# address_unit

$ cat src/rtl/address_unit.sv
// address_unit -- program counter, address register and operand temp
// registers for an 8-bit-data CPU with an ADDR_W-bit address space.
//
// Ports
//   clk            rising-edge clock
//   rst            synchronous reset, active low; overrides every strobe
//   data_in[7:0]   CPU data bus, source for TH/TL operand bytes
//   PC_load        PC <= {TH,TL}
//   PC_inc         PC <= PC + 1 (PC_load wins when both are set)
//   AR_load        AR <= AB_sel ? PC : {TH,TL}
//   AR_inc         AR <= AR + 1 (AR_load wins when both are set)
//   TL_load        TL <= data_in
//   TH_load        TH <= data_in[ADDR_W-9:0]
//   AB_sel         AR_load source select (1 = PC, 0 = temp)
//   bp_we          breakpoint write: store bp_data, arm, clear bp_hit
//   bp_data        breakpoint address
//   addr_out       AR
//   pc_out         PC
//   temp_out       {TH,TL}
//   pc_wrap        one-cycle pulse after PC incremented past all-ones
//   bp_hit         sticky flag: AR was loaded from PC at the breakpoint
//
// Optional feature: define ADDRESS_UNIT_BREAKPOINT_EN to build the
// breakpoint comparator. Without it the bp_* inputs are ignored and
// bp_hit is tied low.
//
// All outputs come straight from registers; no strobe reaches an output
// combinationally.

module address_unit #(
  parameter int              ADDR_W   = 16,
  parameter logic [ADDR_W-1:0] RESET_PC = '0
) (
  input  logic              clk,
  input  logic              rst,
  input  logic [7:0]        data_in,
  input  logic              PC_load,
  input  logic              PC_inc,
  input  logic              AR_load,
  input  logic              AR_inc,
  input  logic              TL_load,
  input  logic              TH_load,
  input  logic              AB_sel,
  input  logic              bp_we,
  input  logic [ADDR_W-1:0] bp_data,
  output logic [ADDR_W-1:0] addr_out,
  output logic [ADDR_W-1:0] pc_out,
  output logic [ADDR_W-1:0] temp_out,
  output logic              pc_wrap,
  output logic              bp_hit
);

  localparam int TH_W = ADDR_W - 8;

  logic [ADDR_W-1:0] pc_q, pc_d;
  logic [ADDR_W-1:0] ar_q, ar_d;
  logic [TH_W-1:0]   th_q, th_d;
  logic [7:0]        tl_q, tl_d;
  logic              wrap_q, wrap_d;
  logic [ADDR_W-1:0] temp;

  assign temp = {th_q, tl_q};

  always_comb begin
    pc_d   = pc_q;
    ar_d   = ar_q;
    th_d   = th_q;
    tl_d   = tl_q;
    wrap_d = 1'b0;

    if (TH_load) th_d = data_in[TH_W-1:0];
    if (TL_load) tl_d = data_in;

    // Loads sample the pre-edge temp/PC, so a TL fetch and a PC load in
    // the same cycle see the old operand.
    if (PC_load) begin
      pc_d = temp;
    end else if (PC_inc) begin
      pc_d   = pc_q + ADDR_W'(1);
      wrap_d = &pc_q;
    end

    if (AR_load)     ar_d = AB_sel ? pc_q : temp;
    else if (AR_inc) ar_d = ar_q + ADDR_W'(1);
  end

  always_ff @(posedge clk) begin
    if (!rst) begin
      pc_q   <= RESET_PC;
      ar_q   <= RESET_PC;
      th_q   <= '0;
      tl_q   <= '0;
      wrap_q <= 1'b0;
    end else begin
      pc_q   <= pc_d;
      ar_q   <= ar_d;
      th_q   <= th_d;
      tl_q   <= tl_d;
      wrap_q <= wrap_d;
    end
  end

  assign addr_out = ar_q;
  assign pc_out   = pc_q;
  assign temp_out = temp;
  assign pc_wrap  = wrap_q;

`ifdef ADDRESS_UNIT_BREAKPOINT_EN
  logic [ADDR_W-1:0] bp_addr_q, bp_addr_d;
  logic              bp_en_q, bp_en_d;
  logic              bp_hit_q, bp_hit_d;

  always_comb begin
    bp_addr_d = bp_addr_q;
    bp_en_d   = bp_en_q;
    bp_hit_d  = bp_hit_q;
    // A write re-arms and clears the flag; it takes priority over a
    // coincident hit so software always sees a clean state after writing.
    if (bp_we) begin
      bp_addr_d = bp_data;
      bp_en_d   = 1'b1;
      bp_hit_d  = 1'b0;
    end else if (bp_en_q && AR_load && AB_sel && (pc_q == bp_addr_q)) begin
      bp_hit_d  = 1'b1;
    end
  end

  always_ff @(posedge clk) begin
    if (!rst) begin
      bp_addr_q <= '0;
      bp_en_q   <= 1'b0;
      bp_hit_q  <= 1'b0;
    end else begin
      bp_addr_q <= bp_addr_d;
      bp_en_q   <= bp_en_d;
      bp_hit_q  <= bp_hit_d;
    end
  end

  assign bp_hit = bp_hit_q;
`else
  logic bp_unused;
  assign bp_unused = ^{bp_we, bp_data};
  assign bp_hit    = 1'b0;
`endif

endmodule

$ cat config.mk
export PLATFORM = sky130hd
export DESIGN_NAME = address_unit
export DESIGN_NICKNAME = d
export VERILOG_FILES = /design/src/rtl/address_unit.sv
export SDC_FILE = /design/constraint.sdc
export NUM_CORES = 1
export LEC_CHECK = 0
export CAP_MARGIN = 10
export CORE_UTILIZATION = 57
export CTS_CLUSTER_DIAMETER = 80
export CTS_CLUSTER_SIZE = 16
export DETAILED_ROUTE_END_ITERATION = 12
export DONT_BUFFER_PORTS = 1
export GPL_ROUTABILITY_DRIVEN = 1
export PLACE_DENSITY_LB_ADDON = 0.05
export SLEW_MARGIN = 20
export SYNTH_ARGS = -nofsm -noshare
export SYNTH_HDL_FRONTEND = slang
export SYNTH_SLANG_ARGS = --single-unit
$ cat constraint.sdc
create_clock -name clk -period 2 [get_ports clk]
set_input_delay 0.3 -clock clk [delete_from_list [all_inputs] [get_ports clk]]
set_output_delay 0.3 -clock clk [all_outputs]
set_load 0.01 [all_outputs]
# fb_scanout_reader

--- src/rtl/fb_scanout_reader.sv ---
// rtl/fb_scanout_reader.sv - SRAM framebuffer scanout: raster-order prefetch of the visible frame into a pixel FIFO.
module fb_scanout_reader #(
    parameter int          H_RES      = 640,
    parameter int          V_RES      = 480,
    parameter logic [19:0] BASE_ADDR  = 20'h0,
    parameter int          DEPTH      = 16,
    parameter logic [15:0] FILL_COLOR = 16'hF81F
) (
    input  logic        Clk,
    input  logic        Reset,
    input  logic        pix_ce,
    input  logic [9:0]  DrawX,
    input  logic [9:0]  DrawY,
    output logic        req_valid,
    input  logic        req_ready,
    output logic [19:0] req_addr,
    input  logic        rsp_valid,
    input  logic [15:0] rsp_data,
    output logic [15:0] pix_data,
    output logic        underflow,
    output logic        frame_active
);
    localparam int AW = $clog2(DEPTH);
    localparam int CW = AW + 1;
    localparam logic [9:0]  H_LIM    = 10'(H_RES);
    localparam logic [9:0]  V_LIM    = 10'(V_RES);
    localparam logic [18:0] LAST_PIX = 19'(H_RES * V_RES - 1);
    localparam logic [CW:0] DEPTH_W  = (CW + 1)'(DEPTH);

    typedef enum logic [1:0] {IDLE, FETCH, DONE} state_t;
    state_t state, state_n;

    logic [15:0]   mem [DEPTH];
    logic [AW-1:0] wr_ptr, rd_ptr;
    logic [CW-1:0] fifo_count, fifo_count_n;
    logic [CW-1:0] inflight, inflight_n;
    logic [CW-1:0] drop, drop_n;
    logic [18:0]   fetch_cnt;
    logic          frame_sync, visible, accept, push, pop, req_valid_n;

    assign frame_sync = pix_ce && (DrawX == 10'd0) && (DrawY == V_LIM);
    assign visible    = pix_ce && (DrawX < H_LIM) && (DrawY < V_LIM);
    assign accept     = req_valid && req_ready;
    // Responses arriving on a frame sync belong to the old frame and are never stored.
    assign push       = rsp_valid && (drop == '0) && !frame_sync;
    assign pop        = visible && (fifo_count != '0);

    always_comb begin
        state_n      = state;
        inflight_n   = inflight + CW'(accept) - CW'(rsp_valid);
        fifo_count_n = fifo_count + CW'(push) - CW'(pop);
        drop_n       = drop;
        if (frame_sync) begin
            state_n      = FETCH;
            fifo_count_n = '0;
            // Everything still outstanding after this edge, including a same-cycle accept, is stale.
            drop_n       = inflight_n;
        end else begin
            if (state == FETCH && accept && fetch_cnt == LAST_PIX)
                state_n = DONE;
            if (rsp_valid && drop != '0)
                drop_n = drop - CW'(1);
        end
        // Computed from next-state occupancy so a registered request can never overflow the FIFO.
        req_valid_n = (state_n == FETCH) &&
                      (({1'b0, fifo_count_n} + {1'b0, inflight_n}) < DEPTH_W);
    end

    always_ff @(posedge Clk) begin
        if (Reset) begin
            state        <= IDLE;
            req_valid    <= 1'b0;
            req_addr     <= '0;
            pix_data     <= '0;
            underflow    <= 1'b0;
            frame_active <= 1'b0;
            fifo_count   <= '0;
            inflight     <= '0;
            drop         <= '0;
            fetch_cnt    <= '0;
            wr_ptr       <= '0;
            rd_ptr       <= '0;
        end else begin
            state      <= state_n;
            req_valid  <= req_valid_n;
            fifo_count <= fifo_count_n;
            inflight   <= inflight_n;
            drop       <= drop_n;
            if (frame_sync) begin
                req_addr     <= BASE_ADDR;
                fetch_cnt    <= '0;
                wr_ptr       <= '0;
                rd_ptr       <= '0;
                underflow    <= 1'b0;
                frame_active <= 1'b1;
            end else begin
                if (accept) begin
                    req_addr  <= req_addr + 20'd1;
                    fetch_cnt <= fetch_cnt + 19'd1;
                end
                if (push)
                    wr_ptr <= wr_ptr + AW'(1);
                if (pop)
                    rd_ptr <= rd_ptr + AW'(1);
                if (state == DONE && fifo_count == '0 && inflight == '0)
                    frame_active <= 1'b0;
            end
            if (visible) begin
                if (pop) begin
                    pix_data <= mem[rd_ptr];
                end else begin
                    pix_data  <= FILL_COLOR;
                    underflow <= 1'b1;
                end
            end
        end
    end

    always_ff @(posedge Clk) begin
        if (push)
            mem[wr_ptr] <= rsp_data;
    end
endmodule

--- config.mk ---
export PLATFORM = sky130hd
export DESIGN_NAME = fb_scanout_reader
export DESIGN_NICKNAME = d
export VERILOG_FILES = /design/src/rtl/fb_scanout_reader.sv
export SDC_FILE = /design/constraint.sdc
export NUM_CORES = 1
export LEC_CHECK = 0
export ABC_AREA = 1
export CELL_PAD_IN_SITES_DETAIL_PLACEMENT = 1
export CELL_PAD_IN_SITES_GLOBAL_PLACEMENT = 1
export CORE_UTILIZATION = 40
export CTS_CLUSTER_DIAMETER = 120
export DETAILED_ROUTE_END_ITERATION = 12
export GPL_TIMING_DRIVEN = 1
export PLACE_DENSITY_LB_ADDON = 0.25
export SLEW_MARGIN = 20
export SYNTH_ARGS = -nofsm -noshare
export SYNTH_HDL_FRONTEND = slang
export SYNTH_SLANG_ARGS = --single-unit
--- constraint.sdc ---
create_clock -name Clk -period 5 [get_ports Clk]
set_input_delay 1 -clock Clk [delete_from_list [all_inputs] [get_ports Clk]]
set_output_delay 1 -clock Clk [all_outputs]
set_load 0.05 [all_outputs]
# ppr_quad_gen

**src/rtl/ppr_quad_gen.sv**
```systemverilog
// Incremental-encoder emulator: quadrature A/B plus index Z for a selectable PPR.
// PPR changes are deferred to a revolution boundary, or applied at once while stopped.
module ppr_quad_gen #(
  parameter int         CNT_W       = 10,
  parameter int         DIV_W       = 16,
  parameter int         REV_W       = 16,
  parameter logic [3:0] DEFAULT_SEL = 4'd0
) (
  input  logic             clk,
  input  logic             reset,
  input  logic             en,
  input  logic             dir,
  input  logic [3:0]       pr_sel,
  input  logic [DIV_W-1:0] step_div,
  output logic             quad_a,
  output logic             quad_b,
  output logic             index_z,
  output logic [CNT_W-1:0] line_cnt,
  output logic [CNT_W-1:0] ppr_act,
  output logic             sel_pending,
  output logic             rev_pulse,
  output logic [REV_W-1:0] rev_cnt
);

  function automatic logic [CNT_W-1:0] ppr_lut(input logic [3:0] sel);
    logic [9:0] v;
    case (sel)
      4'd0:    v = 10'd63;
      4'd1:    v = 10'd99;
      4'd2:    v = 10'd127;
      4'd3:    v = 10'd199;
      4'd4:    v = 10'd255;
      4'd5:    v = 10'd299;
      4'd6:    v = 10'd359;
      4'd7:    v = 10'd399;
      4'd8:    v = 10'd499;
      4'd9:    v = 10'd599;
      4'd10:   v = 10'd699;
      4'd11:   v = 10'd719;
      4'd12:   v = 10'd799;
      4'd13:   v = 10'd899;
      4'd14:   v = 10'd999;
      default: v = 10'd1023;
    endcase
    return CNT_W'(v);
  endfunction

  // phase 0..3 maps to {A,B} = 00,01,11,10; forward counts up
  logic [1:0]       phase, phase_nxt;
  logic [DIV_W-1:0] div_cnt, div_nxt;
  logic [CNT_W-1:0] line_nxt, ppr_nxt, ppr_req, ppr_wrap;
  logic [REV_W-1:0] rev_nxt;
  logic             pulse_nxt, step;

  always_comb begin
    ppr_req   = ppr_lut(pr_sel);
    ppr_wrap  = sel_pending ? ppr_req : ppr_act;
    step      = en && (div_cnt >= step_div);
    phase_nxt = phase;
    div_nxt   = div_cnt;
    line_nxt  = line_cnt;
    ppr_nxt   = ppr_act;
    rev_nxt   = rev_cnt;
    pulse_nxt = 1'b0;
    if (!en) begin
      div_nxt = '0;
      if (sel_pending) begin
        ppr_nxt   = ppr_req;
        line_nxt  = '0;
        phase_nxt = 2'd0;
      end
    end else if (step) begin
      div_nxt = '0;
      if (!dir) begin
        phase_nxt = phase + 2'd1;
        if (phase == 2'd3) begin
          if (line_cnt == ppr_act) begin
            line_nxt  = '0;
            ppr_nxt   = ppr_wrap;
            rev_nxt   = rev_cnt + REV_W'(1);
            pulse_nxt = 1'b1;
          end else begin
            line_nxt = line_cnt + CNT_W'(1);
          end
        end
      end else begin
        phase_nxt = phase - 2'd1;
        if (phase == 2'd0) begin
          // reverse wrap lands on the last line of the (possibly new) table entry
          if (line_cnt == '0) begin
            ppr_nxt   = ppr_wrap;
            line_nxt  = ppr_wrap;
            rev_nxt   = rev_cnt - REV_W'(1);
            pulse_nxt = 1'b1;
          end else begin
            line_nxt = line_cnt - CNT_W'(1);
          end
        end
      end
    end else begin
      div_nxt = div_cnt + DIV_W'(1);
    end
  end

  always_ff @(posedge clk or posedge reset) begin
    if (reset) begin
      phase       <= 2'd0;
      div_cnt     <= '0;
      line_cnt    <= '0;
      ppr_act     <= ppr_lut(DEFAULT_SEL);
      rev_cnt     <= '0;
      sel_pending <= 1'b0;
      rev_pulse   <= 1'b0;
      quad_a      <= 1'b0;
      quad_b      <= 1'b0;
      index_z     <= 1'b1;
    end else begin
      phase       <= phase_nxt;
      div_cnt     <= div_nxt;
      line_cnt    <= line_nxt;
      ppr_act     <= ppr_nxt;
      rev_cnt     <= rev_nxt;
      sel_pending <= (ppr_req != ppr_act);
      rev_pulse   <= pulse_nxt;
      quad_a      <= phase_nxt[1];
      quad_b      <= phase_nxt[1] ^ phase_nxt[0];
      index_z     <= (line_nxt == '0) && (phase_nxt == 2'd0);
    end
  end

endmodule

```
**config.mk**
```make
export PLATFORM = sky130hd
export DESIGN_NAME = ppr_quad_gen
export DESIGN_NICKNAME = d
export VERILOG_FILES = /design/src/rtl/ppr_quad_gen.sv
export SDC_FILE = /design/constraint.sdc
export NUM_CORES = 1
export LEC_CHECK = 0
export ABC_AREA = 1
export ABC_CLOCK_PERIOD_IN_PS = 5200
export CAP_MARGIN = 15
export CORE_MARGIN = 4
export CORE_UTILIZATION = 40
export CTS_CLUSTER_DIAMETER = 50
export DETAILED_ROUTE_END_ITERATION = 7
export MAX_ROUTING_LAYER = met4
export PLACE_DENSITY = 0.68
export SYNTH_ARGS = -nofsm -noshare
export SYNTH_HDL_FRONTEND = slang
export SYNTH_SLANG_ARGS = --single-unit
```
**constraint.sdc**
```tcl
create_clock -name clk -period 5.2 [get_ports clk]
set_clock_uncertainty 0.2 [all_clocks]
set_input_delay 0.52 -clock clk [delete_from_list [all_inputs] [get_ports clk]]
set_output_delay 0.52 -clock clk [all_outputs]
set_load 0.03 [all_outputs]
```
# ppi_group_b_ctrl

--- src/rtl/ppi_pkg.sv ---
// Shared field positions and state types for the PPI group B controller.
package ppi_pkg;

    // Control word fields
    localparam int CW_MODESET = 7;
    localparam int CW_MODE_B  = 2;
    localparam int CW_DIR_B   = 1;
    localparam int CW_DIR_CL  = 0;
    localparam int BSR_SEL_HI = 3;
    localparam int BSR_SEL_LO = 1;
    localparam int BSR_VAL    = 0;

    // Port C-lower pin roles in mode 1
    localparam int PC_INTR    = 0;
    localparam int PC_BF      = 1;
    localparam int PC_STB_ACK = 2;

    typedef enum logic {IN_EMPTY, IN_FULL} in_state_t;
    typedef enum logic {OUT_IDLE, OUT_PEND} out_state_t;

endpackage

--- src/rtl/ppi_edge_sync.sv ---
// Multi-flop synchroniser with rise/fall pulses; flops idle high so a
// released reset never manufactures an edge on a quiet strobe line.
module ppi_edge_sync #(
    parameter int SYNC_STAGES = 2
) (
    input  logic clk,
    input  logic rst_n,
    input  logic d,
    output logic rise,
    output logic fall
);

    logic [SYNC_STAGES-1:0] sync_q;
    logic                   prev_q;
    logic                   q;

    assign q = sync_q[SYNC_STAGES-1];

    // Synchroniser chain plus one delay flop for edge detection
    always_ff @(posedge clk or negedge rst_n) begin
        if (!rst_n) begin
            sync_q <= '1;
            prev_q <= 1'b1;
        end else begin
            sync_q[0] <= d;
            for (int i = 1; i < SYNC_STAGES; i++)
                sync_q[i] <= sync_q[i-1];
            prev_q <= q;
        end
    end

    assign rise = q & ~prev_q;
    assign fall = ~q & prev_q;

endmodule

--- src/rtl/ppi_group_b_ctrl.sv ---
// Group B controller: control-word decode, Port B mode 0/1 and the
// PC0-PC2 strobed handshake, plus BSR access to Port C lower.
module ppi_group_b_ctrl
    import ppi_pkg::*;
#(
    parameter int DATA_W      = 8,
    parameter int CL_W        = 4,
    parameter int SYNC_STAGES = 2
) (
    input  logic              clk,
    input  logic              rst_n,
    input  logic              cw_wr,
    input  logic [7:0]        cw,
    input  logic              pb_wr,
    input  logic              pb_rd,
    input  logic [DATA_W-1:0] cpu_wdata,
    output logic [DATA_W-1:0] cpu_rdata,
    input  logic [DATA_W-1:0] pb_in,
    output logic [DATA_W-1:0] pb_out,
    output logic              pb_oe,
    input  logic [CL_W-1:0]   pcl_in,
    output logic [CL_W-1:0]   pcl_out,
    output logic [CL_W-1:0]   pcl_oe,
    output logic              mode_b,
    output logic              ovr
);

    logic              dir_b, dir_cl, inte_b, intr;
    logic [CL_W-1:0]   pcl_reg;
    logic [DATA_W-1:0] buf_q;
    in_state_t         in_st;
    out_state_t        out_st;

    logic              mode_b_nx, dir_b_nx, dir_cl_nx, inte_b_nx, intr_nx, ovr_nx;
    logic [CL_W-1:0]   pcl_reg_nx;
    logic [DATA_W-1:0] buf_nx, pb_out_nx, cpu_rdata_nx;
    in_state_t         in_st_nx;
    out_state_t        out_st_nx;

    logic stb_rise, stb_fall;
    logic mode1_in, mode1_out, ibf, obf_n;
    logic unused_pins;

    // Only PC2 is an input the handshake cares about
    assign unused_pins = ^{pcl_in, cw[6:4]};

    ppi_edge_sync #(.SYNC_STAGES(SYNC_STAGES)) u_stb_sync (
        .clk   (clk),
        .rst_n (rst_n),
        .d     (pcl_in[PC_STB_ACK]),
        .rise  (stb_rise),
        .fall  (stb_fall)
    );

    assign mode1_in  = mode_b & dir_b;
    assign mode1_out = mode_b & ~dir_b;
    assign ibf       = (in_st == IN_FULL);
    assign obf_n     = (out_st == OUT_IDLE);

    // State register for configuration, data paths and handshake FSMs
    always_ff @(posedge clk or negedge rst_n) begin
        if (!rst_n) begin
            mode_b    <= 1'b0;
            dir_b     <= 1'b1;
            dir_cl    <= 1'b1;
            inte_b    <= 1'b0;
            intr      <= 1'b0;
            ovr       <= 1'b0;
            pcl_reg   <= '0;
            buf_q     <= '0;
            pb_out    <= '0;
            cpu_rdata <= '0;
            in_st     <= IN_EMPTY;
            out_st    <= OUT_IDLE;
        end else begin
            mode_b    <= mode_b_nx;
            dir_b     <= dir_b_nx;
            dir_cl    <= dir_cl_nx;
            inte_b    <= inte_b_nx;
            intr      <= intr_nx;
            ovr       <= ovr_nx;
            pcl_reg   <= pcl_reg_nx;
            buf_q     <= buf_nx;
            pb_out    <= pb_out_nx;
            cpu_rdata <= cpu_rdata_nx;
            in_st     <= in_st_nx;
            out_st    <= out_st_nx;
        end
    end

    // Next state; later clauses take priority (mode set last so it wins)
    always_comb begin
        mode_b_nx    = mode_b;
        dir_b_nx     = dir_b;
        dir_cl_nx    = dir_cl;
        inte_b_nx    = inte_b;
        intr_nx      = intr;
        ovr_nx       = ovr;
        pcl_reg_nx   = pcl_reg;
        buf_nx       = buf_q;
        pb_out_nx    = pb_out;
        cpu_rdata_nx = cpu_rdata;
        in_st_nx     = in_st;
        out_st_nx    = out_st;

        // Output handshake: ACK rise raises INTR, a CPU write beats ACK fall
        if (mode1_out && stb_rise)
            intr_nx = inte_b & obf_n;
        if (pb_wr) begin
            pb_out_nx = cpu_wdata;
            if (mode1_out) begin
                out_st_nx = OUT_PEND;
                intr_nx   = 1'b0;
            end
        end else if (mode1_out && stb_fall) begin
            out_st_nx = OUT_IDLE;
        end

        // CPU read, then input handshake
        if (pb_rd) begin
            cpu_rdata_nx = mode1_in ? buf_q : (dir_b ? pb_in : pb_out);
            ovr_nx       = 1'b0;
            if (mode1_in) begin
                intr_nx  = 1'b0;
                in_st_nx = IN_EMPTY;
            end
        end
        if (mode1_in && stb_rise && !pb_rd)
            intr_nx = inte_b & ibf;
        if (mode1_in && stb_fall) begin
            // A read on the same edge frees the buffer, so it is not an overrun
            if (!ibf || pb_rd) begin
                buf_nx   = pb_in;
                in_st_nx = IN_FULL;
            end else begin
                ovr_nx = 1'b1;
            end
        end

        // Bit set/reset; handshake pins are not CPU-writable in mode 1
        if (cw_wr && !cw[CW_MODESET]) begin
            for (int i = 0; i < CL_W; i++) begin
                if (int'(cw[BSR_SEL_HI:BSR_SEL_LO]) == i) begin
                    if (!mode_b) begin
                        pcl_reg_nx[i] = cw[BSR_VAL];
                    end else if (i == PC_STB_ACK) begin
                        inte_b_nx = cw[BSR_VAL];
                        if (!cw[BSR_VAL])
                            intr_nx = 1'b0;
                    end else if (i > PC_STB_ACK) begin
                        pcl_reg_nx[i] = cw[BSR_VAL];
                    end
                end
            end
        end

        // Mode set re-initialises the whole group
        if (cw_wr && cw[CW_MODESET]) begin
            mode_b_nx  = cw[CW_MODE_B];
            dir_b_nx   = cw[CW_DIR_B];
            dir_cl_nx  = cw[CW_DIR_CL];
            pb_out_nx  = '0;
            pcl_reg_nx = '0;
            inte_b_nx  = 1'b0;
            intr_nx    = 1'b0;
            ovr_nx     = 1'b0;
            in_st_nx   = IN_EMPTY;
            out_st_nx  = OUT_IDLE;
        end
    end

    assign pb_oe = ~dir_b;

    // Port C-lower pin muxing: handshake signals override PC0-PC2 in mode 1
    always_comb begin
        pcl_out = pcl_reg;
        pcl_oe  = {CL_W{~dir_cl}};
        if (mode_b) begin
            pcl_out[PC_INTR]    = intr;
            pcl_out[PC_BF]      = dir_b ? ibf : obf_n;
            pcl_out[PC_STB_ACK] = 1'b0;
            pcl_oe[PC_INTR]     = 1'b1;
            pcl_oe[PC_BF]       = 1'b1;
            pcl_oe[PC_STB_ACK]  = 1'b0;
        end
    end

endmodule

--- config.mk ---
export PLATFORM = sky130hd
export DESIGN_NAME = ppi_group_b_ctrl
export DESIGN_NICKNAME = d
export VERILOG_FILES = /design/src/rtl/ppi_pkg.sv /design/src/rtl/ppi_edge_sync.sv /design/src/rtl/ppi_group_b_ctrl.sv
export SDC_FILE = /design/constraint.sdc
export NUM_CORES = 1
export LEC_CHECK = 0
export CAP_MARGIN = 20
export CORE_ASPECT_RATIO = 2
export CORE_MARGIN = 1
export CORE_UTILIZATION = 45
export DETAILED_ROUTE_END_ITERATION = 12
export PLACE_DENSITY = 0.81
export SYNTH_ARGS = -nofsm -noshare
export SYNTH_HDL_FRONTEND = slang
export SYNTH_SLANG_ARGS = --single-unit
--- constraint.sdc ---
create_clock -name clk -period 1.9 [get_ports clk]
set_clock_uncertainty 0.2 [all_clocks]
set_input_delay 0.57 -clock clk [delete_from_list [all_inputs] [get_ports clk]]
set_output_delay 0.57 -clock clk [all_outputs]
set_load 0.05 [all_outputs]
==> ppr_quad_gen/clock_map.png <==
(4 px per um)
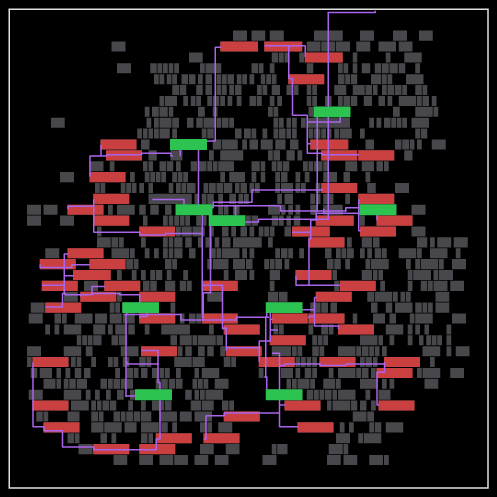
legend:
  clock wires:
    color: purple
    length: 963 um
  flip-flops:
    color: red
    count: 58
  cells driving clock nets:
    color: green
    count: 9
routed clock nets: 10

==> impl_metrics.yaml, ppr_quad_gen <==
# implementation run metrics
critical_path:
  crit_type: "in -> reg"
route:
  postRouteAntennaNets: 0
  wl_met1_mm: 6.19
placement:
  portBuffers: 64
  placed_cells: 941
  place_congestion: 0.923
global_routing:
  grt_max_degree: 59
  met2_usage_pct: 28.1
cts:
  clock_latency_ps: 340
  cts_tree: "built"
  cts_max_level: 3
power:
  powerClk_mw: 0.659
outcome:
  status: "complete, no violations"
sta:
  timing.slew.headroom_pct: 36.4
  rsz0062_at_grt: "false"
die:
  die_area_mm2: 0.0142
  die_h_um: 119
  num_io_pins: 65
run:
  tool_warnings: 32
layout:
  comb.multi_input.count: 555
synth:
  syn-num-nets: 791
  yosys_warnings: 0
## ppr_quad_gen: logic make-up (layout without fill, tap and decap cells)
kind of cell	Yosys count	after routing	synth area share [%]
buffers and inverters	113	176	9.49
adder cells (fa/ha/maj)	41	41	10.5
AND-OR/OR-AND	93	93	10.1
AND/OR/NAND/NOR	390	390	34.9
XOR/XNOR	31	31	5.48
flip-flops	58	58	29.5
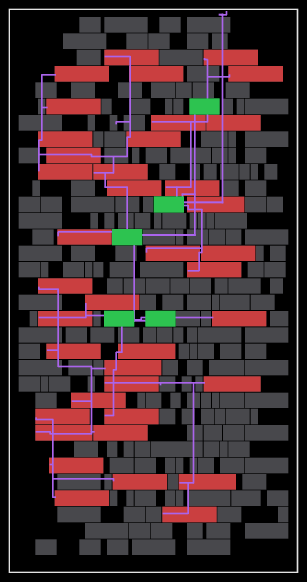
(ppi_group_b_ctrl/clock_map.png)
(6 px per um)
legend:
  flip-flops:
    color: red
    count: 39
  clock wires:
    color: purple
    length: 444 um
  cells driving clock nets:
    color: green
    count: 5
routed clock nets: 6
Clk Latency, worst-skew pair: 290 ps
Clk. pwr: 0.542 mW
clock network power share: 18.9%

==> impl_metrics.yaml, ppi_group_b_ctrl <==
# implementation run metrics
sta:
  fin_ws_ps: -144
  rsz0062_at_grt: "true"
  setup_viol: 8
  timing.slew.headroom_pct: 80.0
layout:
  seq_area_um2: 983
  seq-cell-share_pct: 31.6
outcome:
  status: "finished, violations left"
  violations: "negative setup slack"
synth:
  synthTopLogicFamily: "multiplexers"
  postSynthAreaPerCell_um2: 11.0
  synthAoiAreaFrac_pct: 7.62
critical_path:
  rr_worst_depth: 6
  r2r-start: "mode_b$_DFFE_PN0P_"
route:
  drt_iter0_drc: 22
  routed_wl_mm: 5.14
global_routing:
  grtUsageTotal_pct: 24.8
  antenna_found_initial: 0
cts:
  cts_buffers: 5
  cts_max_level: 2
run:
  cap_viol_max_count: 0
-- ppi_group_b_ctrl: synth_stat cells, drive strengths merged, types with 3 or more instances --
cell / number / share of area (%)
nand2: 9 / 1.8
buf: 11 / 3.6
dfrtp: 34 / 45
nand3: 4 / 1.3
nor2b: 3 / 0.99
mux2: 17 / 10
nor2: 25 / 5.4
a21oi: 16 / 4.2
mux2i: 18 / 9.5
o21ai: 4 / 1.3
inv: 5 / 0.99
dfstp: 5 / 7.0
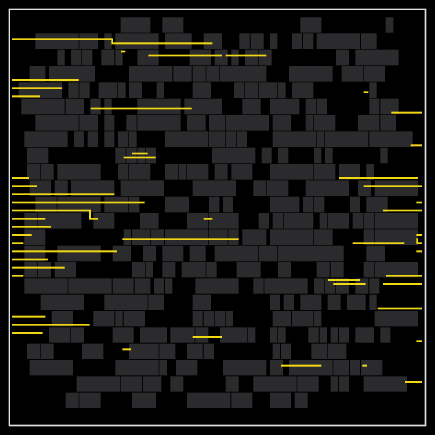
(address_unit/met3.png)
(6 px per um)
longest straight run: 21.8 um
main direction: horizontal
vias: 2,064
met3 Resource Use GR: 6.58%
drt total wl: 5.97 mm

==> impl_metrics.yaml, address_unit <==
# implementation run metrics
sta:
  tns_ps: 0
  hold_violations: 0
global_routing:
  grt_pass1_vias: 1974
synth:
  yosys_warnings: 0
  yosysChipArea_mm2: 0.00257
  ys_types: 40
  syn-num-nets: 319
  synth-main-ff-cell: "dfxtp_1"
route:
  highest_layer: "met4"
  first_pass_iters: 4
die:
  num_io_pins: 84
run:
  cap_viol_max_count: 0
layout:
  seq_area_um2: 981
  logic_area_mm2: 0.00148
  sh_comb_area_pct: 54.2
  seq_cells: 49
  seq-cell-share_pct: 35.9
  lay_top_count: "dfxtp_1"
  nonClkBufAreaFrac_pct: 1.93
outcome:
  status: "complete, no violations"
critical_path:
  endpoint_kind: "register"
  startpoint: "addr_out[4]$_SDFFE_PN0P_"
  worstReg2RegEnd: "addr_out[15]$_SDFFE_PN0P_"
  rrSetupSlack_ps: 330
power:
  power.density_mw_per_mm2: 769
  finalPower_mw: 2.10
  total_leakage_power_nw: 1.07
cts:
  clock_latency_ps: 310
worst_hold_path:
  hp-class: "in -> reg"
address_unit: where the power goes:
group	leakage [nW]	switching, mW	internal, mW
combinational	0.604	0.0929	0.113
sequential	0.405	0.110	1.04
clock	0.0574	0.341	0.407
total	1.07	0.544	1.56
address_unit: cells by family after synthesis:
group	Yosys count	share of synthesized area [%]
compound gates	48	11.7
fa+ha+maj	2	0.974
other cells	1	0.146
simple gates	100	23.3
xor+xnor	23	7.84
mux	34	13.6
flops	49	38.2
buf+inv	26	4.19
address_unit: critical path: stages (launching register included):
cell and delay, ps:
dfxtp_1 490, nand3_4 170, nor4_4 430, a41oi_1 170, o311a_1 310
==> fb_scanout_reader/port_nets.png <==
(2 px per um)
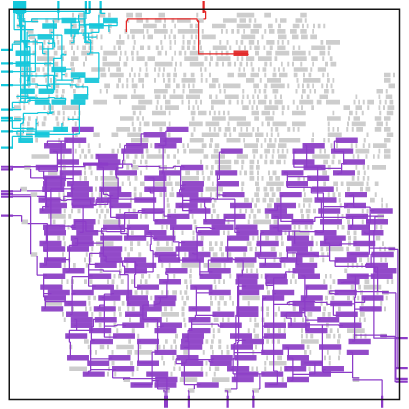
legend:
  rsp_data:
    color: purple
    direction: input
    edge: 6 bottom, 6 left, 4 right
    end_cells: 256
    buffers: 16
    wire: 3,390 um
  req_addr:
    color: cyan
    direction: output
    edge: 11 top, 9 left
    end_cells: 20
    buffers: 20
    wire: 1,070 um
  req_valid:
    color: red
    direction: output
    edge: top
    end_cells: 1
    buffers: 1
    wire: 91.3 um
num ports: 80
# port buffers: 79

==> impl_metrics.yaml, fb_scanout_reader <==
# implementation run metrics
layout:
  reg_top3: "mem: 256 flops, req_addr: 20 flops, fetch_cnt: 19 flops"
  fin_area_mm2: 0.0173
synth:
  ys_sh_adder_pct: 2.30
  simple_gate_share_pct: 21.8
  synth-main-ff-cell: "edfxtp_1"
  ys_types: 40
cts:
  clk_path_buf_depth: 3
  cts_resized: 0
outcome:
  status: "complete, no violations"
critical_path:
  startpoint: "pix_ce"
  path_cells: "clkdlybuf4s50_1, nand3_1, nor2_1, nand3_2, nand2_1, inv_2, nand2_1, nand2_1, ha_1, fa_1, nand2_1, inv_1, nor2_1, nor2_1, nor2_1, xnor2_1, or2_2, inv_1, ha_1, nor3_1, nand2_1, a21oi_1, nand2_1, nor2_1"
  worstPathBufferInverterCount: 4
  crit_family: "simple AND/OR/NAND/NOR gates"
  crit_type: "in -> reg"
route:
  routed_wl_mm: 40.2
  wire_per_inst_um: 19.8
sta:
  setup_viol: 0
power:
  total_leakage_power_nw: 6.25
[fb_scanout_reader: per-layer routing]
metal  part of all wire (%)  vias up
met5                  0.027        -
met3                    4.6       75
met1                     43     5282
li1                       -     5067
met4                    3.0        2
met2                     49      209
[fb_scanout_reader: layout make-up]
type / instances / area (um^2) / area share (%)
clock buffers: 52 / 1110 / 6.42
clock inverters: 20 / 163 / 0.942
inverters: 116 / 438 / 2.54
multi-input cells: 929 / 4560 / 26.4
flip-flops and latches: 343 / 9430 / 54.6
well taps: 468 / 586 / 3.39
repair buffers: 105 / 986 / 5.71

# uart_rx

==> uart_rx/met3.png <==
(4 px per um)
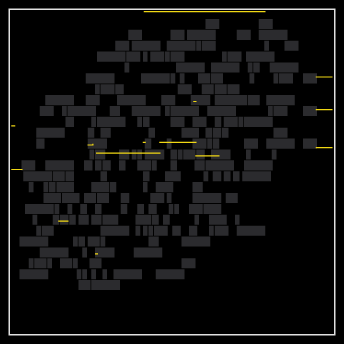

File: src/rtl/uart_pkg.sv
// rtl/uart_pkg.sv - shared UART definitions: FSM state encoding, parity modes, default baud divisor.
package uart_pkg;

  typedef enum logic [2:0] {
    IDLE  = 3'd0,
    START = 3'd1,
    DATA  = 3'd2,
    CHECK = 3'd3,
    STOP  = 3'd4
  } uart_state_e;

  localparam bit CHECK_ODD  = 1'b1;
  localparam bit CHECK_EVEN = 1'b0;

  localparam int BAUD_NUM_DEFAULT = 50_000_000 / 115200;

endpackage

File: src/rtl/uart_rx_sync.sv
// rtl/uart_rx_sync.sv - two-flop synchroniser for the async rx line plus falling-edge detect.
module uart_rx_sync (
  input  logic clk,
  input  logic rst,
  input  logic rx_i,
  output logic rx_s_o,
  output logic fall_o
);

  logic [1:0] sync_q;
  logic       rx_s_d_q;

  // Idle-high line: everything resets to 1 so reset release never looks like an edge.
  always_ff @(posedge clk) begin
    if (rst) begin
      sync_q   <= 2'b11;
      rx_s_d_q <= 1'b1;
    end else begin
      sync_q   <= {sync_q[0], rx_i};
      rx_s_d_q <= sync_q[1];
    end
  end

  assign rx_s_o = sync_q[1];
  assign fall_o = rx_s_d_q & ~sync_q[1];

endmodule

File: src/rtl/uart_rx.sv
// rtl/uart_rx.sv - UART receiver, 8 data bits + parity + stop, mid-bit sampling.
// Optional `define UART_RX_MAJORITY_EN: 2-of-3 majority vote around mid-bit.
module uart_rx
  import uart_pkg::*;
#(
  parameter bit CHECK_MODE = CHECK_ODD,
  parameter int BAUD_NUM   = BAUD_NUM_DEFAULT
) (
  input  logic       clk,
  input  logic       rst,
  input  logic       rx,
  output logic       rx_data_valid,
  output logic [7:0] rx_data,
  output logic       rx_parity_err,
  output logic       rx_frame_err
);

  localparam int CW = $clog2(BAUD_NUM);
  localparam logic [CW-1:0] LAST = CW'(BAUD_NUM - 1);

  uart_state_e   state_q;
  logic [CW-1:0] baud_cnt_q;
  logic [2:0]    bit_cnt_q;
  logic [7:0]    shreg_q;
  logic          par_err_q;
  logic          armed_q;
  logic          valid_q;
  logic [7:0]    data_q;
  logic          perr_q;
  logic          ferr_q;

  logic rx_s;
  logic fall;
  logic sample;
  logic at_dec;
  logic baud_end;

  uart_rx_sync u_sync (
    .clk    (clk),
    .rst    (rst),
    .rx_i   (rx),
    .rx_s_o (rx_s),
    .fall_o (fall)
  );

`ifdef UART_RX_MAJORITY_EN
  localparam logic [CW-1:0] PRE1 = CW'(BAUD_NUM / 2 - 2);
  localparam logic [CW-1:0] PRE0 = CW'(BAUD_NUM / 2 - 1);
  localparam logic [CW-1:0] DEC  = CW'(BAUD_NUM / 2);

  logic [1:0] maj_q;

  // Collect the samples at mid-1 and mid; the third vote is the live sample at mid+1.
  always_ff @(posedge clk) begin
    if (rst) begin
      maj_q <= 2'b11;
    end else if (baud_cnt_q == PRE1 || baud_cnt_q == PRE0) begin
      maj_q <= {maj_q[0], rx_s};
    end
  end

  assign sample = (maj_q[1] & maj_q[0]) | (maj_q[1] & rx_s) | (maj_q[0] & rx_s);
`else
  localparam logic [CW-1:0] DEC = CW'(BAUD_NUM / 2 - 1);

  assign sample = rx_s;
`endif

  assign at_dec   = (baud_cnt_q == DEC);
  assign baud_end = (baud_cnt_q == LAST);

  always_ff @(posedge clk) begin
    if (rst) begin
      state_q    <= IDLE;
      baud_cnt_q <= '0;
      bit_cnt_q  <= '0;
      shreg_q    <= '0;
      par_err_q  <= 1'b0;
      armed_q    <= 1'b0;
      valid_q    <= 1'b0;
      data_q     <= '0;
      perr_q     <= 1'b0;
      ferr_q     <= 1'b0;
    end else begin
      valid_q <= 1'b0;

      if (state_q == IDLE || baud_end) begin
        baud_cnt_q <= '0;
      end else begin
        baud_cnt_q <= baud_cnt_q + 1'b1;
      end

      if (state_q != DATA) begin
        bit_cnt_q <= '0;
      end

      case (state_q)
        IDLE: begin
          if (rx_s) begin
            armed_q <= 1'b1;
          end
          if (armed_q && fall) begin
            state_q <= START;
          end
        end
        START: begin
          // A start bit that is high again at mid-bit was only a glitch.
          if (at_dec && sample) begin
            state_q <= IDLE;
          end else if (baud_end) begin
            state_q <= DATA;
          end
        end
        DATA: begin
          if (at_dec) begin
            shreg_q[bit_cnt_q] <= sample;
          end
          if (baud_end) begin
            if (bit_cnt_q == 3'd7) begin
              state_q <= CHECK;
            end else begin
              bit_cnt_q <= bit_cnt_q + 3'd1;
            end
          end
        end
        CHECK: begin
          if (at_dec) begin
            par_err_q <= sample ^ (^{shreg_q, CHECK_MODE});
          end
          if (baud_end) begin
            state_q <= STOP;
          end
        end
        STOP: begin
          // Leave half a bit early so a back-to-back start edge is not missed.
          if (at_dec) begin
            valid_q <= 1'b1;
            data_q  <= shreg_q;
            perr_q  <= par_err_q;
            ferr_q  <= ~sample;
            state_q <= IDLE;
          end
        end
        default: begin
          state_q <= IDLE;
        end
      endcase
    end
  end

  assign rx_data_valid = valid_q;
  assign rx_data       = data_q;
  assign rx_parity_err = perr_q;
  assign rx_frame_err  = ferr_q;

endmodule

File: config.mk
export PLATFORM = sky130hd
export DESIGN_NAME = uart_rx
export DESIGN_NICKNAME = d
export VERILOG_FILES = /design/src/rtl/uart_pkg.sv /design/src/rtl/uart_rx_sync.sv /design/src/rtl/uart_rx.sv
export SDC_FILE = /design/constraint.sdc
export NUM_CORES = 1
export LEC_CHECK = 0
export CAP_MARGIN = 5
export CORE_MARGIN = 2
export CORE_UTILIZATION = 30
export DETAILED_ROUTE_END_ITERATION = 8
export PLACE_DENSITY = 0.54
export SETUP_SLACK_MARGIN = 0.5
export SLEW_MARGIN = 5
export SYNTH_ARGS = -nofsm -noshare
export SYNTH_HDL_FRONTEND = slang
export SYNTH_SLANG_ARGS = --single-unit
File: constraint.sdc
create_clock -name clk -period 2.7 [get_ports clk]
set_clock_uncertainty 0.2 [all_clocks]
set_input_delay 0.54 -clock clk [delete_from_list [all_inputs] [get_ports clk]]
set_output_delay 0.54 -clock clk [all_outputs]
set_load 0.02 [all_outputs]
# int8_shift_seq

### src/rtl/int8_pkg.sv
// Shared constants for the 8-bit sequential shifter: operation modes,
// shift directions and the controller state encoding.
package int8_pkg;

   localparam logic [1:0] MODE_LSH = 2'b00;
   localparam logic [1:0] MODE_ROT = 2'b01;
   localparam logic [1:0] MODE_RCT = 2'b10;
   localparam logic [1:0] MODE_ASH = 2'b11;

   localparam logic DIR_LEFT  = 1'b0;
   localparam logic DIR_RIGHT = 1'b1;

   typedef enum logic [1:0] {
      ST_IDLE  = 2'b00,
      ST_SHIFT = 2'b01,
      ST_DONE  = 2'b10
   } state_t;

endpackage

### src/rtl/int8_shift1.sv
// One single-bit shift/rotate step on an 8-bit value plus carry.
// Purely combinational; the sequencer applies it once per SHIFT cycle.
module int8_shift1
   import int8_pkg::*;
(
   input  logic [7:0] v,
   input  logic       c,
   input  logic       dir,
   input  logic [1:0] mode,
   output logic [7:0] v_next,
   output logic       c_next
);

   // The carry always receives the bit that falls off the end being vacated.
   always_comb begin
      v_next = v;
      c_next = (dir == DIR_RIGHT) ? v[0] : v[7];
      case (mode)
         MODE_LSH: v_next = (dir == DIR_RIGHT) ? {1'b0, v[7:1]} : {v[6:0], 1'b0};
         MODE_ROT: v_next = (dir == DIR_RIGHT) ? {v[0], v[7:1]} : {v[6:0], v[7]};
         MODE_RCT: v_next = (dir == DIR_RIGHT) ? {c, v[7:1]}    : {v[6:0], c};
         MODE_ASH: v_next = (dir == DIR_RIGHT) ? {v[7], v[7:1]} : {v[6:0], 1'b0};
         default:  v_next = v;
      endcase
   end

endmodule

### src/rtl/int8_shift_seq.sv
// Multi-cycle 8-bit shifter: latches an operation on start, applies one
// single-bit step per cycle, then publishes y/cout/zero with a done pulse.
module int8_shift_seq
   import int8_pkg::*;
(
   input  logic       clk,
   input  logic       rst,
   input  logic       start,
   input  logic       dir,
   input  logic [1:0] mode,
   input  logic [2:0] cnt,
   input  logic [7:0] a,
   input  logic       cin,
   output logic [7:0] y,
   output logic       cout,
   output logic       zero,
   output logic       busy,
   output logic       done
);

   state_t     state;
   logic [7:0] work_v;
   logic       work_c;
   logic       dir_q;
   logic [1:0] mode_q;
   logic [2:0] rem;
   logic [7:0] step_v;
   logic       step_c;

   int8_shift1 u_shift1 (
      .v      (work_v),
      .c      (work_c),
      .dir    (dir_q),
      .mode   (mode_q),
      .v_next (step_v),
      .c_next (step_c)
   );

   // Results only update on leaving DONE, so y/cout/zero stay stable while
   // a new operation is being worked on internally.
   always_ff @(posedge clk) begin
      if (rst) begin
         state  <= ST_IDLE;
         work_v <= 8'h00;
         work_c <= 1'b0;
         dir_q  <= DIR_LEFT;
         mode_q <= MODE_LSH;
         rem    <= 3'd0;
         y      <= 8'h00;
         cout   <= 1'b0;
         zero   <= 1'b1;
         busy   <= 1'b0;
         done   <= 1'b0;
      end else begin
         done <= 1'b0;
         case (state)
            ST_IDLE: begin
               if (start) begin
                  work_v <= a;
                  work_c <= cin;
                  dir_q  <= dir;
                  mode_q <= mode;
                  rem    <= cnt;
                  busy   <= 1'b1;
                  state  <= (cnt != 3'd0) ? ST_SHIFT : ST_DONE;
               end
            end
            ST_SHIFT: begin
               work_v <= step_v;
               work_c <= step_c;
               rem    <= rem - 3'd1;
               if (rem == 3'd1) begin
                  state <= ST_DONE;
               end
            end
            ST_DONE: begin
               y     <= work_v;
               cout  <= work_c;
               zero  <= (work_v == 8'h00);
               done  <= 1'b1;
               busy  <= 1'b0;
               state <= ST_IDLE;
            end
            default: begin
               busy  <= 1'b0;
               state <= ST_IDLE;
            end
         endcase
      end
   end

endmodule

### config.mk
export PLATFORM = sky130hd
export DESIGN_NAME = int8_shift_seq
export DESIGN_NICKNAME = d
export VERILOG_FILES = /design/src/rtl/int8_pkg.sv /design/src/rtl/int8_shift1.sv /design/src/rtl/int8_shift_seq.sv
export SDC_FILE = /design/constraint.sdc
export NUM_CORES = 1
export LEC_CHECK = 0
export ABC_AREA = 1
export CORE_MARGIN = 1
export CORE_UTILIZATION = 35
export DETAILED_ROUTE_END_ITERATION = 7
export SETUP_SLACK_MARGIN = 0.3
export SKIP_LAST_GASP = 1
export SLEW_MARGIN = 40
export SYNTH_ARGS = -nofsm -noshare
export SYNTH_HDL_FRONTEND = slang
export SYNTH_SLANG_ARGS = --single-unit
export TNS_END_PERCENT = 50
### constraint.sdc
create_clock -name clk -period 2.2 [get_ports clk]
set_input_delay 0.55 -clock clk [delete_from_list [all_inputs] [get_ports clk]]
set_output_delay 0.55 -clock clk [all_outputs]
set_load 0.1 [all_outputs]
# fabric_driver

## config.mk

```make
export PLATFORM = sky130hd
export DESIGN_NAME = fabric_driver
export DESIGN_NICKNAME = d
export VERILOG_FILES = /design/src/rtl/fabric_driver.sv
export SDC_FILE = /design/constraint.sdc
export NUM_CORES = 1
export LEC_CHECK = 0
export CORE_ASPECT_RATIO = 1.75
export CORE_MARGIN = 2
export CORE_UTILIZATION = 50
export CTS_CLUSTER_DIAMETER = 30
export CTS_CLUSTER_SIZE = 40
export DETAILED_ROUTE_END_ITERATION = 10
export DONT_BUFFER_PORTS = 1
export GPL_TIMING_DRIVEN = 0
export PLACE_DENSITY_LB_ADDON = 0.08
export SYNTH_ARGS = -nofsm -noshare
export SYNTH_HDL_FRONTEND = slang
export SYNTH_SLANG_ARGS = --single-unit
```

## constraint.sdc

```tcl
create_clock -name clk -period 1.3 [get_ports clk]
set_input_delay 0.195 -clock clk [delete_from_list [all_inputs] [get_ports clk]]
set_output_delay 0.195 -clock clk [all_outputs]
set_load 0.02 [all_outputs]
```

## src/rtl/fabric_driver.sv

```systemverilog
// rtl/fabric_driver.sv - pairs IO bytes into a four-lane frame held HOLD_CYCLES on the fabric inputs
// Optional: FABRIC_DRIVER_AUTOCLEAR_EN zeroes the lanes when the hold period ends.
module fabric_driver #(
    parameter int HOLD_CYCLES = 4
) (
    input  logic       clk,
    input  logic       rst_n,
    input  logic [7:0] wr_data,
    input  logic       wr_valid,
    output logic       wr_ready,
    input  logic       flush,
    output logic [3:0] out1,
    output logic [3:0] out2,
    output logic [3:0] out3,
    output logic [3:0] out4,
    output logic       frame_done,
    output logic [7:0] frame_count
);

    localparam logic [7:0] HOLD_INIT = 8'(HOLD_CYCLES - 1);

    typedef enum logic [1:0] {IDLE, HALF, HOLD} state_t;

    state_t     state;
    logic [7:0] shadow;
    logic [7:0] hold_cnt;

    assign wr_ready = (state != HOLD);

    always_ff @(posedge clk) begin
        if (!rst_n) begin
            state       <= IDLE;
            shadow      <= '0;
            hold_cnt    <= '0;
            out1        <= '0;
            out2        <= '0;
            out3        <= '0;
            out4        <= '0;
            frame_done  <= 1'b0;
            frame_count <= '0;
        end else begin
            frame_done <= 1'b0;
            case (state)
                IDLE: begin
                    if (wr_valid) begin
                        shadow <= wr_data;
                        state  <= HALF;
                    end
                end
                HALF: begin
                    // flush beats a simultaneous byte; that byte is dropped
                    if (flush) begin
                        state <= IDLE;
                    end else if (wr_valid) begin
                        out1        <= shadow[3:0];
                        out2        <= shadow[7:4];
                        out3        <= wr_data[3:0];
                        out4        <= wr_data[7:4];
                        hold_cnt    <= HOLD_INIT;
                        frame_count <= frame_count + 8'd1;
                        state       <= HOLD;
                    end
                end
                HOLD: begin
                    if (hold_cnt == 8'd0) begin
                        state      <= IDLE;
                        frame_done <= 1'b1;
`ifdef FABRIC_DRIVER_AUTOCLEAR_EN
                        out1 <= '0;
                        out2 <= '0;
                        out3 <= '0;
                        out4 <= '0;
`endif
                    end else begin
                        hold_cnt <= hold_cnt - 8'd1;
                    end
                end
                default: state <= IDLE;
            endcase
        end
    end

endmodule
```

# spi_reg_peripheral

==> config.mk <==
export PLATFORM = sky130hd
export DESIGN_NAME = spi_reg_peripheral
export DESIGN_NICKNAME = d
export VERILOG_FILES = /design/src/rtl/spi_reg_peripheral.sv
export SDC_FILE = /design/constraint.sdc
export NUM_CORES = 1
export LEC_CHECK = 0
export ABC_AREA = 1
export CORE_ASPECT_RATIO = 0.9
export CORE_MARGIN = 2
export CORE_UTILIZATION = 45
export DETAILED_ROUTE_END_ITERATION = 7
export GPL_TIMING_DRIVEN = 0
export PLACE_DENSITY = 0.71
export SLEW_MARGIN = 20
export SYNTH_ARGS = -nofsm -noshare
export SYNTH_HDL_FRONTEND = slang
export SYNTH_SLANG_ARGS = --single-unit
==> constraint.sdc <==
create_clock -name clk -period 1.3 [get_ports clk]
set_input_delay 0.195 -clock clk [delete_from_list [all_inputs] [get_ports clk]]
set_output_delay 0.195 -clock clk [all_outputs]
set_load 0.01 [all_outputs]
==> src/rtl/spi_reg_peripheral.sv <==
// spi_reg_peripheral: SPI mode-0 target that writes five 8-bit PWM control registers from 16-bit frames.
// Latency: register outputs and wr_strobe update SYNC_STAGES+2 clk after the raw ncs rising edge.
// Backpressure: none; the SPI master free-runs, so SCLK must stay at or below clk/8.
// Optional feature: `define SPI_READBACK_EN to support read frames (R/W = 0) driving cipo.
module spi_reg_peripheral #(
  parameter int SYNC_STAGES = 2,
  parameter int MAX_ADDR    = 4
) (
  input  logic       clk,
  input  logic       rst,
  input  logic       sclk,
  input  logic       copi,
  input  logic       ncs,
  output logic       cipo,
  output logic       wr_strobe,
  output logic [7:0] en_reg_out_7_0,
  output logic [7:0] en_reg_out_15_8,
  output logic [7:0] en_reg_pwm_7_0,
  output logic [7:0] en_reg_pwm_15_8,
  output logic [7:0] pwm_duty_cycle
);

  typedef enum logic [1:0] {IDLE, SHIFT, COMMIT} state_t;

  state_t                 state;
  // Stage SYNC_STAGES-1 is the synchronized value; stage SYNC_STAGES is its one-clk-old copy.
  logic [SYNC_STAGES:0]   sclk_sync;
  logic [SYNC_STAGES:0]   ncs_sync;
  logic [SYNC_STAGES-1:0] copi_sync;
  // Marks which sync stages already hold post-reset samples.
  logic [SYNC_STAGES:0]   fill;
  // Set once ncs has been seen high after reset; a frame needs a fresh falling edge.
  logic                   armed;
  logic [4:0]             bit_cnt;
  logic [15:0]            shift_reg;

  logic       sclk_rise;
  logic       ncs_fall;
  logic       ncs_rise;
  logic       copi_s;
  logic [6:0] frame_addr;
  logic [7:0] frame_data;
  logic       frame_wr;
  logic       frame_ok;

  assign sclk_rise  = sclk_sync[SYNC_STAGES-1] & ~sclk_sync[SYNC_STAGES];
  assign ncs_fall   = ~ncs_sync[SYNC_STAGES-1] & ncs_sync[SYNC_STAGES];
  assign ncs_rise   = ncs_sync[SYNC_STAGES-1] & ~ncs_sync[SYNC_STAGES];
  assign copi_s     = copi_sync[SYNC_STAGES-1];

  assign frame_wr   = shift_reg[15];
  assign frame_addr = shift_reg[14:8];
  assign frame_data = shift_reg[7:0];
  assign frame_ok   = (bit_cnt == 5'd16) && frame_wr && (int'(frame_addr) <= MAX_ADDR);

  // Input synchronizers, edge-history flop and post-reset arming of ncs.
  always_ff @(posedge clk) begin
    if (rst) begin
      sclk_sync <= '0;
      copi_sync <= '0;
      ncs_sync  <= '1;
      fill      <= '0;
      armed     <= 1'b0;
    end else begin
      sclk_sync <= {sclk_sync[SYNC_STAGES-1:0], sclk};
      copi_sync <= {copi_sync[SYNC_STAGES-2:0], copi};
      ncs_sync  <= {ncs_sync[SYNC_STAGES-1:0], ncs};
      fill      <= {fill[SYNC_STAGES-1:0], 1'b1};
      if ((&fill) && ncs_sync[SYNC_STAGES]) begin
        armed <= 1'b1;
      end
    end
  end

  // Frame FSM: collect bits while ncs is low, commit a valid write when ncs rises.
  always_ff @(posedge clk) begin
    if (rst) begin
      state           <= IDLE;
      bit_cnt         <= '0;
      shift_reg       <= '0;
      wr_strobe       <= 1'b0;
      en_reg_out_7_0  <= '0;
      en_reg_out_15_8 <= '0;
      en_reg_pwm_7_0  <= '0;
      en_reg_pwm_15_8 <= '0;
      pwm_duty_cycle  <= '0;
    end else begin
      wr_strobe <= 1'b0;
      case (state)
        IDLE: begin
          if (ncs_fall && armed) begin
            state     <= SHIFT;
            bit_cnt   <= '0;
            shift_reg <= '0;
          end
        end
        SHIFT: begin
          if (ncs_rise) begin
            state <= COMMIT;
          end else if (sclk_rise) begin
            shift_reg <= {shift_reg[14:0], copi_s};
            if (bit_cnt != 5'd17) begin
              bit_cnt <= bit_cnt + 5'd1;
            end
          end
        end
        COMMIT: begin
          state <= IDLE;
          if (frame_ok) begin
            wr_strobe <= 1'b1;
            case (frame_addr)
              7'd0:    en_reg_out_7_0  <= frame_data;
              7'd1:    en_reg_out_15_8 <= frame_data;
              7'd2:    en_reg_pwm_7_0  <= frame_data;
              7'd3:    en_reg_pwm_15_8 <= frame_data;
              7'd4:    pwm_duty_cycle  <= frame_data;
              default: ;
            endcase
          end
        end
        default: state <= IDLE;
      endcase
    end
  end

`ifdef SPI_READBACK_EN
  logic       sclk_fall;
  logic [7:0] hdr;
  logic [7:0] rd_data;
  logic [7:0] cipo_shift;

  assign sclk_fall = ~sclk_sync[SYNC_STAGES-1] & sclk_sync[SYNC_STAGES];
  // Header as it will look once the 8th bit lands: {R/W, addr[6:0]}.
  assign hdr       = {shift_reg[6:0], copi_s};

  // Register file read mux; unmapped or out-of-range addresses read as zero.
  always_comb begin
    rd_data = 8'h00;
    if (int'(hdr[6:0]) <= MAX_ADDR) begin
      case (hdr[6:0])
        7'd0:    rd_data = en_reg_out_7_0;
        7'd1:    rd_data = en_reg_out_15_8;
        7'd2:    rd_data = en_reg_pwm_7_0;
        7'd3:    rd_data = en_reg_pwm_15_8;
        7'd4:    rd_data = pwm_duty_cycle;
        default: rd_data = 8'h00;
      endcase
    end
  end

  // Load read data on the 8th sclk rise; shift only on falls after the 9th rise so bit7
  // stays valid for the master's first data sample.
  always_ff @(posedge clk) begin
    if (rst) begin
      cipo_shift <= '0;
    end else if (state != SHIFT) begin
      cipo_shift <= '0;
    end else if (sclk_rise && !ncs_rise && bit_cnt == 5'd7 && !hdr[7]) begin
      cipo_shift <= rd_data;
    end else if (sclk_fall && bit_cnt > 5'd8) begin
      cipo_shift <= {cipo_shift[6:0], 1'b0};
    end
  end

  assign cipo = cipo_shift[7];
`else
  assign cipo = 1'b0;
`endif

endmodule


==> gallery <==
Clock wires, drivers and flops.
panel A
(6 px per um)
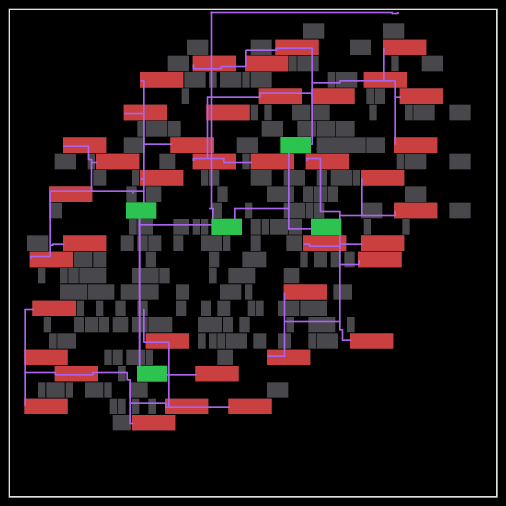
panel B
(8 px per um)
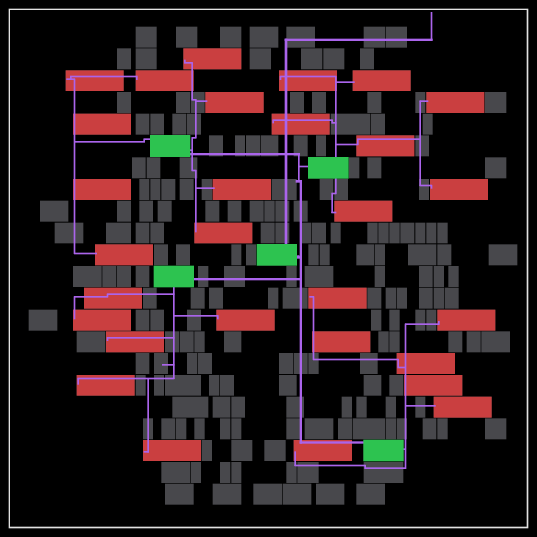
panel C
(8 px per um)
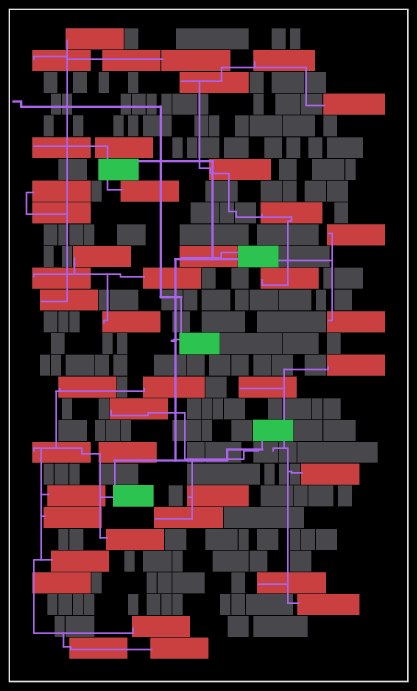
panel D
(4 px per um)
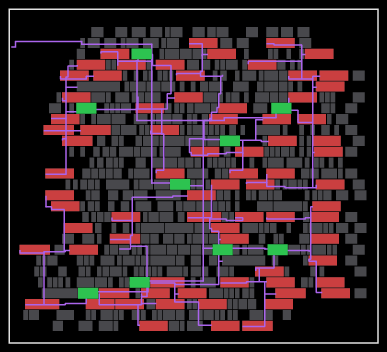
- uart_rx = panel A
- spi_reg_peripheral = panel D
- fabric_driver = panel C
- int8_shift_seq = panel B
Of these, largest die: panel D
Of these, fewest sequential cells: panel B

==> spi_reg_peripheral/met3.png <==
(4 px per um)
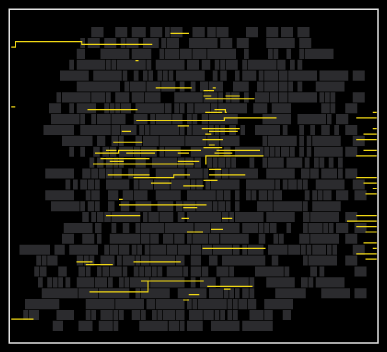
wire length on this layer: 526 um
share of all routed wire: 5.9%
longest straight run: 24.8 um

==> spi_reg_peripheral/final_clocks.png <==
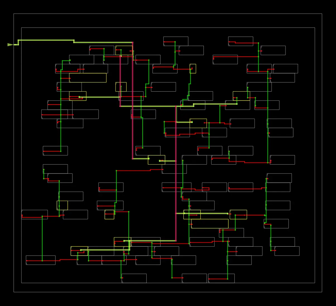
Clk. pwr: 1.98 mW
CTS Buf Count: 9
seq_cells: 76

==> impl_metrics.yaml, spi_reg_peripheral <==
# implementation run metrics
route:
  viasPerCell: 5.13
  wire_per_inst_um: 14.5
layout:
  largest_register_ffs: 16
  syn_to_final_growth_pct: 46.4
sta:
  setup_viol: 63
  fin_ws_ps: -229
placement:
  portBuffers: 44
  place_ws_ps: -242
outcome:
  status: "finished, violations left"
  violations: "negative setup slack"
cts:
  path_clk_slew_ps: 80
power:
  comb_power_share_pct: 15.1
  p_seq_share_pct: 47.4
critical_path:
  r2r-start: "bit_cnt[0]$_SDFFE_PP0P_"
die:
  num_io_pins: 47
synth:
  ys_types: 28
  largest_area_cell: "dfxtp_1"
[spi_reg_peripheral: worst register-to-register path, stage by stage (launching register included)]
cell     delay (ps)
dfxtp_4         360
inv_4            60
ha_4            170
nand3_4          80
nor3_4          300
nand3_4         150
buf_12          170
nand2_4          50
nand2_2          40
nor2_2          110
[spi_reg_peripheral: layer usage]
layer,vias to the layer above,track usage [%],routed length [um]
met5,-,0,0
met4,0,7.46,196
met3,24,5.72,526
met2,116,35.4,4330
met1,1484,28.3,3870
li1,1533,-,-
==> fabric_driver/met3.png <==
(6 px per um)
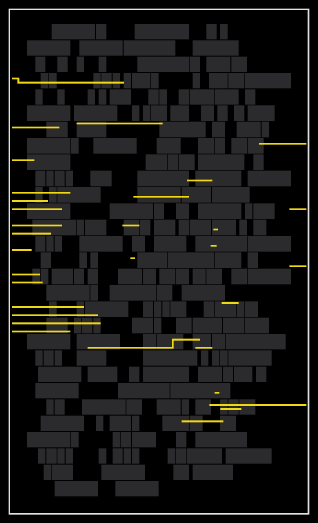
wire length on this layer: 224 um
main direction: horizontal
share of all routed wire: 5.1%
longest straight run: 17.5 um

==> impl_metrics.yaml, fabric_driver <==
# implementation run metrics
placement:
  place_area_mm2: 0.00188
synth:
  yosys_warnings: 0
  simple_gate_share_pct: 26.4
  yosysCellCount: 206
  top_area_share_pct: 47.3
  ys_sh_adder_pct: 2.06
  synth-edff-count: 0
layout:
  fin_area_mm2: 0.00229
  antenna_cells: 0
  syn_to_final_growth_pct: 25.8
cts:
  path_clk_slew_ps: 80
critical_path:
  crit_type: "reg -> reg"
  critPathRequiredTime_ps: 1530
  slowest_stage: "or4_4"
  startpoint_type: "register"
power:
  powerClk_mw: 0.915
  p_sw_mw: 0.639
  p_seq_share_pct: 54.6
route:
  first_pass_iters: 4
  drc: 0
  drt_iter0_drc: 14
run:
  tool_warnings: 30
sta:
  setup_viol: 13
  fin_ws_ps: -157
  tns_ps: -913
outcome:
  status: "finished, violations left"
  violations: "negative setup slack"
die:
  die_area_mm2: 0.00416
  die_w_um: 49.6
global_routing:
  grt.busiest_layer: "met2"
[fabric_driver: layout make-up]
class / count / area [um^2]
fill: 333 / 1260
multi-input combinational: 146 / 1050
sequential: 43 / 885
timing repair buffer: 11 / 95.1
clock buffer: 6 / 82.6
buffer: 12 / 82.6
tap: 46 / 57.6
inverter: 6 / 22.5
clock inverter: 2 / 16.3
[fabric_driver: repair_timing]
item | CTS | global route
setup endpoints to repair | 32 | 41
pin swaps | 12 | 10
gates resized | 29 | 26
cloned | 1 | 1
endpoints found under the hold margin | 0 | 0
setup buffers | 5 | 5
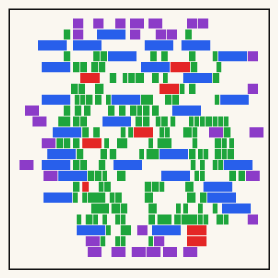
(int8_shift_seq/cell_classes.png)
(4 px per um)
legend:
  other buffers and delay cells:
    color: purple
    cells: 31
    share_of_their_area: 16%
  all other logic:
    color: green
    cells: 149
    share_of_their_area: 43%
  clock drivers and dummy loads:
    color: red
    cells: 8
    share_of_their_area: 6.0%
  flops:
    color: blue
    cells: 29
    share_of_their_area: 34%
fin area: 0.00175 mm^2
final core utilization: 47.0%
register fraction of the total cell area: 33.3%

==> impl_metrics.yaml, int8_shift_seq <==
# implementation run metrics
outcome:
  status: "complete, no violations"
layout:
  comb.multi_input.count: 126
  drive_gt1_share_pct: 17.1
  n_all_inverters: 23
critical_path:
  r2r-start: "state[1]$_SDFFE_PP0P_"
  crit_fanout: 11
cts:
  cts_resized: 0
  path_clk_slew_ps: 60
  clk_path_buf_depth: 2
  cts_buffers: 5
power:
  powerComb_mw: 0.378
  switching_share_pct: 34.2
  p_seq_share_pct: 41.7
  power.density_mw_per_mm2: 852
  p_sw_mw: 0.509
global_routing:
  grt.busiest_layer: "met2"
  grtUsageTotal_pct: 18.1
  grt_overflow: 0
die:
  num_io_pins: 30
sta:
  tns_ps: 0
  tightest_slew_ps: 357
synth:
  synth-main-ff-cell: "dfxtp_1"
  synth-edff-count: 0
  ys_sh_adder_pct: 1.82
  synth_seq_share_pct: 42.3
route:
  viasPerCell: 4.84
worst_hold_path:
  hp-start: "busy$_SDFFE_PP0P_"
==> int8_shift_seq: flip-flops by register name (all words and copies together), names as in the netlist <==
signal	count
work_c	1
work_v	8
y	8
busy	1
done	1
state	2
zero	1
mode_q	2
rem	3
dir_q	1
cout	1
==> int8_shift_seq: kinds of logic (layout without fill, tap and decap cells) <==
kind of cell	after synthesis	count (layout)
AND-OR/OR-AND	67	67
AND/OR/NAND/NOR	57	57
buffers and inverters	30	62
flip-flops	29	29
adder cells (fa/ha/maj)	2	2
==> uart_rx/port_nets.png <==
(6 px per um)
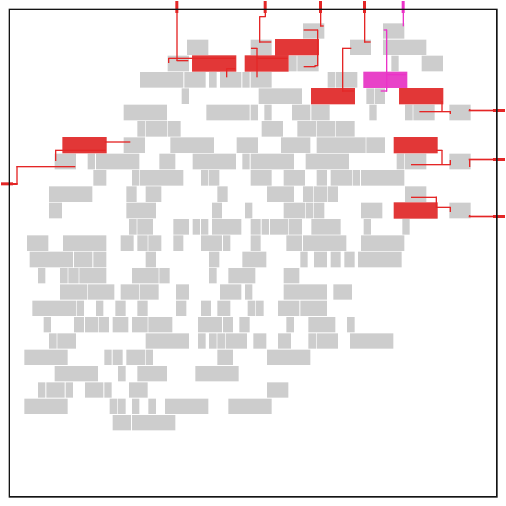
legend:
  rx_data:
    color: red
    direction: output
    edge: 4 top, 3 right, 1 left
    end_cells: 8
    buffers: 8
    wire: 139 um
  rx_frame_err:
    color: magenta
    direction: output
    edge: top
    end_cells: 1
    buffers: 1
    wire: 17.0 um
# port buffers: 13
num ports: 14

==> uart_rx/cell_classes.png <==
(3 px per um)
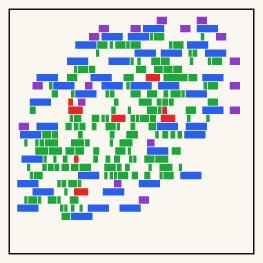
legend:
  clock drivers and dummy loads:
    color: red
    cells: 8
    share_of_their_area: 4.2%
  other buffers and delay cells:
    color: purple
    cells: 17
    share_of_their_area: 8.0%
  flops:
    color: blue
    cells: 39
    share_of_their_area: 39%
  all other logic:
    color: green
    cells: 149
    share_of_their_area: 49%

Notes on uart_rx/met3.png above:
longest straight run: 30.1 um
share of all routed wire: 2.3%
nets with wire on the layer: 8
drt total wl: 3.44 mm
vias: 1,326
met3 Resource Use GR: 3.33%

==> impl_metrics.yaml, uart_rx <==
# implementation run metrics
worst_hold_path:
  hp-class: "reg -> reg"
cts:
  path_clk_slew_ps: 80
  ctsRootBufferMaster: "clkbuf_8"
placement:
  placed_cells: 280
  hpwl_mm: 2.42
critical_path:
  slowest_stage: "or4_4"
  max_stage_delay_ps: 570
  crit_family: "simple AND/OR/NAND/NOR gates"
synth:
  numSynthFlops: 39
  syn_area_mm2: 0.00178
  yosys-top-cells-count: "nor2_1, dfxtp_1, mux2i_1"
route:
  first_pass_iters: 4
  route.met2.wl_mm: 1.54
sta:
  fin_ws_ps: 609
  finalCriticalPeriod_ps: 2090
  fmax_mhz: 478
power:
  total_leakage_power_nw: 0.815
global_routing:
  grt_pass1_wl_mm: 6.07
layout:
  n_all_inverters: 9
die:
  die_area_mm2: 0.00656
outcome:
  status: "complete, no violations"
-- uart_rx: routing by layer --
metal | vias up | track usage [%]
met5 | - | 0
met4 | 0 | 5.08
met3 | 8 | 3.33
met2 | 15 | 18.9
met1 | 609 | 15.7
li1 | 694 | -
-- uart_rx: report_power, final --
group	total [mW]	switching, mW	internal, mW
combinational	0.166	0.0963	0.0696
sequential	0.624	0.0284	0.595
clock	0.382	0.205	0.177
total	1.17	0.330	0.842

# braille_key_debounce

==> braille_key_debounce/port_nets.png <==
(4 px per um)
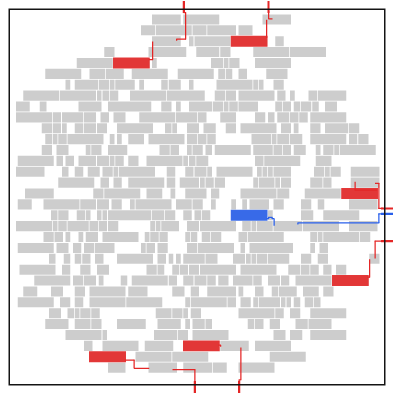

[src/rtl/braille_key_debounce_pkg.sv]
// Shared definitions for the Braille key debouncer: channel state encodings
// and default parameter values.
package braille_key_debounce_pkg;

    // Per-channel debounce states
    typedef enum logic [1:0] {
        CH_REL       = 2'd0,
        CH_PRESS_CHK = 2'd1,
        CH_PRS       = 2'd2,
        CH_REL_CHK   = 2'd3
    } ch_state_e;

    localparam int DEFAULT_NUM_KEYS  = 6;
    localparam int DEFAULT_STABLE_MS = 20;
    localparam int DEFAULT_CNT_W     = 5;

    // True when a tick arrives and the stability counter sits on its last value
    function automatic logic accept_now(input logic tick, input logic last_cnt);
        return tick & last_cnt;
    endfunction

endpackage

[src/rtl/braille_key_debounce_ch.sv]
// One debounce channel: 2-FF synchronizer, four-state debounce FSM and a
// stability counter advanced only by the 1 ms strobe.
module braille_key_debounce_ch
    import braille_key_debounce_pkg::*;
#(
    parameter int STABLE_MS = DEFAULT_STABLE_MS,
    parameter int CNT_W     = DEFAULT_CNT_W
) (
    input  logic clk,
    input  logic rst,
    input  logic tick_1ms,
    input  logic key_raw,
    output logic key_level,
    output logic key_press,
    output logic key_release
);

    localparam logic [CNT_W-1:0] LAST_CNT = CNT_W'(STABLE_MS - 1);
    localparam logic [CNT_W-1:0] CNT_ONE  = CNT_W'(1);

    logic [1:0]       sync_q;
    logic             s;
    ch_state_e        state_q, state_d;
    logic [CNT_W-1:0] cnt_q, cnt_d;
    logic             level_q, level_d;
    logic             press_q, press_d;
    logic             release_q, release_d;
    logic             accept_s;

    assign s        = sync_q[1];
    assign accept_s = accept_now(tick_1ms, (cnt_q == LAST_CNT));

    // Bring the asynchronous switch input into the clock domain
    always_ff @(posedge clk or posedge rst) begin
        if (rst) begin
            sync_q <= 2'b00;
        end else begin
            sync_q <= {sync_q[0], key_raw};
        end
    end

    // Debounce next-state, counter and output decisions; a bounce always beats a tick
    always_comb begin
        state_d   = state_q;
        cnt_d     = cnt_q;
        level_d   = level_q;
        press_d   = 1'b0;
        release_d = 1'b0;
        case (state_q)
            CH_REL: begin
                if (s) begin
                    state_d = CH_PRESS_CHK;
                    cnt_d   = '0;
                end else begin
                    state_d = CH_REL;
                end
            end
            CH_PRESS_CHK: begin
                if (!s) begin
                    state_d = CH_REL;
                    cnt_d   = '0;
                end else if (accept_s) begin
                    state_d = CH_PRS;
                    cnt_d   = '0;
                    level_d = 1'b1;
                    press_d = 1'b1;
                end else if (tick_1ms) begin
                    cnt_d = cnt_q + CNT_ONE;
                end else begin
                    cnt_d = cnt_q;
                end
            end
            CH_PRS: begin
                if (!s) begin
                    state_d = CH_REL_CHK;
                    cnt_d   = '0;
                end else begin
                    state_d = CH_PRS;
                end
            end
            CH_REL_CHK: begin
                if (s) begin
                    state_d = CH_PRS;
                    cnt_d   = '0;
                end else if (accept_s) begin
                    state_d   = CH_REL;
                    cnt_d     = '0;
                    level_d   = 1'b0;
                    release_d = 1'b1;
                end else if (tick_1ms) begin
                    cnt_d = cnt_q + CNT_ONE;
                end else begin
                    cnt_d = cnt_q;
                end
            end
            default: begin
                state_d = CH_REL;
                cnt_d   = '0;
                level_d = 1'b0;
            end
        endcase
    end

    // State, counter and registered outputs
    always_ff @(posedge clk or posedge rst) begin
        if (rst) begin
            state_q   <= CH_REL;
            cnt_q     <= '0;
            level_q   <= 1'b0;
            press_q   <= 1'b0;
            release_q <= 1'b0;
        end else begin
            state_q   <= state_d;
            cnt_q     <= cnt_d;
            level_q   <= level_d;
            press_q   <= press_d;
            release_q <= release_d;
        end
    end

    assign key_level   = level_q;
    assign key_press   = press_q;
    assign key_release = release_q;

endmodule

[src/rtl/braille_key_debounce.sv]
// Braille key debouncer top: reset synchronizer, NUM_KEYS independent debounce
// channels and the registered any_pressed summary.
module braille_key_debounce
    import braille_key_debounce_pkg::*;
#(
    parameter int NUM_KEYS  = DEFAULT_NUM_KEYS,
    parameter int STABLE_MS = DEFAULT_STABLE_MS,
    parameter int CNT_W     = DEFAULT_CNT_W
) (
    input  logic                clk,
    input  logic                rst,
    input  logic                tick_1ms,
    input  logic [NUM_KEYS-1:0] key_raw,
    output logic [NUM_KEYS-1:0] key_level,
    output logic [NUM_KEYS-1:0] key_press,
    output logic [NUM_KEYS-1:0] key_release,
    output logic                any_pressed
);

    logic [1:0] rst_sync_q;
    logic       rst_int_s;
    logic       any_pressed_q;

    // Reset asserts immediately, releases two clocks after rst drops
    always_ff @(posedge clk or posedge rst) begin
        if (rst) begin
            rst_sync_q <= 2'b11;
        end else begin
            rst_sync_q <= {rst_sync_q[0], 1'b0};
        end
    end

    assign rst_int_s = rst_sync_q[1];

    for (genvar g = 0; g < NUM_KEYS; g++) begin : g_ch
        braille_key_debounce_ch #(
            .STABLE_MS (STABLE_MS),
            .CNT_W     (CNT_W)
        ) u_ch (
            .clk         (clk),
            .rst         (rst_int_s),
            .tick_1ms    (tick_1ms),
            .key_raw     (key_raw[g]),
            .key_level   (key_level[g]),
            .key_press   (key_press[g]),
            .key_release (key_release[g])
        );
    end

    // Registered OR of all debounced levels, one clock behind key_level
    always_ff @(posedge clk or posedge rst_int_s) begin
        if (rst_int_s) begin
            any_pressed_q <= 1'b0;
        end else begin
            any_pressed_q <= |key_level;
        end
    end

    assign any_pressed = any_pressed_q;

endmodule
[config.mk]
export PLATFORM = sky130hd
export DESIGN_NAME = braille_key_debounce
export DESIGN_NICKNAME = d
export VERILOG_FILES = /design/src/rtl/braille_key_debounce_pkg.sv /design/src/rtl/braille_key_debounce_ch.sv /design/src/rtl/braille_key_debounce.sv
export SDC_FILE = /design/constraint.sdc
export NUM_CORES = 1
export LEC_CHECK = 0
export CORE_UTILIZATION = 45
export CTS_BUF_LIST = sky130_fd_sc_hd__clkbuf_8
export DETAILED_ROUTE_END_ITERATION = 7
export PLACE_DENSITY = 0.68
export SLEW_MARGIN = 10
export SYNTH_ARGS = -nofsm -noshare
export SYNTH_HDL_FRONTEND = slang
export SYNTH_HIERARCHICAL = 1
export SYNTH_SLANG_ARGS = --single-unit
[constraint.sdc]
create_clock -name clk -period 1.5 [get_ports clk]
set_clock_uncertainty 0.05 [all_clocks]
set_input_delay 0.225 -clock clk [delete_from_list [all_inputs] [get_ports clk]]
set_output_delay 0.225 -clock clk [all_outputs]
set_load 0.05 [all_outputs]
# pcs_tx_scheduler

==> config.mk <==
export PLATFORM = sky130hd
export DESIGN_NAME = pcs_tx_scheduler
export DESIGN_NICKNAME = d
export VERILOG_FILES = /design/src/rtl/pcs_pkg.sv /design/src/rtl/pcs_tx_scheduler.sv
export SDC_FILE = /design/constraint.sdc
export NUM_CORES = 1
export LEC_CHECK = 0
export CORE_MARGIN = 3
export CORE_UTILIZATION = 41
export DETAILED_ROUTE_END_ITERATION = 8
export GPL_ROUTABILITY_DRIVEN = 0
export PLACE_DENSITY = 0.76
export SETUP_SLACK_MARGIN = 0.4
export SYNTH_ARGS = -nofsm -noshare
export SYNTH_HDL_FRONTEND = slang
export SYNTH_SLANG_ARGS = --single-unit
==> constraint.sdc <==
create_clock -name i_clk -period 3 [get_ports i_clk]
set_input_delay 0.6 -clock i_clk [delete_from_list [all_inputs] [get_ports i_clk]]
set_output_delay 0.6 -clock i_clk [all_outputs]
set_load 0.05 [all_outputs]
==> src/rtl/pcs_pkg.sv <==
// Shared definitions for the PCS transmit path.
//   IDLE_BLK  : 64b/66b control block payload carrying eight /I/ codes
//   SYNC_DATA : sync header for data blocks
//   SYNC_CTRL : sync header for control blocks
//   SEQ_MAX   : last value of the GT TXSEQUENCE counter (pause slot)
//   blk_t     : 66-bit encoded block, header in the upper two bits
package pcs_pkg;

   localparam logic [63:0] IDLE_BLK  = 64'h0000_0000_0000_001E;
   localparam logic [1:0]  SYNC_DATA = 2'b01;
   localparam logic [1:0]  SYNC_CTRL = 2'b10;
   localparam logic [6:0]  SEQ_MAX   = 7'd32;

   typedef struct packed {
      logic [1:0]  hdr;
      logic [63:0] data;
   } blk_t;

endpackage

==> src/rtl/pcs_tx_scheduler.sv <==
// Feeds 66-bit encoded blocks to a 32-bit GT gearbox as two half-blocks,
// driving the GT TXSEQUENCE counter and substituting idle blocks when the
// encoder has nothing to send.
// Ports:
//   i_clk, i_reset_n   : clock, synchronous active-low reset
//   i_blk_data/hdr     : encoded block from the encoder (lane 0 in bits 7:0)
//   i_blk_valid        : encoder block available
//   o_blk_ready        : block is taken this cycle
//   i_gt_tx_ready      : GT TX reset done
//   o_tx_data          : half-block to the scrambler/gearbox
//   o_tx_hdr           : header of the current block
//   o_tx_hdr_valid     : o_tx_hdr is meaningful this cycle (lower half slot)
//   o_tx_sequence      : GT TXSEQUENCE value
//   o_idle_ins         : pulse, idle block was substituted
//   o_idle_cnt         : saturating count of substituted idle blocks
module pcs_tx_scheduler
   import pcs_pkg::*;
#(
   parameter int DATA_WIDTH = 32
) (
   input  logic        i_clk,
   input  logic        i_reset_n,
   input  logic [63:0] i_blk_data,
   input  logic [1:0]  i_blk_hdr,
   input  logic        i_blk_valid,
   output logic        o_blk_ready,
   input  logic        i_gt_tx_ready,
   output logic [31:0] o_tx_data,
   output logic [1:0]  o_tx_hdr,
   output logic        o_tx_hdr_valid,
   output logic [6:0]  o_tx_sequence,
   output logic        o_idle_ins,
   output logic [15:0] o_idle_cnt
);

   generate
      if (DATA_WIDTH != 32) begin : g_bad_width
         $error("pcs_tx_scheduler: DATA_WIDTH must be 32");
      end
   endgenerate

   localparam blk_t IDLE_HOLD = '{hdr: SYNC_CTRL, data: IDLE_BLK};

   logic [6:0] seq;
   blk_t       hold;
   logic       pause;

   // Blocks are taken in odd slots so that the lower half goes out in the
   // following even slot; slot 32 is the gearbox pause.
   always_ff @(posedge i_clk) begin
      if (!i_reset_n) begin
         seq        <= '0;
         hold       <= IDLE_HOLD;
         o_idle_ins <= 1'b0;
         o_idle_cnt <= '0;
      end else if (!i_gt_tx_ready) begin
         seq        <= '0;
         hold       <= IDLE_HOLD;
         o_idle_ins <= 1'b0;
      end else begin
         seq        <= (seq == SEQ_MAX) ? '0 : seq + 7'd1;
         o_idle_ins <= 1'b0;
         if (seq[0]) begin
            if (i_blk_valid) begin
               hold <= '{hdr: i_blk_hdr, data: i_blk_data};
            end else begin
               hold       <= IDLE_HOLD;
               o_idle_ins <= 1'b1;
               if (o_idle_cnt != '1) begin
                  o_idle_cnt <= o_idle_cnt + 16'd1;
               end
            end
         end
      end
   end

   assign pause          = (seq == SEQ_MAX);
   assign o_blk_ready    = i_gt_tx_ready & seq[0];
   assign o_tx_sequence  = seq;
   assign o_tx_hdr       = hold.hdr;
   assign o_tx_hdr_valid = ~seq[0] & ~pause;
   assign o_tx_data      = (seq[0] | pause) ? hold.data[63:32] : hold.data[31:0];

endmodule

# ac97_frame_feeder

<file path="config.mk">
export PLATFORM = sky130hd
export DESIGN_NAME = ac97_frame_feeder
export DESIGN_NICKNAME = d
export VERILOG_FILES = /design/src/rtl/ac97_frame_feeder.sv
export SDC_FILE = /design/constraint.sdc
export NUM_CORES = 1
export LEC_CHECK = 0
export ABC_AREA = 1
export CAP_MARGIN = 20
export CORE_UTILIZATION = 30
export DETAILED_ROUTE_END_ITERATION = 7
export PLACE_DENSITY = 0.5
export SLEW_MARGIN = 40
export SYNTH_ARGS = -nofsm -noshare
export SYNTH_HDL_FRONTEND = slang
export SYNTH_SLANG_ARGS = --single-unit
</file>
<file path="constraint.sdc">
create_clock -name ac97_bitclk -period 5.68 [get_ports ac97_bitclk]
set_clock_uncertainty 0.2 [all_clocks]
set_input_delay 1.136 -clock ac97_bitclk [delete_from_list [all_inputs] [get_ports ac97_bitclk]]
set_output_delay 1.136 -clock ac97_bitclk [all_outputs]
set_load 0.1 [all_outputs]
</file>
<file path="src/rtl/ac97_frame_feeder.sv">
// Feeds AC'97 slots 1-4: buffers stereo PCM in a FIFO and holds one codec register
// command. Slot words change only on the link's frame strobe so they stay stable while serialized.
module ac97_frame_feeder #(
  parameter int DEPTH = 16,
  parameter int AW    = 4
) (
  input  logic          ac97_bitclk,
  input  logic          rst_b,
  input  logic          ac97_strobe,
  input  logic          pcm_en,
  input  logic          pcm_valid,
  output logic          pcm_ready,
  input  logic [15:0]   pcm_left,
  input  logic [15:0]   pcm_right,
  input  logic          cmd_valid,
  output logic          cmd_ready,
  input  logic          cmd_read,
  input  logic [6:0]    cmd_addr,
  input  logic [15:0]   cmd_data,
  output logic          cmd_done,
  output logic [AW:0]   fifo_level,
  output logic [15:0]   underrun_count,
  output logic [19:0]   ac97_out_slot1,
  output logic          ac97_out_slot1_valid,
  output logic [19:0]   ac97_out_slot2,
  output logic          ac97_out_slot2_valid,
  output logic [19:0]   ac97_out_slot3,
  output logic          ac97_out_slot3_valid,
  output logic [19:0]   ac97_out_slot4,
  output logic          ac97_out_slot4_valid
);

  typedef enum logic [1:0] {IDLE, PEND, SEND} state_e;

  localparam logic [AW-1:0] PTR_ONE  = {{(AW-1){1'b0}}, 1'b1};
  localparam logic [AW:0]   LVL_ONE  = {{AW{1'b0}}, 1'b1};
  localparam logic [AW:0]   LVL_FULL = {1'b1, {AW{1'b0}}};

  logic [31:0]   mem_q [DEPTH];
  logic [AW-1:0] wr_ptr_q, rd_ptr_q;
  logic [AW:0]   level_q, level_d;
  logic          pcm_ready_q;
  logic [15:0]   underrun_q;
  logic [19:0]   slot3_q, slot4_q;
  logic          slot3_vld_q, slot4_vld_q;
  logic          push, pop, starve;
  logic [31:0]   head;

  state_e        state_q;
  logic          cmd_rd_q;
  logic [6:0]    cmd_addr_q;
  logic [15:0]   cmd_data_q;
  logic          cmd_ready_q, cmd_done_q;
  logic [19:0]   slot1_q, slot2_q;
  logic          slot1_vld_q, slot2_vld_q;

  assign push   = pcm_valid && pcm_ready_q;
  // Pop decision uses the pre-cycle level, so a sample pushed on a strobe waits a frame.
  assign pop    = ac97_strobe && pcm_en && (level_q != '0);
  assign starve = ac97_strobe && pcm_en && (level_q == '0);
  assign head   = mem_q[rd_ptr_q];

  always_comb begin
    level_d = level_q;
    if (push && !pop)      level_d = level_q + LVL_ONE;
    else if (pop && !push) level_d = level_q - LVL_ONE;
  end

  always_ff @(posedge ac97_bitclk) begin
    if (push) mem_q[wr_ptr_q] <= {pcm_left, pcm_right};
  end

  always_ff @(posedge ac97_bitclk or negedge rst_b) begin
    if (!rst_b) begin
      wr_ptr_q    <= '0;
      rd_ptr_q    <= '0;
      level_q     <= '0;
      pcm_ready_q <= 1'b1;
      underrun_q  <= '0;
      slot3_q     <= '0;
      slot4_q     <= '0;
      slot3_vld_q <= 1'b0;
      slot4_vld_q <= 1'b0;
    end else begin
      if (push) wr_ptr_q <= wr_ptr_q + PTR_ONE;
      if (pop)  rd_ptr_q <= rd_ptr_q + PTR_ONE;
      level_q     <= level_d;
      pcm_ready_q <= (level_d != LVL_FULL);
      if (starve && underrun_q != 16'hFFFF) underrun_q <= underrun_q + 16'd1;
      if (ac97_strobe) begin
        slot3_q     <= pop ? {head[31:16], 4'h0} : 20'h0;
        slot4_q     <= pop ? {head[15:0], 4'h0}  : 20'h0;
        slot3_vld_q <= pop;
        slot4_vld_q <= pop;
      end
    end
  end

  // Command path: one command is held, sent for exactly one frame, then retired.
  always_ff @(posedge ac97_bitclk or negedge rst_b) begin
    if (!rst_b) begin
      state_q     <= IDLE;
      cmd_rd_q    <= 1'b0;
      cmd_addr_q  <= '0;
      cmd_data_q  <= '0;
      cmd_ready_q <= 1'b1;
      cmd_done_q  <= 1'b0;
      slot1_q     <= '0;
      slot2_q     <= '0;
      slot1_vld_q <= 1'b0;
      slot2_vld_q <= 1'b0;
    end else begin
      cmd_done_q <= 1'b0;
      case (state_q)
        IDLE: begin
          if (cmd_valid) begin
            cmd_rd_q    <= cmd_read;
            cmd_addr_q  <= cmd_addr;
            cmd_data_q  <= cmd_data;
            cmd_ready_q <= 1'b0;
            state_q     <= PEND;
          end
        end
        PEND: begin
          if (ac97_strobe) begin
            slot1_q     <= {cmd_rd_q, cmd_addr_q, 12'h0};
            slot1_vld_q <= 1'b1;
            slot2_q     <= cmd_rd_q ? 20'h0 : {cmd_data_q, 4'h0};
            slot2_vld_q <= !cmd_rd_q;
            state_q     <= SEND;
          end
        end
        SEND: begin
          if (ac97_strobe) begin
            slot1_q     <= '0;
            slot2_q     <= '0;
            slot1_vld_q <= 1'b0;
            slot2_vld_q <= 1'b0;
            cmd_done_q  <= 1'b1;
            cmd_ready_q <= 1'b1;
            state_q     <= IDLE;
          end
        end
        default: state_q <= IDLE;
      endcase
    end
  end

  assign pcm_ready            = pcm_ready_q;
  assign fifo_level           = level_q;
  assign underrun_count       = underrun_q;
  assign cmd_ready            = cmd_ready_q;
  assign cmd_done             = cmd_done_q;
  assign ac97_out_slot1       = slot1_q;
  assign ac97_out_slot1_valid = slot1_vld_q;
  assign ac97_out_slot2       = slot2_q;
  assign ac97_out_slot2_valid = slot2_vld_q;
  assign ac97_out_slot3       = slot3_q;
  assign ac97_out_slot3_valid = slot3_vld_q;
  assign ac97_out_slot4       = slot4_q;
  assign ac97_out_slot4_valid = slot4_vld_q;

endmodule

</file>

==> gallery <==
Placed cells, one color a class.
(a)
(3 px per um)
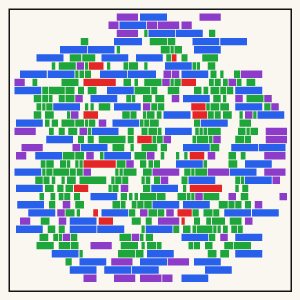
(b)
(1 px per um)
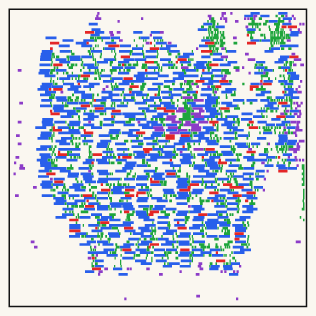
(c)
(3 px per um)
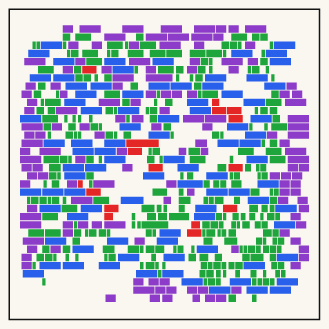
- ac97_frame_feeder = (b)
- pcs_tx_scheduler = (c)
- braille_key_debounce = (a)
Of these, most sequential cells: (b)
Of these, largest die: (b)

==> pcs_tx_scheduler/met3.png <==
(4 px per um)
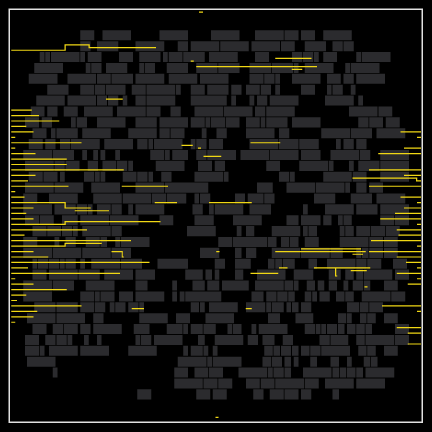
main direction: horizontal
longest straight run: 34.3 um
share of all routed wire: 7.6%
wire length on this layer: 798 um
nets with wire on the layer: 86
vias: 3,450
met3 Resource Use GR: 6.83%
drt total wl: 10.5 mm

==> pcs_tx_scheduler/final_clocks.png <==
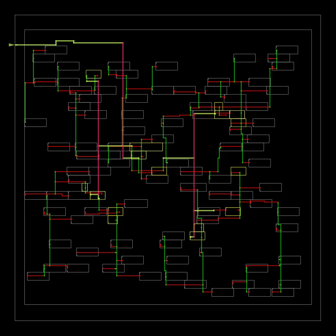
clock skew: 14.0 ps
CTS Buf Count: 9
seq_cells: 90
CTS sink count: 90
# clk buffers: 11

==> impl_metrics.yaml, pcs_tx_scheduler <==
# implementation run metrics
outcome:
  status: "complete, no violations"
layout:
  n_all_inverters: 5
  final_cell_mix: "clkdlybuf4s50_1, dfxtp_1, nor2_1"
  buffers: 140
global_routing:
  grt_pass1_vias: 3461
synth:
  ys_sh_adder_pct: 0.975
  synth-main-ff-cell: "dfxtp_1"
  synth_seq_share_pct: 46.8
  postSynthAreaPerCell_um2: 9.69
placement:
  portBuffers: 129
  place_ws_ps: 273
sta:
  setup_viol: 0
  timing.slew.headroom_pct: 58.1
power:
  finalPower_mw: 2.41
  p_sw_mw: 0.590
  powerComb_mw: 0.328
  p_int_mw: 1.82
die:
  core_util_floorplan_pct: 43.1
route:
  postRouteAntennaNets: 0
run:
  tool_warnings: 30
## pcs_tx_scheduler: worst max-delay path, delay by kind of cell, from the launching register on
| kind | cells | cell delay [ps] |
|---|---|---|
| AND/OR/NAND/NOR | 3 | 850 |
| flip-flops | 1 | 370 |
| buffers and inverters | 3 | 370 |
| multiplexers | 1 | 330 |
| adder cells (fa/ha/maj) | 1 | 100 |
## pcs_tx_scheduler: registers in the layout, summed over array words and instances, names as in the netlist
signal,count
hold,64
o_idle_cnt,16
o_idle_ins,1
o_tx_hdr,2
o_tx_sequence,7
==> braille_key_debounce/final_clocks.png <==
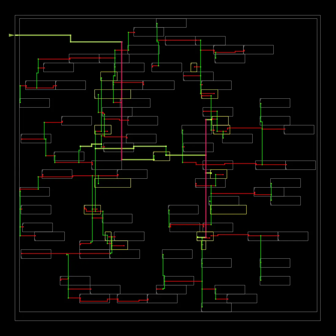
# clk buffers: 10
Clk. pwr: 1.87 mW

Notes on braille_key_debounce/port_nets.png above:
legend:
  any_pressed:
    color: blue
    direction: output
    edge: right
    end_cells: 1
    buffers: 1
    wire: 27.9 um
  key_release:
    color: red
    direction: output
    edge: 2 bottom, 2 right, 2 top
    end_cells: 6
    buffers: 6
    wire: 76.0 um
# port buffers: 27
num ports: 28

==> impl_metrics.yaml, braille_key_debounce <==
# implementation run metrics
synth:
  ys_sh_adder_pct: 1.99
  largest_area_cell: "dfrtp_1"
  yosysCellCount: 357
  async_reset_ff_share_pct: 100
  postSynthAreaPerCell_um2: 10.5
  ys_types: 28
route:
  vias: 3018
  postRouteAntennaNets: 0
critical_path:
  endpoint_kind: "register"
  rr_worst_depth: 4
  path_cells: "ha_1, nand4b_1, nor2_1, mux2_1"
layout:
  final_cell_mix: "dfrtp_1, buf_4, nand2_1"
  syn_to_final_growth_pct: 30.4
power:
  maxPowerGroup: "registers"
  p_sw_mw: 0.975
placement:
  placed_cells: 513
  place_ws_ps: -286
  hpwl_mm: 5.50
outcome:
  status: "complete, no violations"
global_routing:
  grtUsageTotal_pct: 19.5
cts:
  ctsRootBufferMaster: "clkbuf_8"
die:
  core_util_floorplan_pct: 46.1
-- braille_key_debounce: metal layers --
layer	wire (um)	vias to the layer above	track usage [%]	part of all wire, %
met3	242	16	3.17	3.0
li1	-	1446	-	-
met4	144	0	8.33	1.8
met5	0	-	0	0
met1	3530	1497	23.4	43
met2	4200	59	34.4	52
==> ac97_frame_feeder/port_nets.png <==
(1.5 px per um)
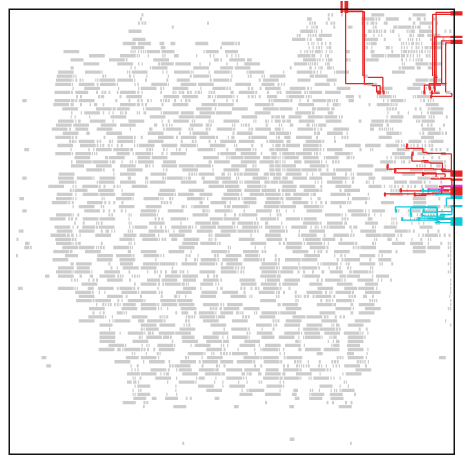
legend:
  cmd_read:
    color: magenta
    direction: input
    edge: right
    end_cells: 1
    buffers: 1
    wire: 23.6 um
  cmd_addr:
    color: cyan
    direction: input
    edge: right
    end_cells: 7
    buffers: 7
    wire: 258 um
  cmd_data:
    color: red
    direction: input
    edge: 13 right, 3 top
    end_cells: 16
    buffers: 16
    wire: 881 um
# port buffers: 145
num ports: 170

==> impl_metrics.yaml, ac97_frame_feeder <==
# implementation run metrics
synth:
  yosys_warnings: 0
  largest_area_cell: "edfxtp_1"
  syn_area_mm2: 0.0259
  ys_types: 30
  yosysMostFrequentCell: "edfxtp_1"
global_routing:
  grt_pass1_wl_mm: 103
  grt_pass1_vias: 16600
  grtUsageMet1_pct: 20.9
worst_hold_path:
  min_path_cells: 2
  hp-start: "ac97_out_slot4[6]$_DFFE_PN0P_"
critical_path:
  worstReg2RegEnd: "ac97_out_slot3[4]$_DFFE_PN0P_"
  cp.arrival_ps: 3370
  rrSetupSlack_ps: 2420
  crit_fanout: 18
  worstPathBufferInverterCount: 3
cts:
  cts_resized: 0
  cts_tree: "built"
  path_clk_slew_ps: 50
layout:
  syn_to_final_growth_pct: 18.7
power:
  vdd_drop_max_v: 0.000390
route:
  highest_layer: "met4"
  drt_iter0_drc: 1247
run:
  tool_warnings: 34
placement:
  hpwl_mm: 41.7
  place_ws_ps: 1740
sta:
  tns_ps: 0
outcome:
  status: "complete, no violations"
ac97_frame_feeder: power by group:
part | total, mW | switching, mW | internal [mW]
Sequential | 6.06 | 0.351 | 5.71
Clock | 4.45 | 1.83 | 2.62
Combinational | 6.45 | 4.95 | 1.50
ac97_frame_feeder: logic make-up after synthesis:
logic type	after synthesis	share of synthesized area (%)
AND/OR/NAND/NOR	994	16.1
other	1	0.0145
adder cells (fa/ha/maj)	8	0.387
flip-flops	629	70.7
AND-OR/OR-AND	300	6.59
buffers and inverters	286	5.44
XOR/XNOR	21	0.711

# led_sequencer

==> led_sequencer/cell_classes.png <==
(3 px per um)
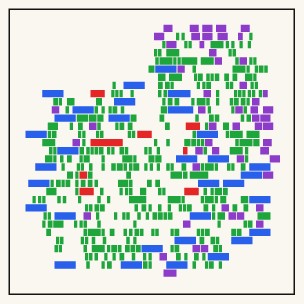

[config.mk]
export PLATFORM = sky130hd
export DESIGN_NAME = led_sequencer
export DESIGN_NICKNAME = d
export VERILOG_FILES = /design/src/rtl/led_sequencer.sv
export SDC_FILE = /design/constraint.sdc
export NUM_CORES = 1
export LEC_CHECK = 0
export ABC_AREA = 1
export CELL_PAD_IN_SITES_DETAIL_PLACEMENT = 0
export CELL_PAD_IN_SITES_GLOBAL_PLACEMENT = 2
export CORE_MARGIN = 4
export CORE_UTILIZATION = 31
export CTS_CLUSTER_DIAMETER = 60
export DETAILED_ROUTE_END_ITERATION = 8
export PLACE_DENSITY = 0.87
export SYNTH_ARGS = -nofsm -noshare
export SYNTH_HDL_FRONTEND = slang
export SYNTH_SLANG_ARGS = --single-unit
[constraint.sdc]
create_clock -name clk -period 1.9 [get_ports clk]
set_input_delay 0.475 -clock clk [delete_from_list [all_inputs] [get_ports clk]]
set_output_delay 0.475 -clock clk [all_outputs]
set_load 0.02 [all_outputs]
[src/rtl/led_sequencer.sv]
// Parametrised LED sequencer: prescaled tick, up/down/bounce/hold state index, one-hot LED decode.
// Optional thermometer (bar graph) display enabled by defining LED_SEQUENCER_BAR_EN.
module led_sequencer #(
    parameter int N_LEDS   = 8,
    parameter int IDX_W    = 3,
    parameter int PRESCALE = 4,
    parameter int PS_W     = 26
) (
    input  logic              clk,
    input  logic              reset,
    input  logic              en,
    input  logic [1:0]        mode,
    input  logic              load,
    input  logic [IDX_W-1:0]  load_idx,
`ifdef LED_SEQUENCER_BAR_EN
    input  logic              bar,
`endif
    output logic [IDX_W-1:0]  state,
    output logic [N_LEDS-1:0] Led,
    output logic              tick,
    output logic              wrap
);

    typedef enum logic [1:0] {
        MODE_UP     = 2'b00,
        MODE_DOWN   = 2'b01,
        MODE_BOUNCE = 2'b10,
        MODE_HOLD   = 2'b11
    } mode_e;

    typedef enum logic {
        DIR_UP   = 1'b0,
        DIR_DOWN = 1'b1
    } dir_e;

    localparam logic [PS_W-1:0]  PS_LAST   = PS_W'(PRESCALE - 1);
    localparam logic [IDX_W-1:0] IDX_LAST  = IDX_W'(N_LEDS - 1);
    localparam logic [IDX_W-1:0] IDX_PENUL = IDX_W'(N_LEDS - 2);
    localparam logic [IDX_W-1:0] IDX_ONE   = IDX_W'(1);

    logic [PS_W-1:0]  ps_cnt_q, ps_cnt_d;
    logic [IDX_W-1:0] state_q, state_d;
    dir_e             dir_q, dir_d;
    logic             tick_q, tick_d;
    logic             wrap_q, wrap_d;
    logic             ps_hit;

    always_comb begin
        ps_hit   = en && (ps_cnt_q == PS_LAST);
        ps_cnt_d = ps_cnt_q;
        state_d  = state_q;
        dir_d    = dir_q;
        tick_d   = ps_hit;
        wrap_d   = 1'b0;

        if (en) begin
            ps_cnt_d = ps_hit ? '0 : ps_cnt_q + PS_W'(1);
        end

        // Preload outranks the tick: the tick still pulses, but the index comes from load_idx.
        if (load) begin
            state_d  = (load_idx > IDX_LAST) ? IDX_LAST : load_idx;
            ps_cnt_d = '0;
            dir_d    = DIR_UP;
        end else if (ps_hit) begin
            case (mode_e'(mode))
                MODE_UP: begin
                    dir_d = DIR_UP;
                    if (state_q == IDX_LAST) begin
                        state_d = '0;
                        wrap_d  = 1'b1;
                    end else begin
                        state_d = state_q + IDX_ONE;
                    end
                end
                MODE_DOWN: begin
                    dir_d = DIR_DOWN;
                    if (state_q == '0) begin
                        state_d = IDX_LAST;
                        wrap_d  = 1'b1;
                    end else begin
                        state_d = state_q - IDX_ONE;
                    end
                end
                MODE_BOUNCE: begin
                    if (dir_q == DIR_UP) begin
                        if (state_q == IDX_LAST) begin
                            state_d = IDX_PENUL;
                            dir_d   = DIR_DOWN;
                            wrap_d  = 1'b1;
                        end else begin
                            state_d = state_q + IDX_ONE;
                        end
                    end else begin
                        if (state_q == '0) begin
                            state_d = IDX_ONE;
                            dir_d   = DIR_UP;
                            wrap_d  = 1'b1;
                        end else begin
                            state_d = state_q - IDX_ONE;
                        end
                    end
                end
                default: begin
                    state_d = state_q;
                end
            endcase
        end
    end

    always_ff @(posedge clk) begin
        if (reset) begin
            ps_cnt_q <= '0;
            state_q  <= '0;
            dir_q    <= DIR_UP;
            tick_q   <= 1'b0;
            wrap_q   <= 1'b0;
        end else begin
            ps_cnt_q <= ps_cnt_d;
            state_q  <= state_d;
            dir_q    <= dir_d;
            tick_q   <= tick_d;
            wrap_q   <= wrap_d;
        end
    end

    always_comb begin
        Led = '0;
        for (int i = 0; i < N_LEDS; i++) begin
`ifdef LED_SEQUENCER_BAR_EN
            Led[i] = bar ? (state_q >= IDX_W'(i)) : (state_q == IDX_W'(i));
`else
            Led[i] = (state_q == IDX_W'(i));
`endif
        end
    end

    assign state = state_q;
    assign tick  = tick_q;
    assign wrap  = wrap_q;

endmodule
# fp32_to_int32_pipe

File: config.mk
export PLATFORM = sky130hd
export DESIGN_NAME = fp32_to_int32_pipe
export DESIGN_NICKNAME = d
export VERILOG_FILES = /design/src/rtl/fp32_to_int32_pipe.sv
export SDC_FILE = /design/constraint.sdc
export NUM_CORES = 1
export LEC_CHECK = 0
export ABC_AREA = 1
export CELL_PAD_IN_SITES_DETAIL_PLACEMENT = 1
export CELL_PAD_IN_SITES_GLOBAL_PLACEMENT = 1
export CORE_AREA = 2 2 144 174
export CTS_BUF_LIST = sky130_fd_sc_hd__clkbuf_4
export DETAILED_ROUTE_END_ITERATION = 8
export DIE_AREA = 0 0 146 176
export MAX_ROUTING_LAYER = met4
export PLACE_DENSITY = 0.61
export REMOVE_ABC_BUFFERS = 1
export SLEW_MARGIN = 20
export SYNTH_ARGS = -nofsm -noshare
export SYNTH_HDL_FRONTEND = slang
export SYNTH_SLANG_ARGS = --single-unit
File: constraint.sdc
create_clock -name CLK -period 5 [get_ports CLK]
set_clock_uncertainty 0.1 [all_clocks]
set_input_delay 0.75 -clock CLK [delete_from_list [all_inputs] [get_ports CLK]]
set_output_delay 0.75 -clock CLK [all_outputs]
set_load 0.02 [all_outputs]
File: src/rtl/fp32_to_int32_pipe.sv
// fp32_to_int32_pipe: three-stage elastic pipeline converting an IEEE-754 single-precision
// operand into a saturated two's-complement 32-bit integer, one conversion per clock.
//
// Ports:
//   CLK        clock, all state on rising edge
//   RST        synchronous active-high reset; clears all stage valids, OUT and FLG
//   IN_VALID   INA holds a valid operand
//   IN_READY   stage 1 can load this cycle (combinational through the ready chain)
//   INA        FP32 operand {sign, exp[7:0], frac[22:0]}
//   OUT_VALID  OUT/FLG hold a valid result
//   OUT_READY  downstream accepts this cycle
//   OUT        signed integer result
//   FLG        {NV, OF, NX, ZR}: NaN input, overflow/infinity, inexact, result zero
//
// Build option:
//   FP2INT_ROUND_NEAREST_EN  defined: round to nearest, ties to even
//                            undefined: truncate toward zero (NX still reported)
module fp32_to_int32_pipe #(
  parameter int unsigned OFST = 127
) (
  input  logic        CLK,
  input  logic        RST,
  input  logic        IN_VALID,
  output logic        IN_READY,
  input  logic [31:0] INA,
  output logic        OUT_VALID,
  input  logic        OUT_READY,
  output logic [31:0] OUT,
  output logic [3:0]  FLG
);

  // Pipeline valids and load enables
  logic v1_q, v2_q, v3_q;
  logic ld1, ld2, ld3;

  assign ld3      = ~v3_q | OUT_READY;
  assign ld2      = ~v2_q | ld3;
  assign ld1      = ~v1_q | ld2;
  assign IN_READY = ld1 & ~RST;

  // Stage 1: decode
  logic        s1_sign_q;
  logic [7:0]  s1_exp_q;
  logic [23:0] s1_sig_q;
  logic        s1_zd_q, s1_inf_q, s1_nan_q;

  always_ff @(posedge CLK) begin
    if (ld1 && IN_VALID) begin
      s1_sign_q <= INA[31];
      s1_exp_q  <= INA[30:23];
      s1_sig_q  <= {(INA[30:23] != 8'h00), INA[22:0]};
      s1_zd_q   <= (INA[30:23] == 8'h00);
      s1_inf_q  <= (INA[30:23] == 8'hFF) && (INA[22:0] == 23'd0);
      s1_nan_q  <= (INA[30:23] == 8'hFF) && (INA[22:0] != 23'd0);
    end
  end

  // Stage 2: align
  logic signed [9:0] e;
  logic [54:0]       wide;
  logic [31:0]       al_mag;
  logic              al_guard, al_sticky, al_ovf;

  assign e    = $signed({2'b00, s1_exp_q}) - $signed(10'(OFST));
  assign wide = 55'(s1_sig_q) << e[4:0];

  always_comb begin
    al_mag    = 32'd0;
    al_guard  = 1'b0;
    al_sticky = 1'b0;
    al_ovf    = 1'b0;
    if (s1_zd_q) begin
      al_sticky = |s1_sig_q[22:0];
    end else if (e[9]) begin
      if (e == -10'sd1) begin
        al_guard  = s1_sig_q[23];
        al_sticky = |s1_sig_q[22:0];
      end else begin
        al_sticky = |s1_sig_q;
      end
    end else if (e <= 10'sd30) begin
      al_mag    = wide[54:23];
      al_guard  = wide[22];
      al_sticky = |wide[21:0];
    end else if (s1_sign_q && (e == 10'sd31) && (s1_sig_q[22:0] == 23'd0)) begin
      // -2^31 is the only representable value with e >= 31
      al_mag = 32'h8000_0000;
    end else begin
      al_ovf = 1'b1;
    end
  end

  logic        s2_sign_q;
  logic [31:0] s2_mag_q;
  logic        s2_guard_q, s2_sticky_q, s2_ovf_q, s2_inf_q, s2_nan_q;

  always_ff @(posedge CLK) begin
    if (ld2 && v1_q) begin
      s2_sign_q   <= s1_sign_q;
      s2_mag_q    <= al_mag;
      s2_guard_q  <= al_guard;
      s2_sticky_q <= al_sticky;
      s2_ovf_q    <= al_ovf;
      s2_inf_q    <= s1_inf_q;
      s2_nan_q    <= s1_nan_q;
    end
  end

  // Stage 3: round, sign, saturate
  logic        inc;
  logic [32:0] mag_r;
  logic        sat;
  logic [31:0] res;
  logic        nv, of, nx, zr;
  logic [31:0] out_d;

`ifdef FP2INT_ROUND_NEAREST_EN
  assign inc = s2_guard_q & (s2_mag_q[0] | s2_sticky_q);
`else
  assign inc = 1'b0;
`endif

  always_comb begin
    mag_r = {1'b0, s2_mag_q} + 33'(inc);
    sat   = s2_sign_q ? (mag_r > 33'h0_8000_0000) : (mag_r > 33'h0_7FFF_FFFF);
    res   = s2_sign_q ? (32'd0 - mag_r[31:0]) : mag_r[31:0];
    nv    = s2_nan_q;
    of    = ~s2_nan_q & (s2_inf_q | s2_ovf_q | sat);
    if (nv) begin
      out_d = 32'h7FFF_FFFF;
    end else if (of) begin
      out_d = s2_sign_q ? 32'h8000_0000 : 32'h7FFF_FFFF;
    end else begin
      out_d = res;
    end
    nx = (s2_guard_q | s2_sticky_q) & ~nv & ~of;
    zr = (out_d == 32'd0) & ~nv & ~of;
  end

  logic [31:0] out_q;
  logic [3:0]  flg_q;

  always_ff @(posedge CLK) begin
    if (RST) begin
      v1_q  <= 1'b0;
      v2_q  <= 1'b0;
      v3_q  <= 1'b0;
      out_q <= 32'd0;
      flg_q <= 4'd0;
    end else begin
      if (ld1) v1_q <= IN_VALID;
      if (ld2) v2_q <= v1_q;
      if (ld3) begin
        v3_q <= v2_q;
        // Data only moves with a real result so OUT stays put across bubbles
        if (v2_q) begin
          out_q <= out_d;
          flg_q <= {nv, of, nx, zr};
        end
      end
    end
  end

  assign OUT_VALID = v3_q;
  assign OUT       = out_q;
  assign FLG       = flg_q;

endmodule

# binary_to_bcd_seq

### src/rtl/binary_to_bcd_seq_pkg.sv
// Shared widths, counter limits and FSM encoding
// for the sequential binary-to-BCD converter.
package binary_to_bcd_seq_pkg;

  localparam int BIN_W  = 16;
  localparam int DIGITS = 5;
  localparam int BCD_W  = 4 * DIGITS;
  localparam int CNT_W  = $clog2(BIN_W);

  localparam logic [CNT_W-1:0] CNT_LAST =
    CNT_W'(BIN_W - 1);

  typedef enum logic [1:0] {
    S_IDLE = 2'd0,
    S_CONV = 2'd1,
    S_DONE = 2'd2
  } state_e;

endpackage

### src/rtl/binary_to_bcd_seq_bcd_digit_adj.sv
// One double-dabble digit correction:
// add 3 when the digit is 5 or more.
module bcd_digit_adj (
  input  logic [3:0] d_i,
  output logic [3:0] d_o
);

  always_comb begin
    d_o = d_i;
    if (d_i >= 4'd5) begin
      d_o = d_i + 4'd3;
    end
  end

endmodule

### src/rtl/binary_to_bcd_seq.sv
// Sequential double-dabble converter: one
// adjust-and-shift iteration per clock.
module binary_to_bcd_seq
  import binary_to_bcd_seq_pkg::*;
(
  input  logic             clk,
  input  logic             rst,
  input  logic             start,
  input  logic [BIN_W-1:0] bin_in,
  output logic             busy,
  output logic             done,
  output logic [BCD_W-1:0] bcd_out
);

  localparam int SH_W = BCD_W + BIN_W;

  state_e           state_q, state_d;
  logic [BIN_W-1:0] bin_q, bin_d;
  logic [BCD_W-1:0] scr_q, scr_d;
  logic [CNT_W-1:0] cnt_q, cnt_d;
  logic [BCD_W-1:0] bcd_q, bcd_d;

  logic [BCD_W-1:0] scr_adj;
  logic [SH_W-1:0]  sh;
  logic [BCD_W-1:0] scr_nxt;
  logic [BIN_W-1:0] bin_nxt;

  for (genvar g = 0; g < DIGITS; g++) begin : g_adj
    bcd_digit_adj u_adj (
      .d_i (scr_q[4*g +: 4]),
      .d_o (scr_adj[4*g +: 4])
    );
  end

  always_comb begin
    sh      = {scr_adj, bin_q} << 1;
    scr_nxt = sh[SH_W-1:BIN_W];
    bin_nxt = sh[BIN_W-1:0];
  end

  always_comb begin
    state_d = state_q;
    bin_d   = bin_q;
    scr_d   = scr_q;
    cnt_d   = cnt_q;
    bcd_d   = bcd_q;
    unique case (state_q)
      S_IDLE, S_DONE: begin
        if (start) begin
          bin_d   = bin_in;
          scr_d   = '0;
          cnt_d   = '0;
          state_d = S_CONV;
        end else begin
          state_d = S_IDLE;
        end
      end
      S_CONV: begin
        bin_d = bin_nxt;
        scr_d = scr_nxt;
        cnt_d = cnt_q + 1'b1;
        // Only the final iteration reaches the output.
        if (cnt_q == CNT_LAST) begin
          bcd_d   = scr_nxt;
          state_d = S_DONE;
        end
      end
      default: state_d = S_IDLE;
    endcase
  end

  always_ff @(posedge clk) begin
    if (rst) begin
      state_q <= S_IDLE;
      bin_q   <= '0;
      scr_q   <= '0;
      cnt_q   <= '0;
      bcd_q   <= '0;
    end else begin
      state_q <= state_d;
      bin_q   <= bin_d;
      scr_q   <= scr_d;
      cnt_q   <= cnt_d;
      bcd_q   <= bcd_d;
    end
  end

  assign busy    = (state_q == S_CONV);
  assign done    = (state_q == S_DONE);
  assign bcd_out = bcd_q;

endmodule

### config.mk
export PLATFORM = sky130hd
export DESIGN_NAME = binary_to_bcd_seq
export DESIGN_NICKNAME = d
export VERILOG_FILES = /design/src/rtl/binary_to_bcd_seq_pkg.sv /design/src/rtl/binary_to_bcd_seq_bcd_digit_adj.sv /design/src/rtl/binary_to_bcd_seq.sv
export SDC_FILE = /design/constraint.sdc
export NUM_CORES = 1
export LEC_CHECK = 0
export CAP_MARGIN = 25
export CORE_AREA = 4 4 77 79
export CTS_CLUSTER_DIAMETER = 100
export DETAILED_ROUTE_END_ITERATION = 10
export DIE_AREA = 0 0 81 83
export HOLD_SLACK_MARGIN = 0.05
export PLACE_DENSITY = 0.85
export SLEW_MARGIN = 20
export SYNTH_ARGS = -nofsm -noshare
export SYNTH_HDL_FRONTEND = slang
export SYNTH_SLANG_ARGS = --single-unit
### constraint.sdc
create_clock -name clk -period 1.6 [get_ports clk]
set_input_delay 0.4 -clock clk [delete_from_list [all_inputs] [get_ports clk]]
set_output_delay 0.4 -clock clk [all_outputs]
set_load 0.03 [all_outputs]

==> gallery <==
M3 wires.
Plate I
(4 px per um)
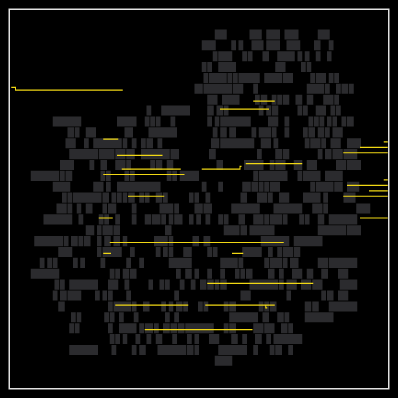
Plate II
(2 px per um)
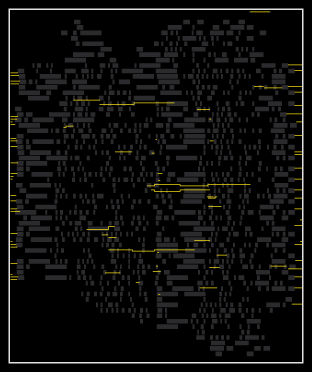
Plate III
(4 px per um)
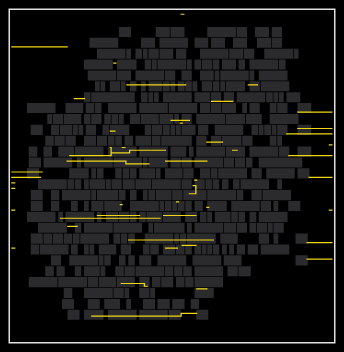
Of these, largest die: Plate II
led_sequencer is Plate I.
binary_to_bcd_seq is Plate III.
fp32_to_int32_pipe is Plate II.

Key to Plate III:
longest straight run: 24.8 um
main direction: horizontal
wire length on this layer: 301 um
nets with wire on the layer: 30

==> led_sequencer/clock_map.png <==
(4 px per um)
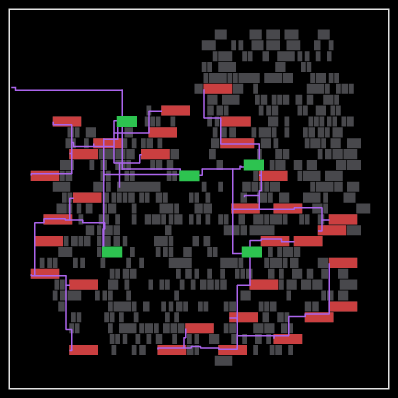
legend:
  cells driving clock nets:
    color: green
    count: 5
  flip-flops:
    color: red
    count: 32
  clock wires:
    color: purple
    length: 529 um
routed clock nets: 6

About led_sequencer/cell_classes.png:
legend:
  other buffers and delay cells:
    color: purple
    cells: 53
    share_of_their_area: 15%
  all other logic:
    color: green
    cells: 341
    share_of_their_area: 59%
  flops:
    color: blue
    cells: 32
    share_of_their_area: 23%
  clock drivers and dummy loads:
    color: red
    cells: 8
    share_of_their_area: 3.9%
register fraction of the total cell area: 21.6%
row cnt: 31
Core Area: 0.00725 mm^2

==> impl_metrics.yaml, led_sequencer <==
# implementation run metrics
outcome:
  status: "complete, no violations"
power:
  comb_power_share_pct: 14.9
  total_leakage_power_nw: 1.30
  p_seq_mw: 0.683
  power.density_mw_per_mm2: 536
sta:
  rsz0062_at_grt: "true"
  hold_ws_ps: 508
  finalCriticalPeriod_ps: 1850
layout:
  fin_area_mm2: 0.00299
  fillers: 844
synth:
  simple_gate_share_pct: 47.0
  async_reset_ff_share_pct: 0
placement:
  place_ws_ps: -399
global_routing:
  grt_pass1_wl_mm: 11.3
cts:
  post_cts_buffers: 0
route:
  vias: 2446
die:
  n_tap_cell: 99
  die_h_um: 94.5
[led_sequencer: synth_stat cells, types with 3 or more instances]
cell      number
inv_1         46
dfxtp_1       32
nand3_1       37
a21oi_1       17
nor3_1         9
inv_2          7
nor2_1        68
nand4_1        5
o21ai_0        6
o21ai_1        4
nand2_2        6
nand2_1       94
ha_1          12
a211oi_1       3
buf_2          3
nor3_2         4
[led_sequencer: worst max-delay path: stages, from the launching register on]
cell and delay, ps:
dfxtp_2 370, buf_4 120, clkdlybuf4s50_1 590
[led_sequencer: registers in the layout, summed over array words and instances (netlist names)]
signal    count
ps_cnt_q     26
state         3
dir_q         1
tick          1
wrap          1
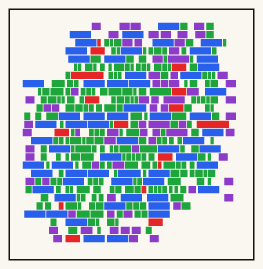
(binary_to_bcd_seq/cell_classes.png)
(3 px per um)
legend:
  all other logic:
    color: green
    cells: 227
    share_of_their_area: 40%
  clock drivers and dummy loads:
    color: red
    cells: 16
    share_of_their_area: 6.1%
  flops:
    color: blue
    cells: 62
    share_of_their_area: 35%
  other buffers and delay cells:
    color: purple
    cells: 71
    share_of_their_area: 19%
final core utilization: 68.2%
Core Area: 0.00534 mm^2
register fraction of the total cell area: 34.2%
row cnt: 27
fin area: 0.00364 mm^2

==> binary_to_bcd_seq/port_nets.png <==
(6 px per um)
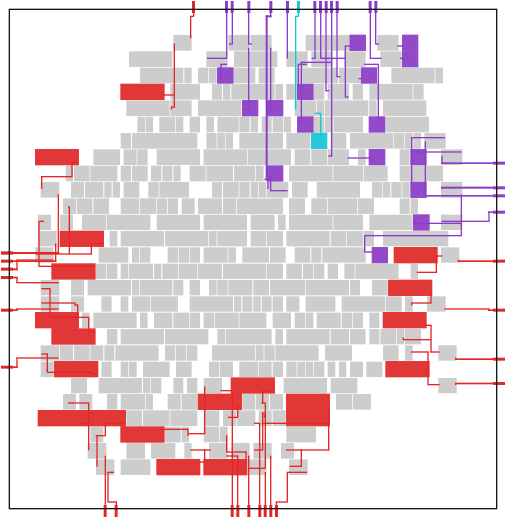
legend:
  bcd_out:
    color: red
    direction: output
    edge: 9 bottom, 6 left, 4 right, 1 top
    end_cells: 20
    buffers: 20
    wire: 434 um
  bin_in:
    color: purple
    direction: input
    edge: 12 top, 4 right
    end_cells: 16
    buffers: 16
    wire: 331 um
  start:
    color: cyan
    direction: input
    edge: top
    end_cells: 1
    buffers: 1
    wire: 21.6 um

==> impl_metrics.yaml, binary_to_bcd_seq <==
# implementation run metrics
sta:
  hold_ws_ps: 453
  setup_viol: 0
  clock-skew-final_ps: 4.75
  fmax_mhz: 641
critical_path:
  r2r-start: "scr_q[5]$_SDFFE_PP0P_"
  crit_fanout: 4
  startpoint_type: "register"
  cp-endpoint: "busy"
power:
  p_seq_mw: 1.60
  vdd_drop_max_v: 0.000609
  total_leakage_power_nw: 1.40
  powerComb_mw: 0.315
synth:
  top_area_share_pct: 45.4
  postSynthAreaPerCell_um2: 8.87
  yosys-top-cells-count: "dfxtp_1, a21oi_1, nand2_1"
  synth-xor-area-share_pct: 1.60
  synthTopLogicFamily: "AND-OR/OR-AND gates"
layout:
  fillers: 431
placement:
  place_ws_ps: -129
  place_congestion: 0.764
cts:
  cts_tree: "built"
global_routing:
  antenna_found_initial: 0
  grt_max_degree: 31
die:
  n_tap_cell: 72
  die_area_mm2: 0.00672
outcome:
  status: "complete, no violations"
## binary_to_bcd_seq: stage by stage
step	instance area (um^2)	TNS, ps
after global routing	3640	-69.6
after global placement	3330	-2120
after CTS	3560	0
final	3640	0
after detailed placement	3330	-3020
after floorplan	2730	0
## binary_to_bcd_seq: tightest hold or removal path: stages (launching register included)
cell,delay (ps)
dfxtp_1,320
nand2_1,40
o21ai_0,50
## binary_to_bcd_seq: registers in the layout, summed over array words and instances (netlist names)
| signal | count |
|---|---|
| cnt_q | 4 |
| scr_q | 20 |
| state_q | 2 |
| bcd_out | 20 |
| bin_q | 16 |
==> fp32_to_int32_pipe/final_clocks.png <==
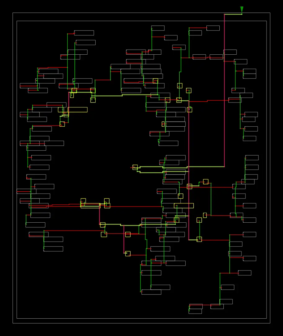
CTS sink count: 113
# clk buffers: 19
seq_cells: 113
Clk. pwr: 0.758 mW

==> fp32_to_int32_pipe/port_nets.png <==
(3 px per um)
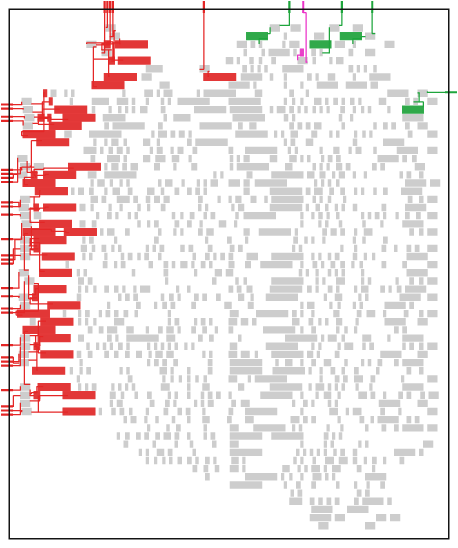
legend:
  INA:
    color: red
    direction: input
    edge: 27 left, 5 top
    end_cells: 44
    buffers: 32
    wire: 676 um
  IN_READY:
    color: magenta
    direction: output
    edge: top
    end_cells: 1
    buffers: 1
    wire: 21.9 um
  FLG:
    color: green
    direction: output
    edge: 3 top, 1 right
    end_cells: 4
    buffers: 4
    wire: 63.0 um
# port buffers: 73
num ports: 74

==> impl_metrics.yaml, fp32_to_int32_pipe <==
# implementation run metrics
outcome:
  status: "complete, no violations"
die:
  n_tap_cell: 320
critical_path:
  cp.depth: 15
  crit_type: "reg -> reg"
  crit_family: "buffers and inverters"
  max_stage_delay_ps: 410
  startpoint_type: "register"
  r2r-start: "s1_exp_q[0]$_DFFE_PP_"
  startpoint: "s1_exp_q[0]$_DFFE_PP_"
  path_cells: "buf_4, inv_1, ha_1, inv_1, o21ai_0, nand2_1, nand3_1, nand3_1, o31ai_1, nor2_1, nand2_1, nor2_1, nand2_1, nand2_1, a21oi_1"
  slowest_stage: "inv_1"
sta:
  tightest_slew_ps: 972
global_routing:
  globalRouteMet3Util_pct: 2.76
  grt_pass1_wl_mm: 34.3
  grt_pass1_vias: 6706
worst_hold_path:
  min_path_cells: 0
run:
  cap_viol_max_count: 0
synth:
  synthCells: 976
  async_reset_ff_share_pct: 0
route:
  postRouteAntennaNets: 0
  viasPerCell: 4.77
power:
  p_seq_mw: 1.06
==> fp32_to_int32_pipe: flip-flops by register name (all words and copies together), names as in the netlist <==
| signal | cells |
|---|---|
| s1_sig_q | 24 |
| s2_mag_q | 32 |
| nv | 1 |
| s2_guard_q | 1 |
| s2_ovf_q | 1 |
| s1_nan_q | 1 |
| s1_zd_q | 1 |
| OUT | 32 |
| OUT_VALID | 1 |
| s2_inf_q | 1 |
| v2_q | 1 |
| s1_exp_q | 8 |
| FLG | 4 |
| s2_sticky_q | 1 |
| s1_inf_q | 1 |
| s1_sign_q | 1 |
| s2_sign_q | 1 |
| v1_q | 1 |


==> notes/layouts.md <==
Pictures saved along the way, in no particular order.

M3 wires.
image #1
(2 px per um)
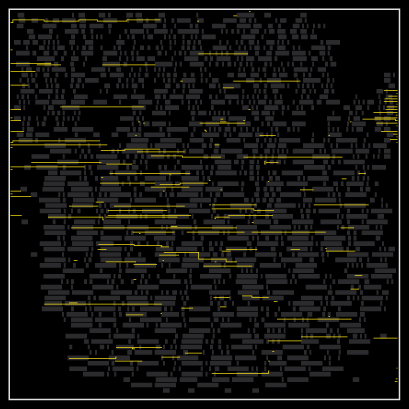
image #2
(6 px per um)
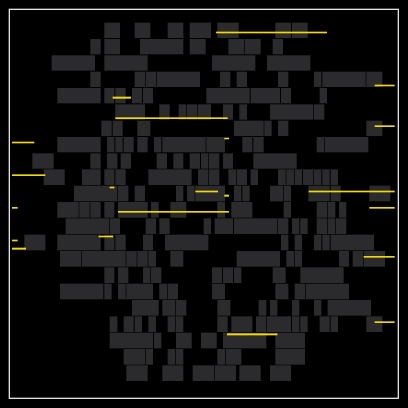
image #3
(3 px per um)
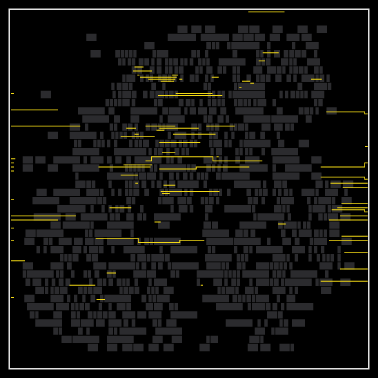
image #4
(4 px per um)
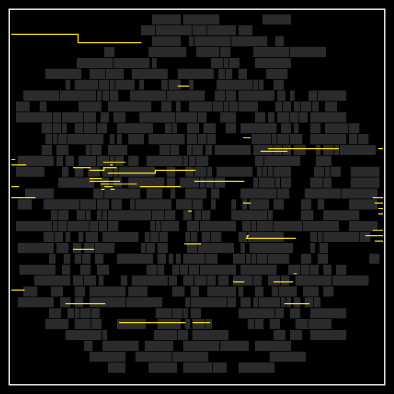
image #5
(1 px per um)
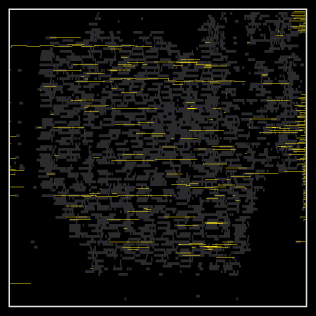
image #6
(6 px per um)
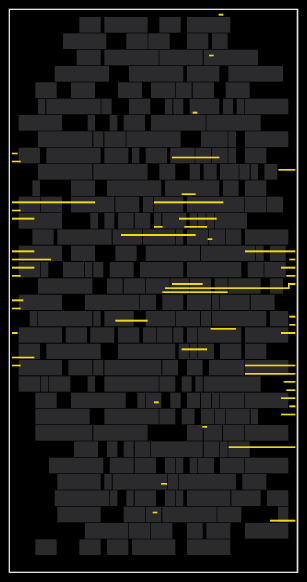
- largest die: image #5
- ppi_group_b_ctrl = image #6
- ppr_quad_gen = image #3
- int8_shift_seq = image #2
- braille_key_debounce = image #4
- fb_scanout_reader = image #1
- ac97_frame_feeder = image #5

Key to image #5:
share of all routed wire: 4.4%
longest straight run: 45.1 um
main direction: horizontal
wire length on this layer: 2,960 um
nets with wire on the layer: 184


==> layout pictures side by side <==
Placed cells, one color a class.
picture 1
(1.5 px per um)
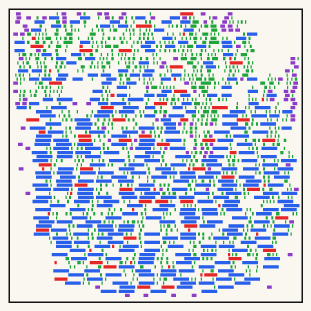
picture 2
(4 px per um)
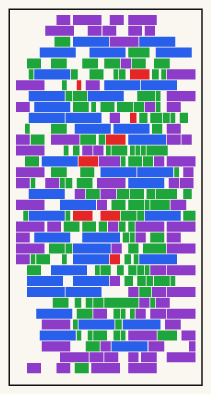
picture 3
(2 px per um)
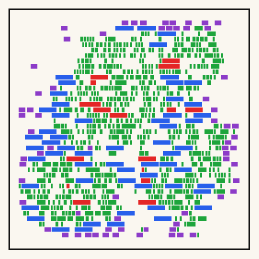
picture 4
(1.5 px per um)
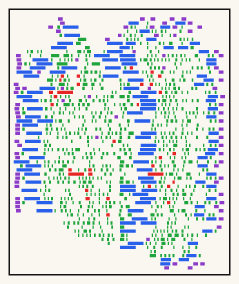
picture 5
(4 px per um)
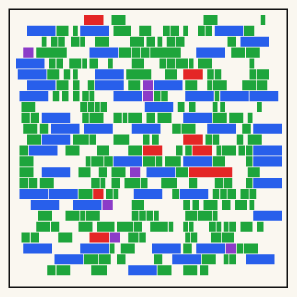
picture 6
(4 px per um)
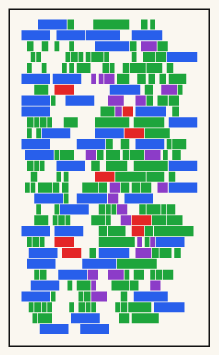
ppi_group_b_ctrl -> picture 2
ppr_quad_gen -> picture 3
fp32_to_int32_pipe -> picture 4
address_unit -> picture 5
fb_scanout_reader -> picture 1
fabric_driver -> picture 6

No activity file was given, so power comes from the tool's default toggle rates.
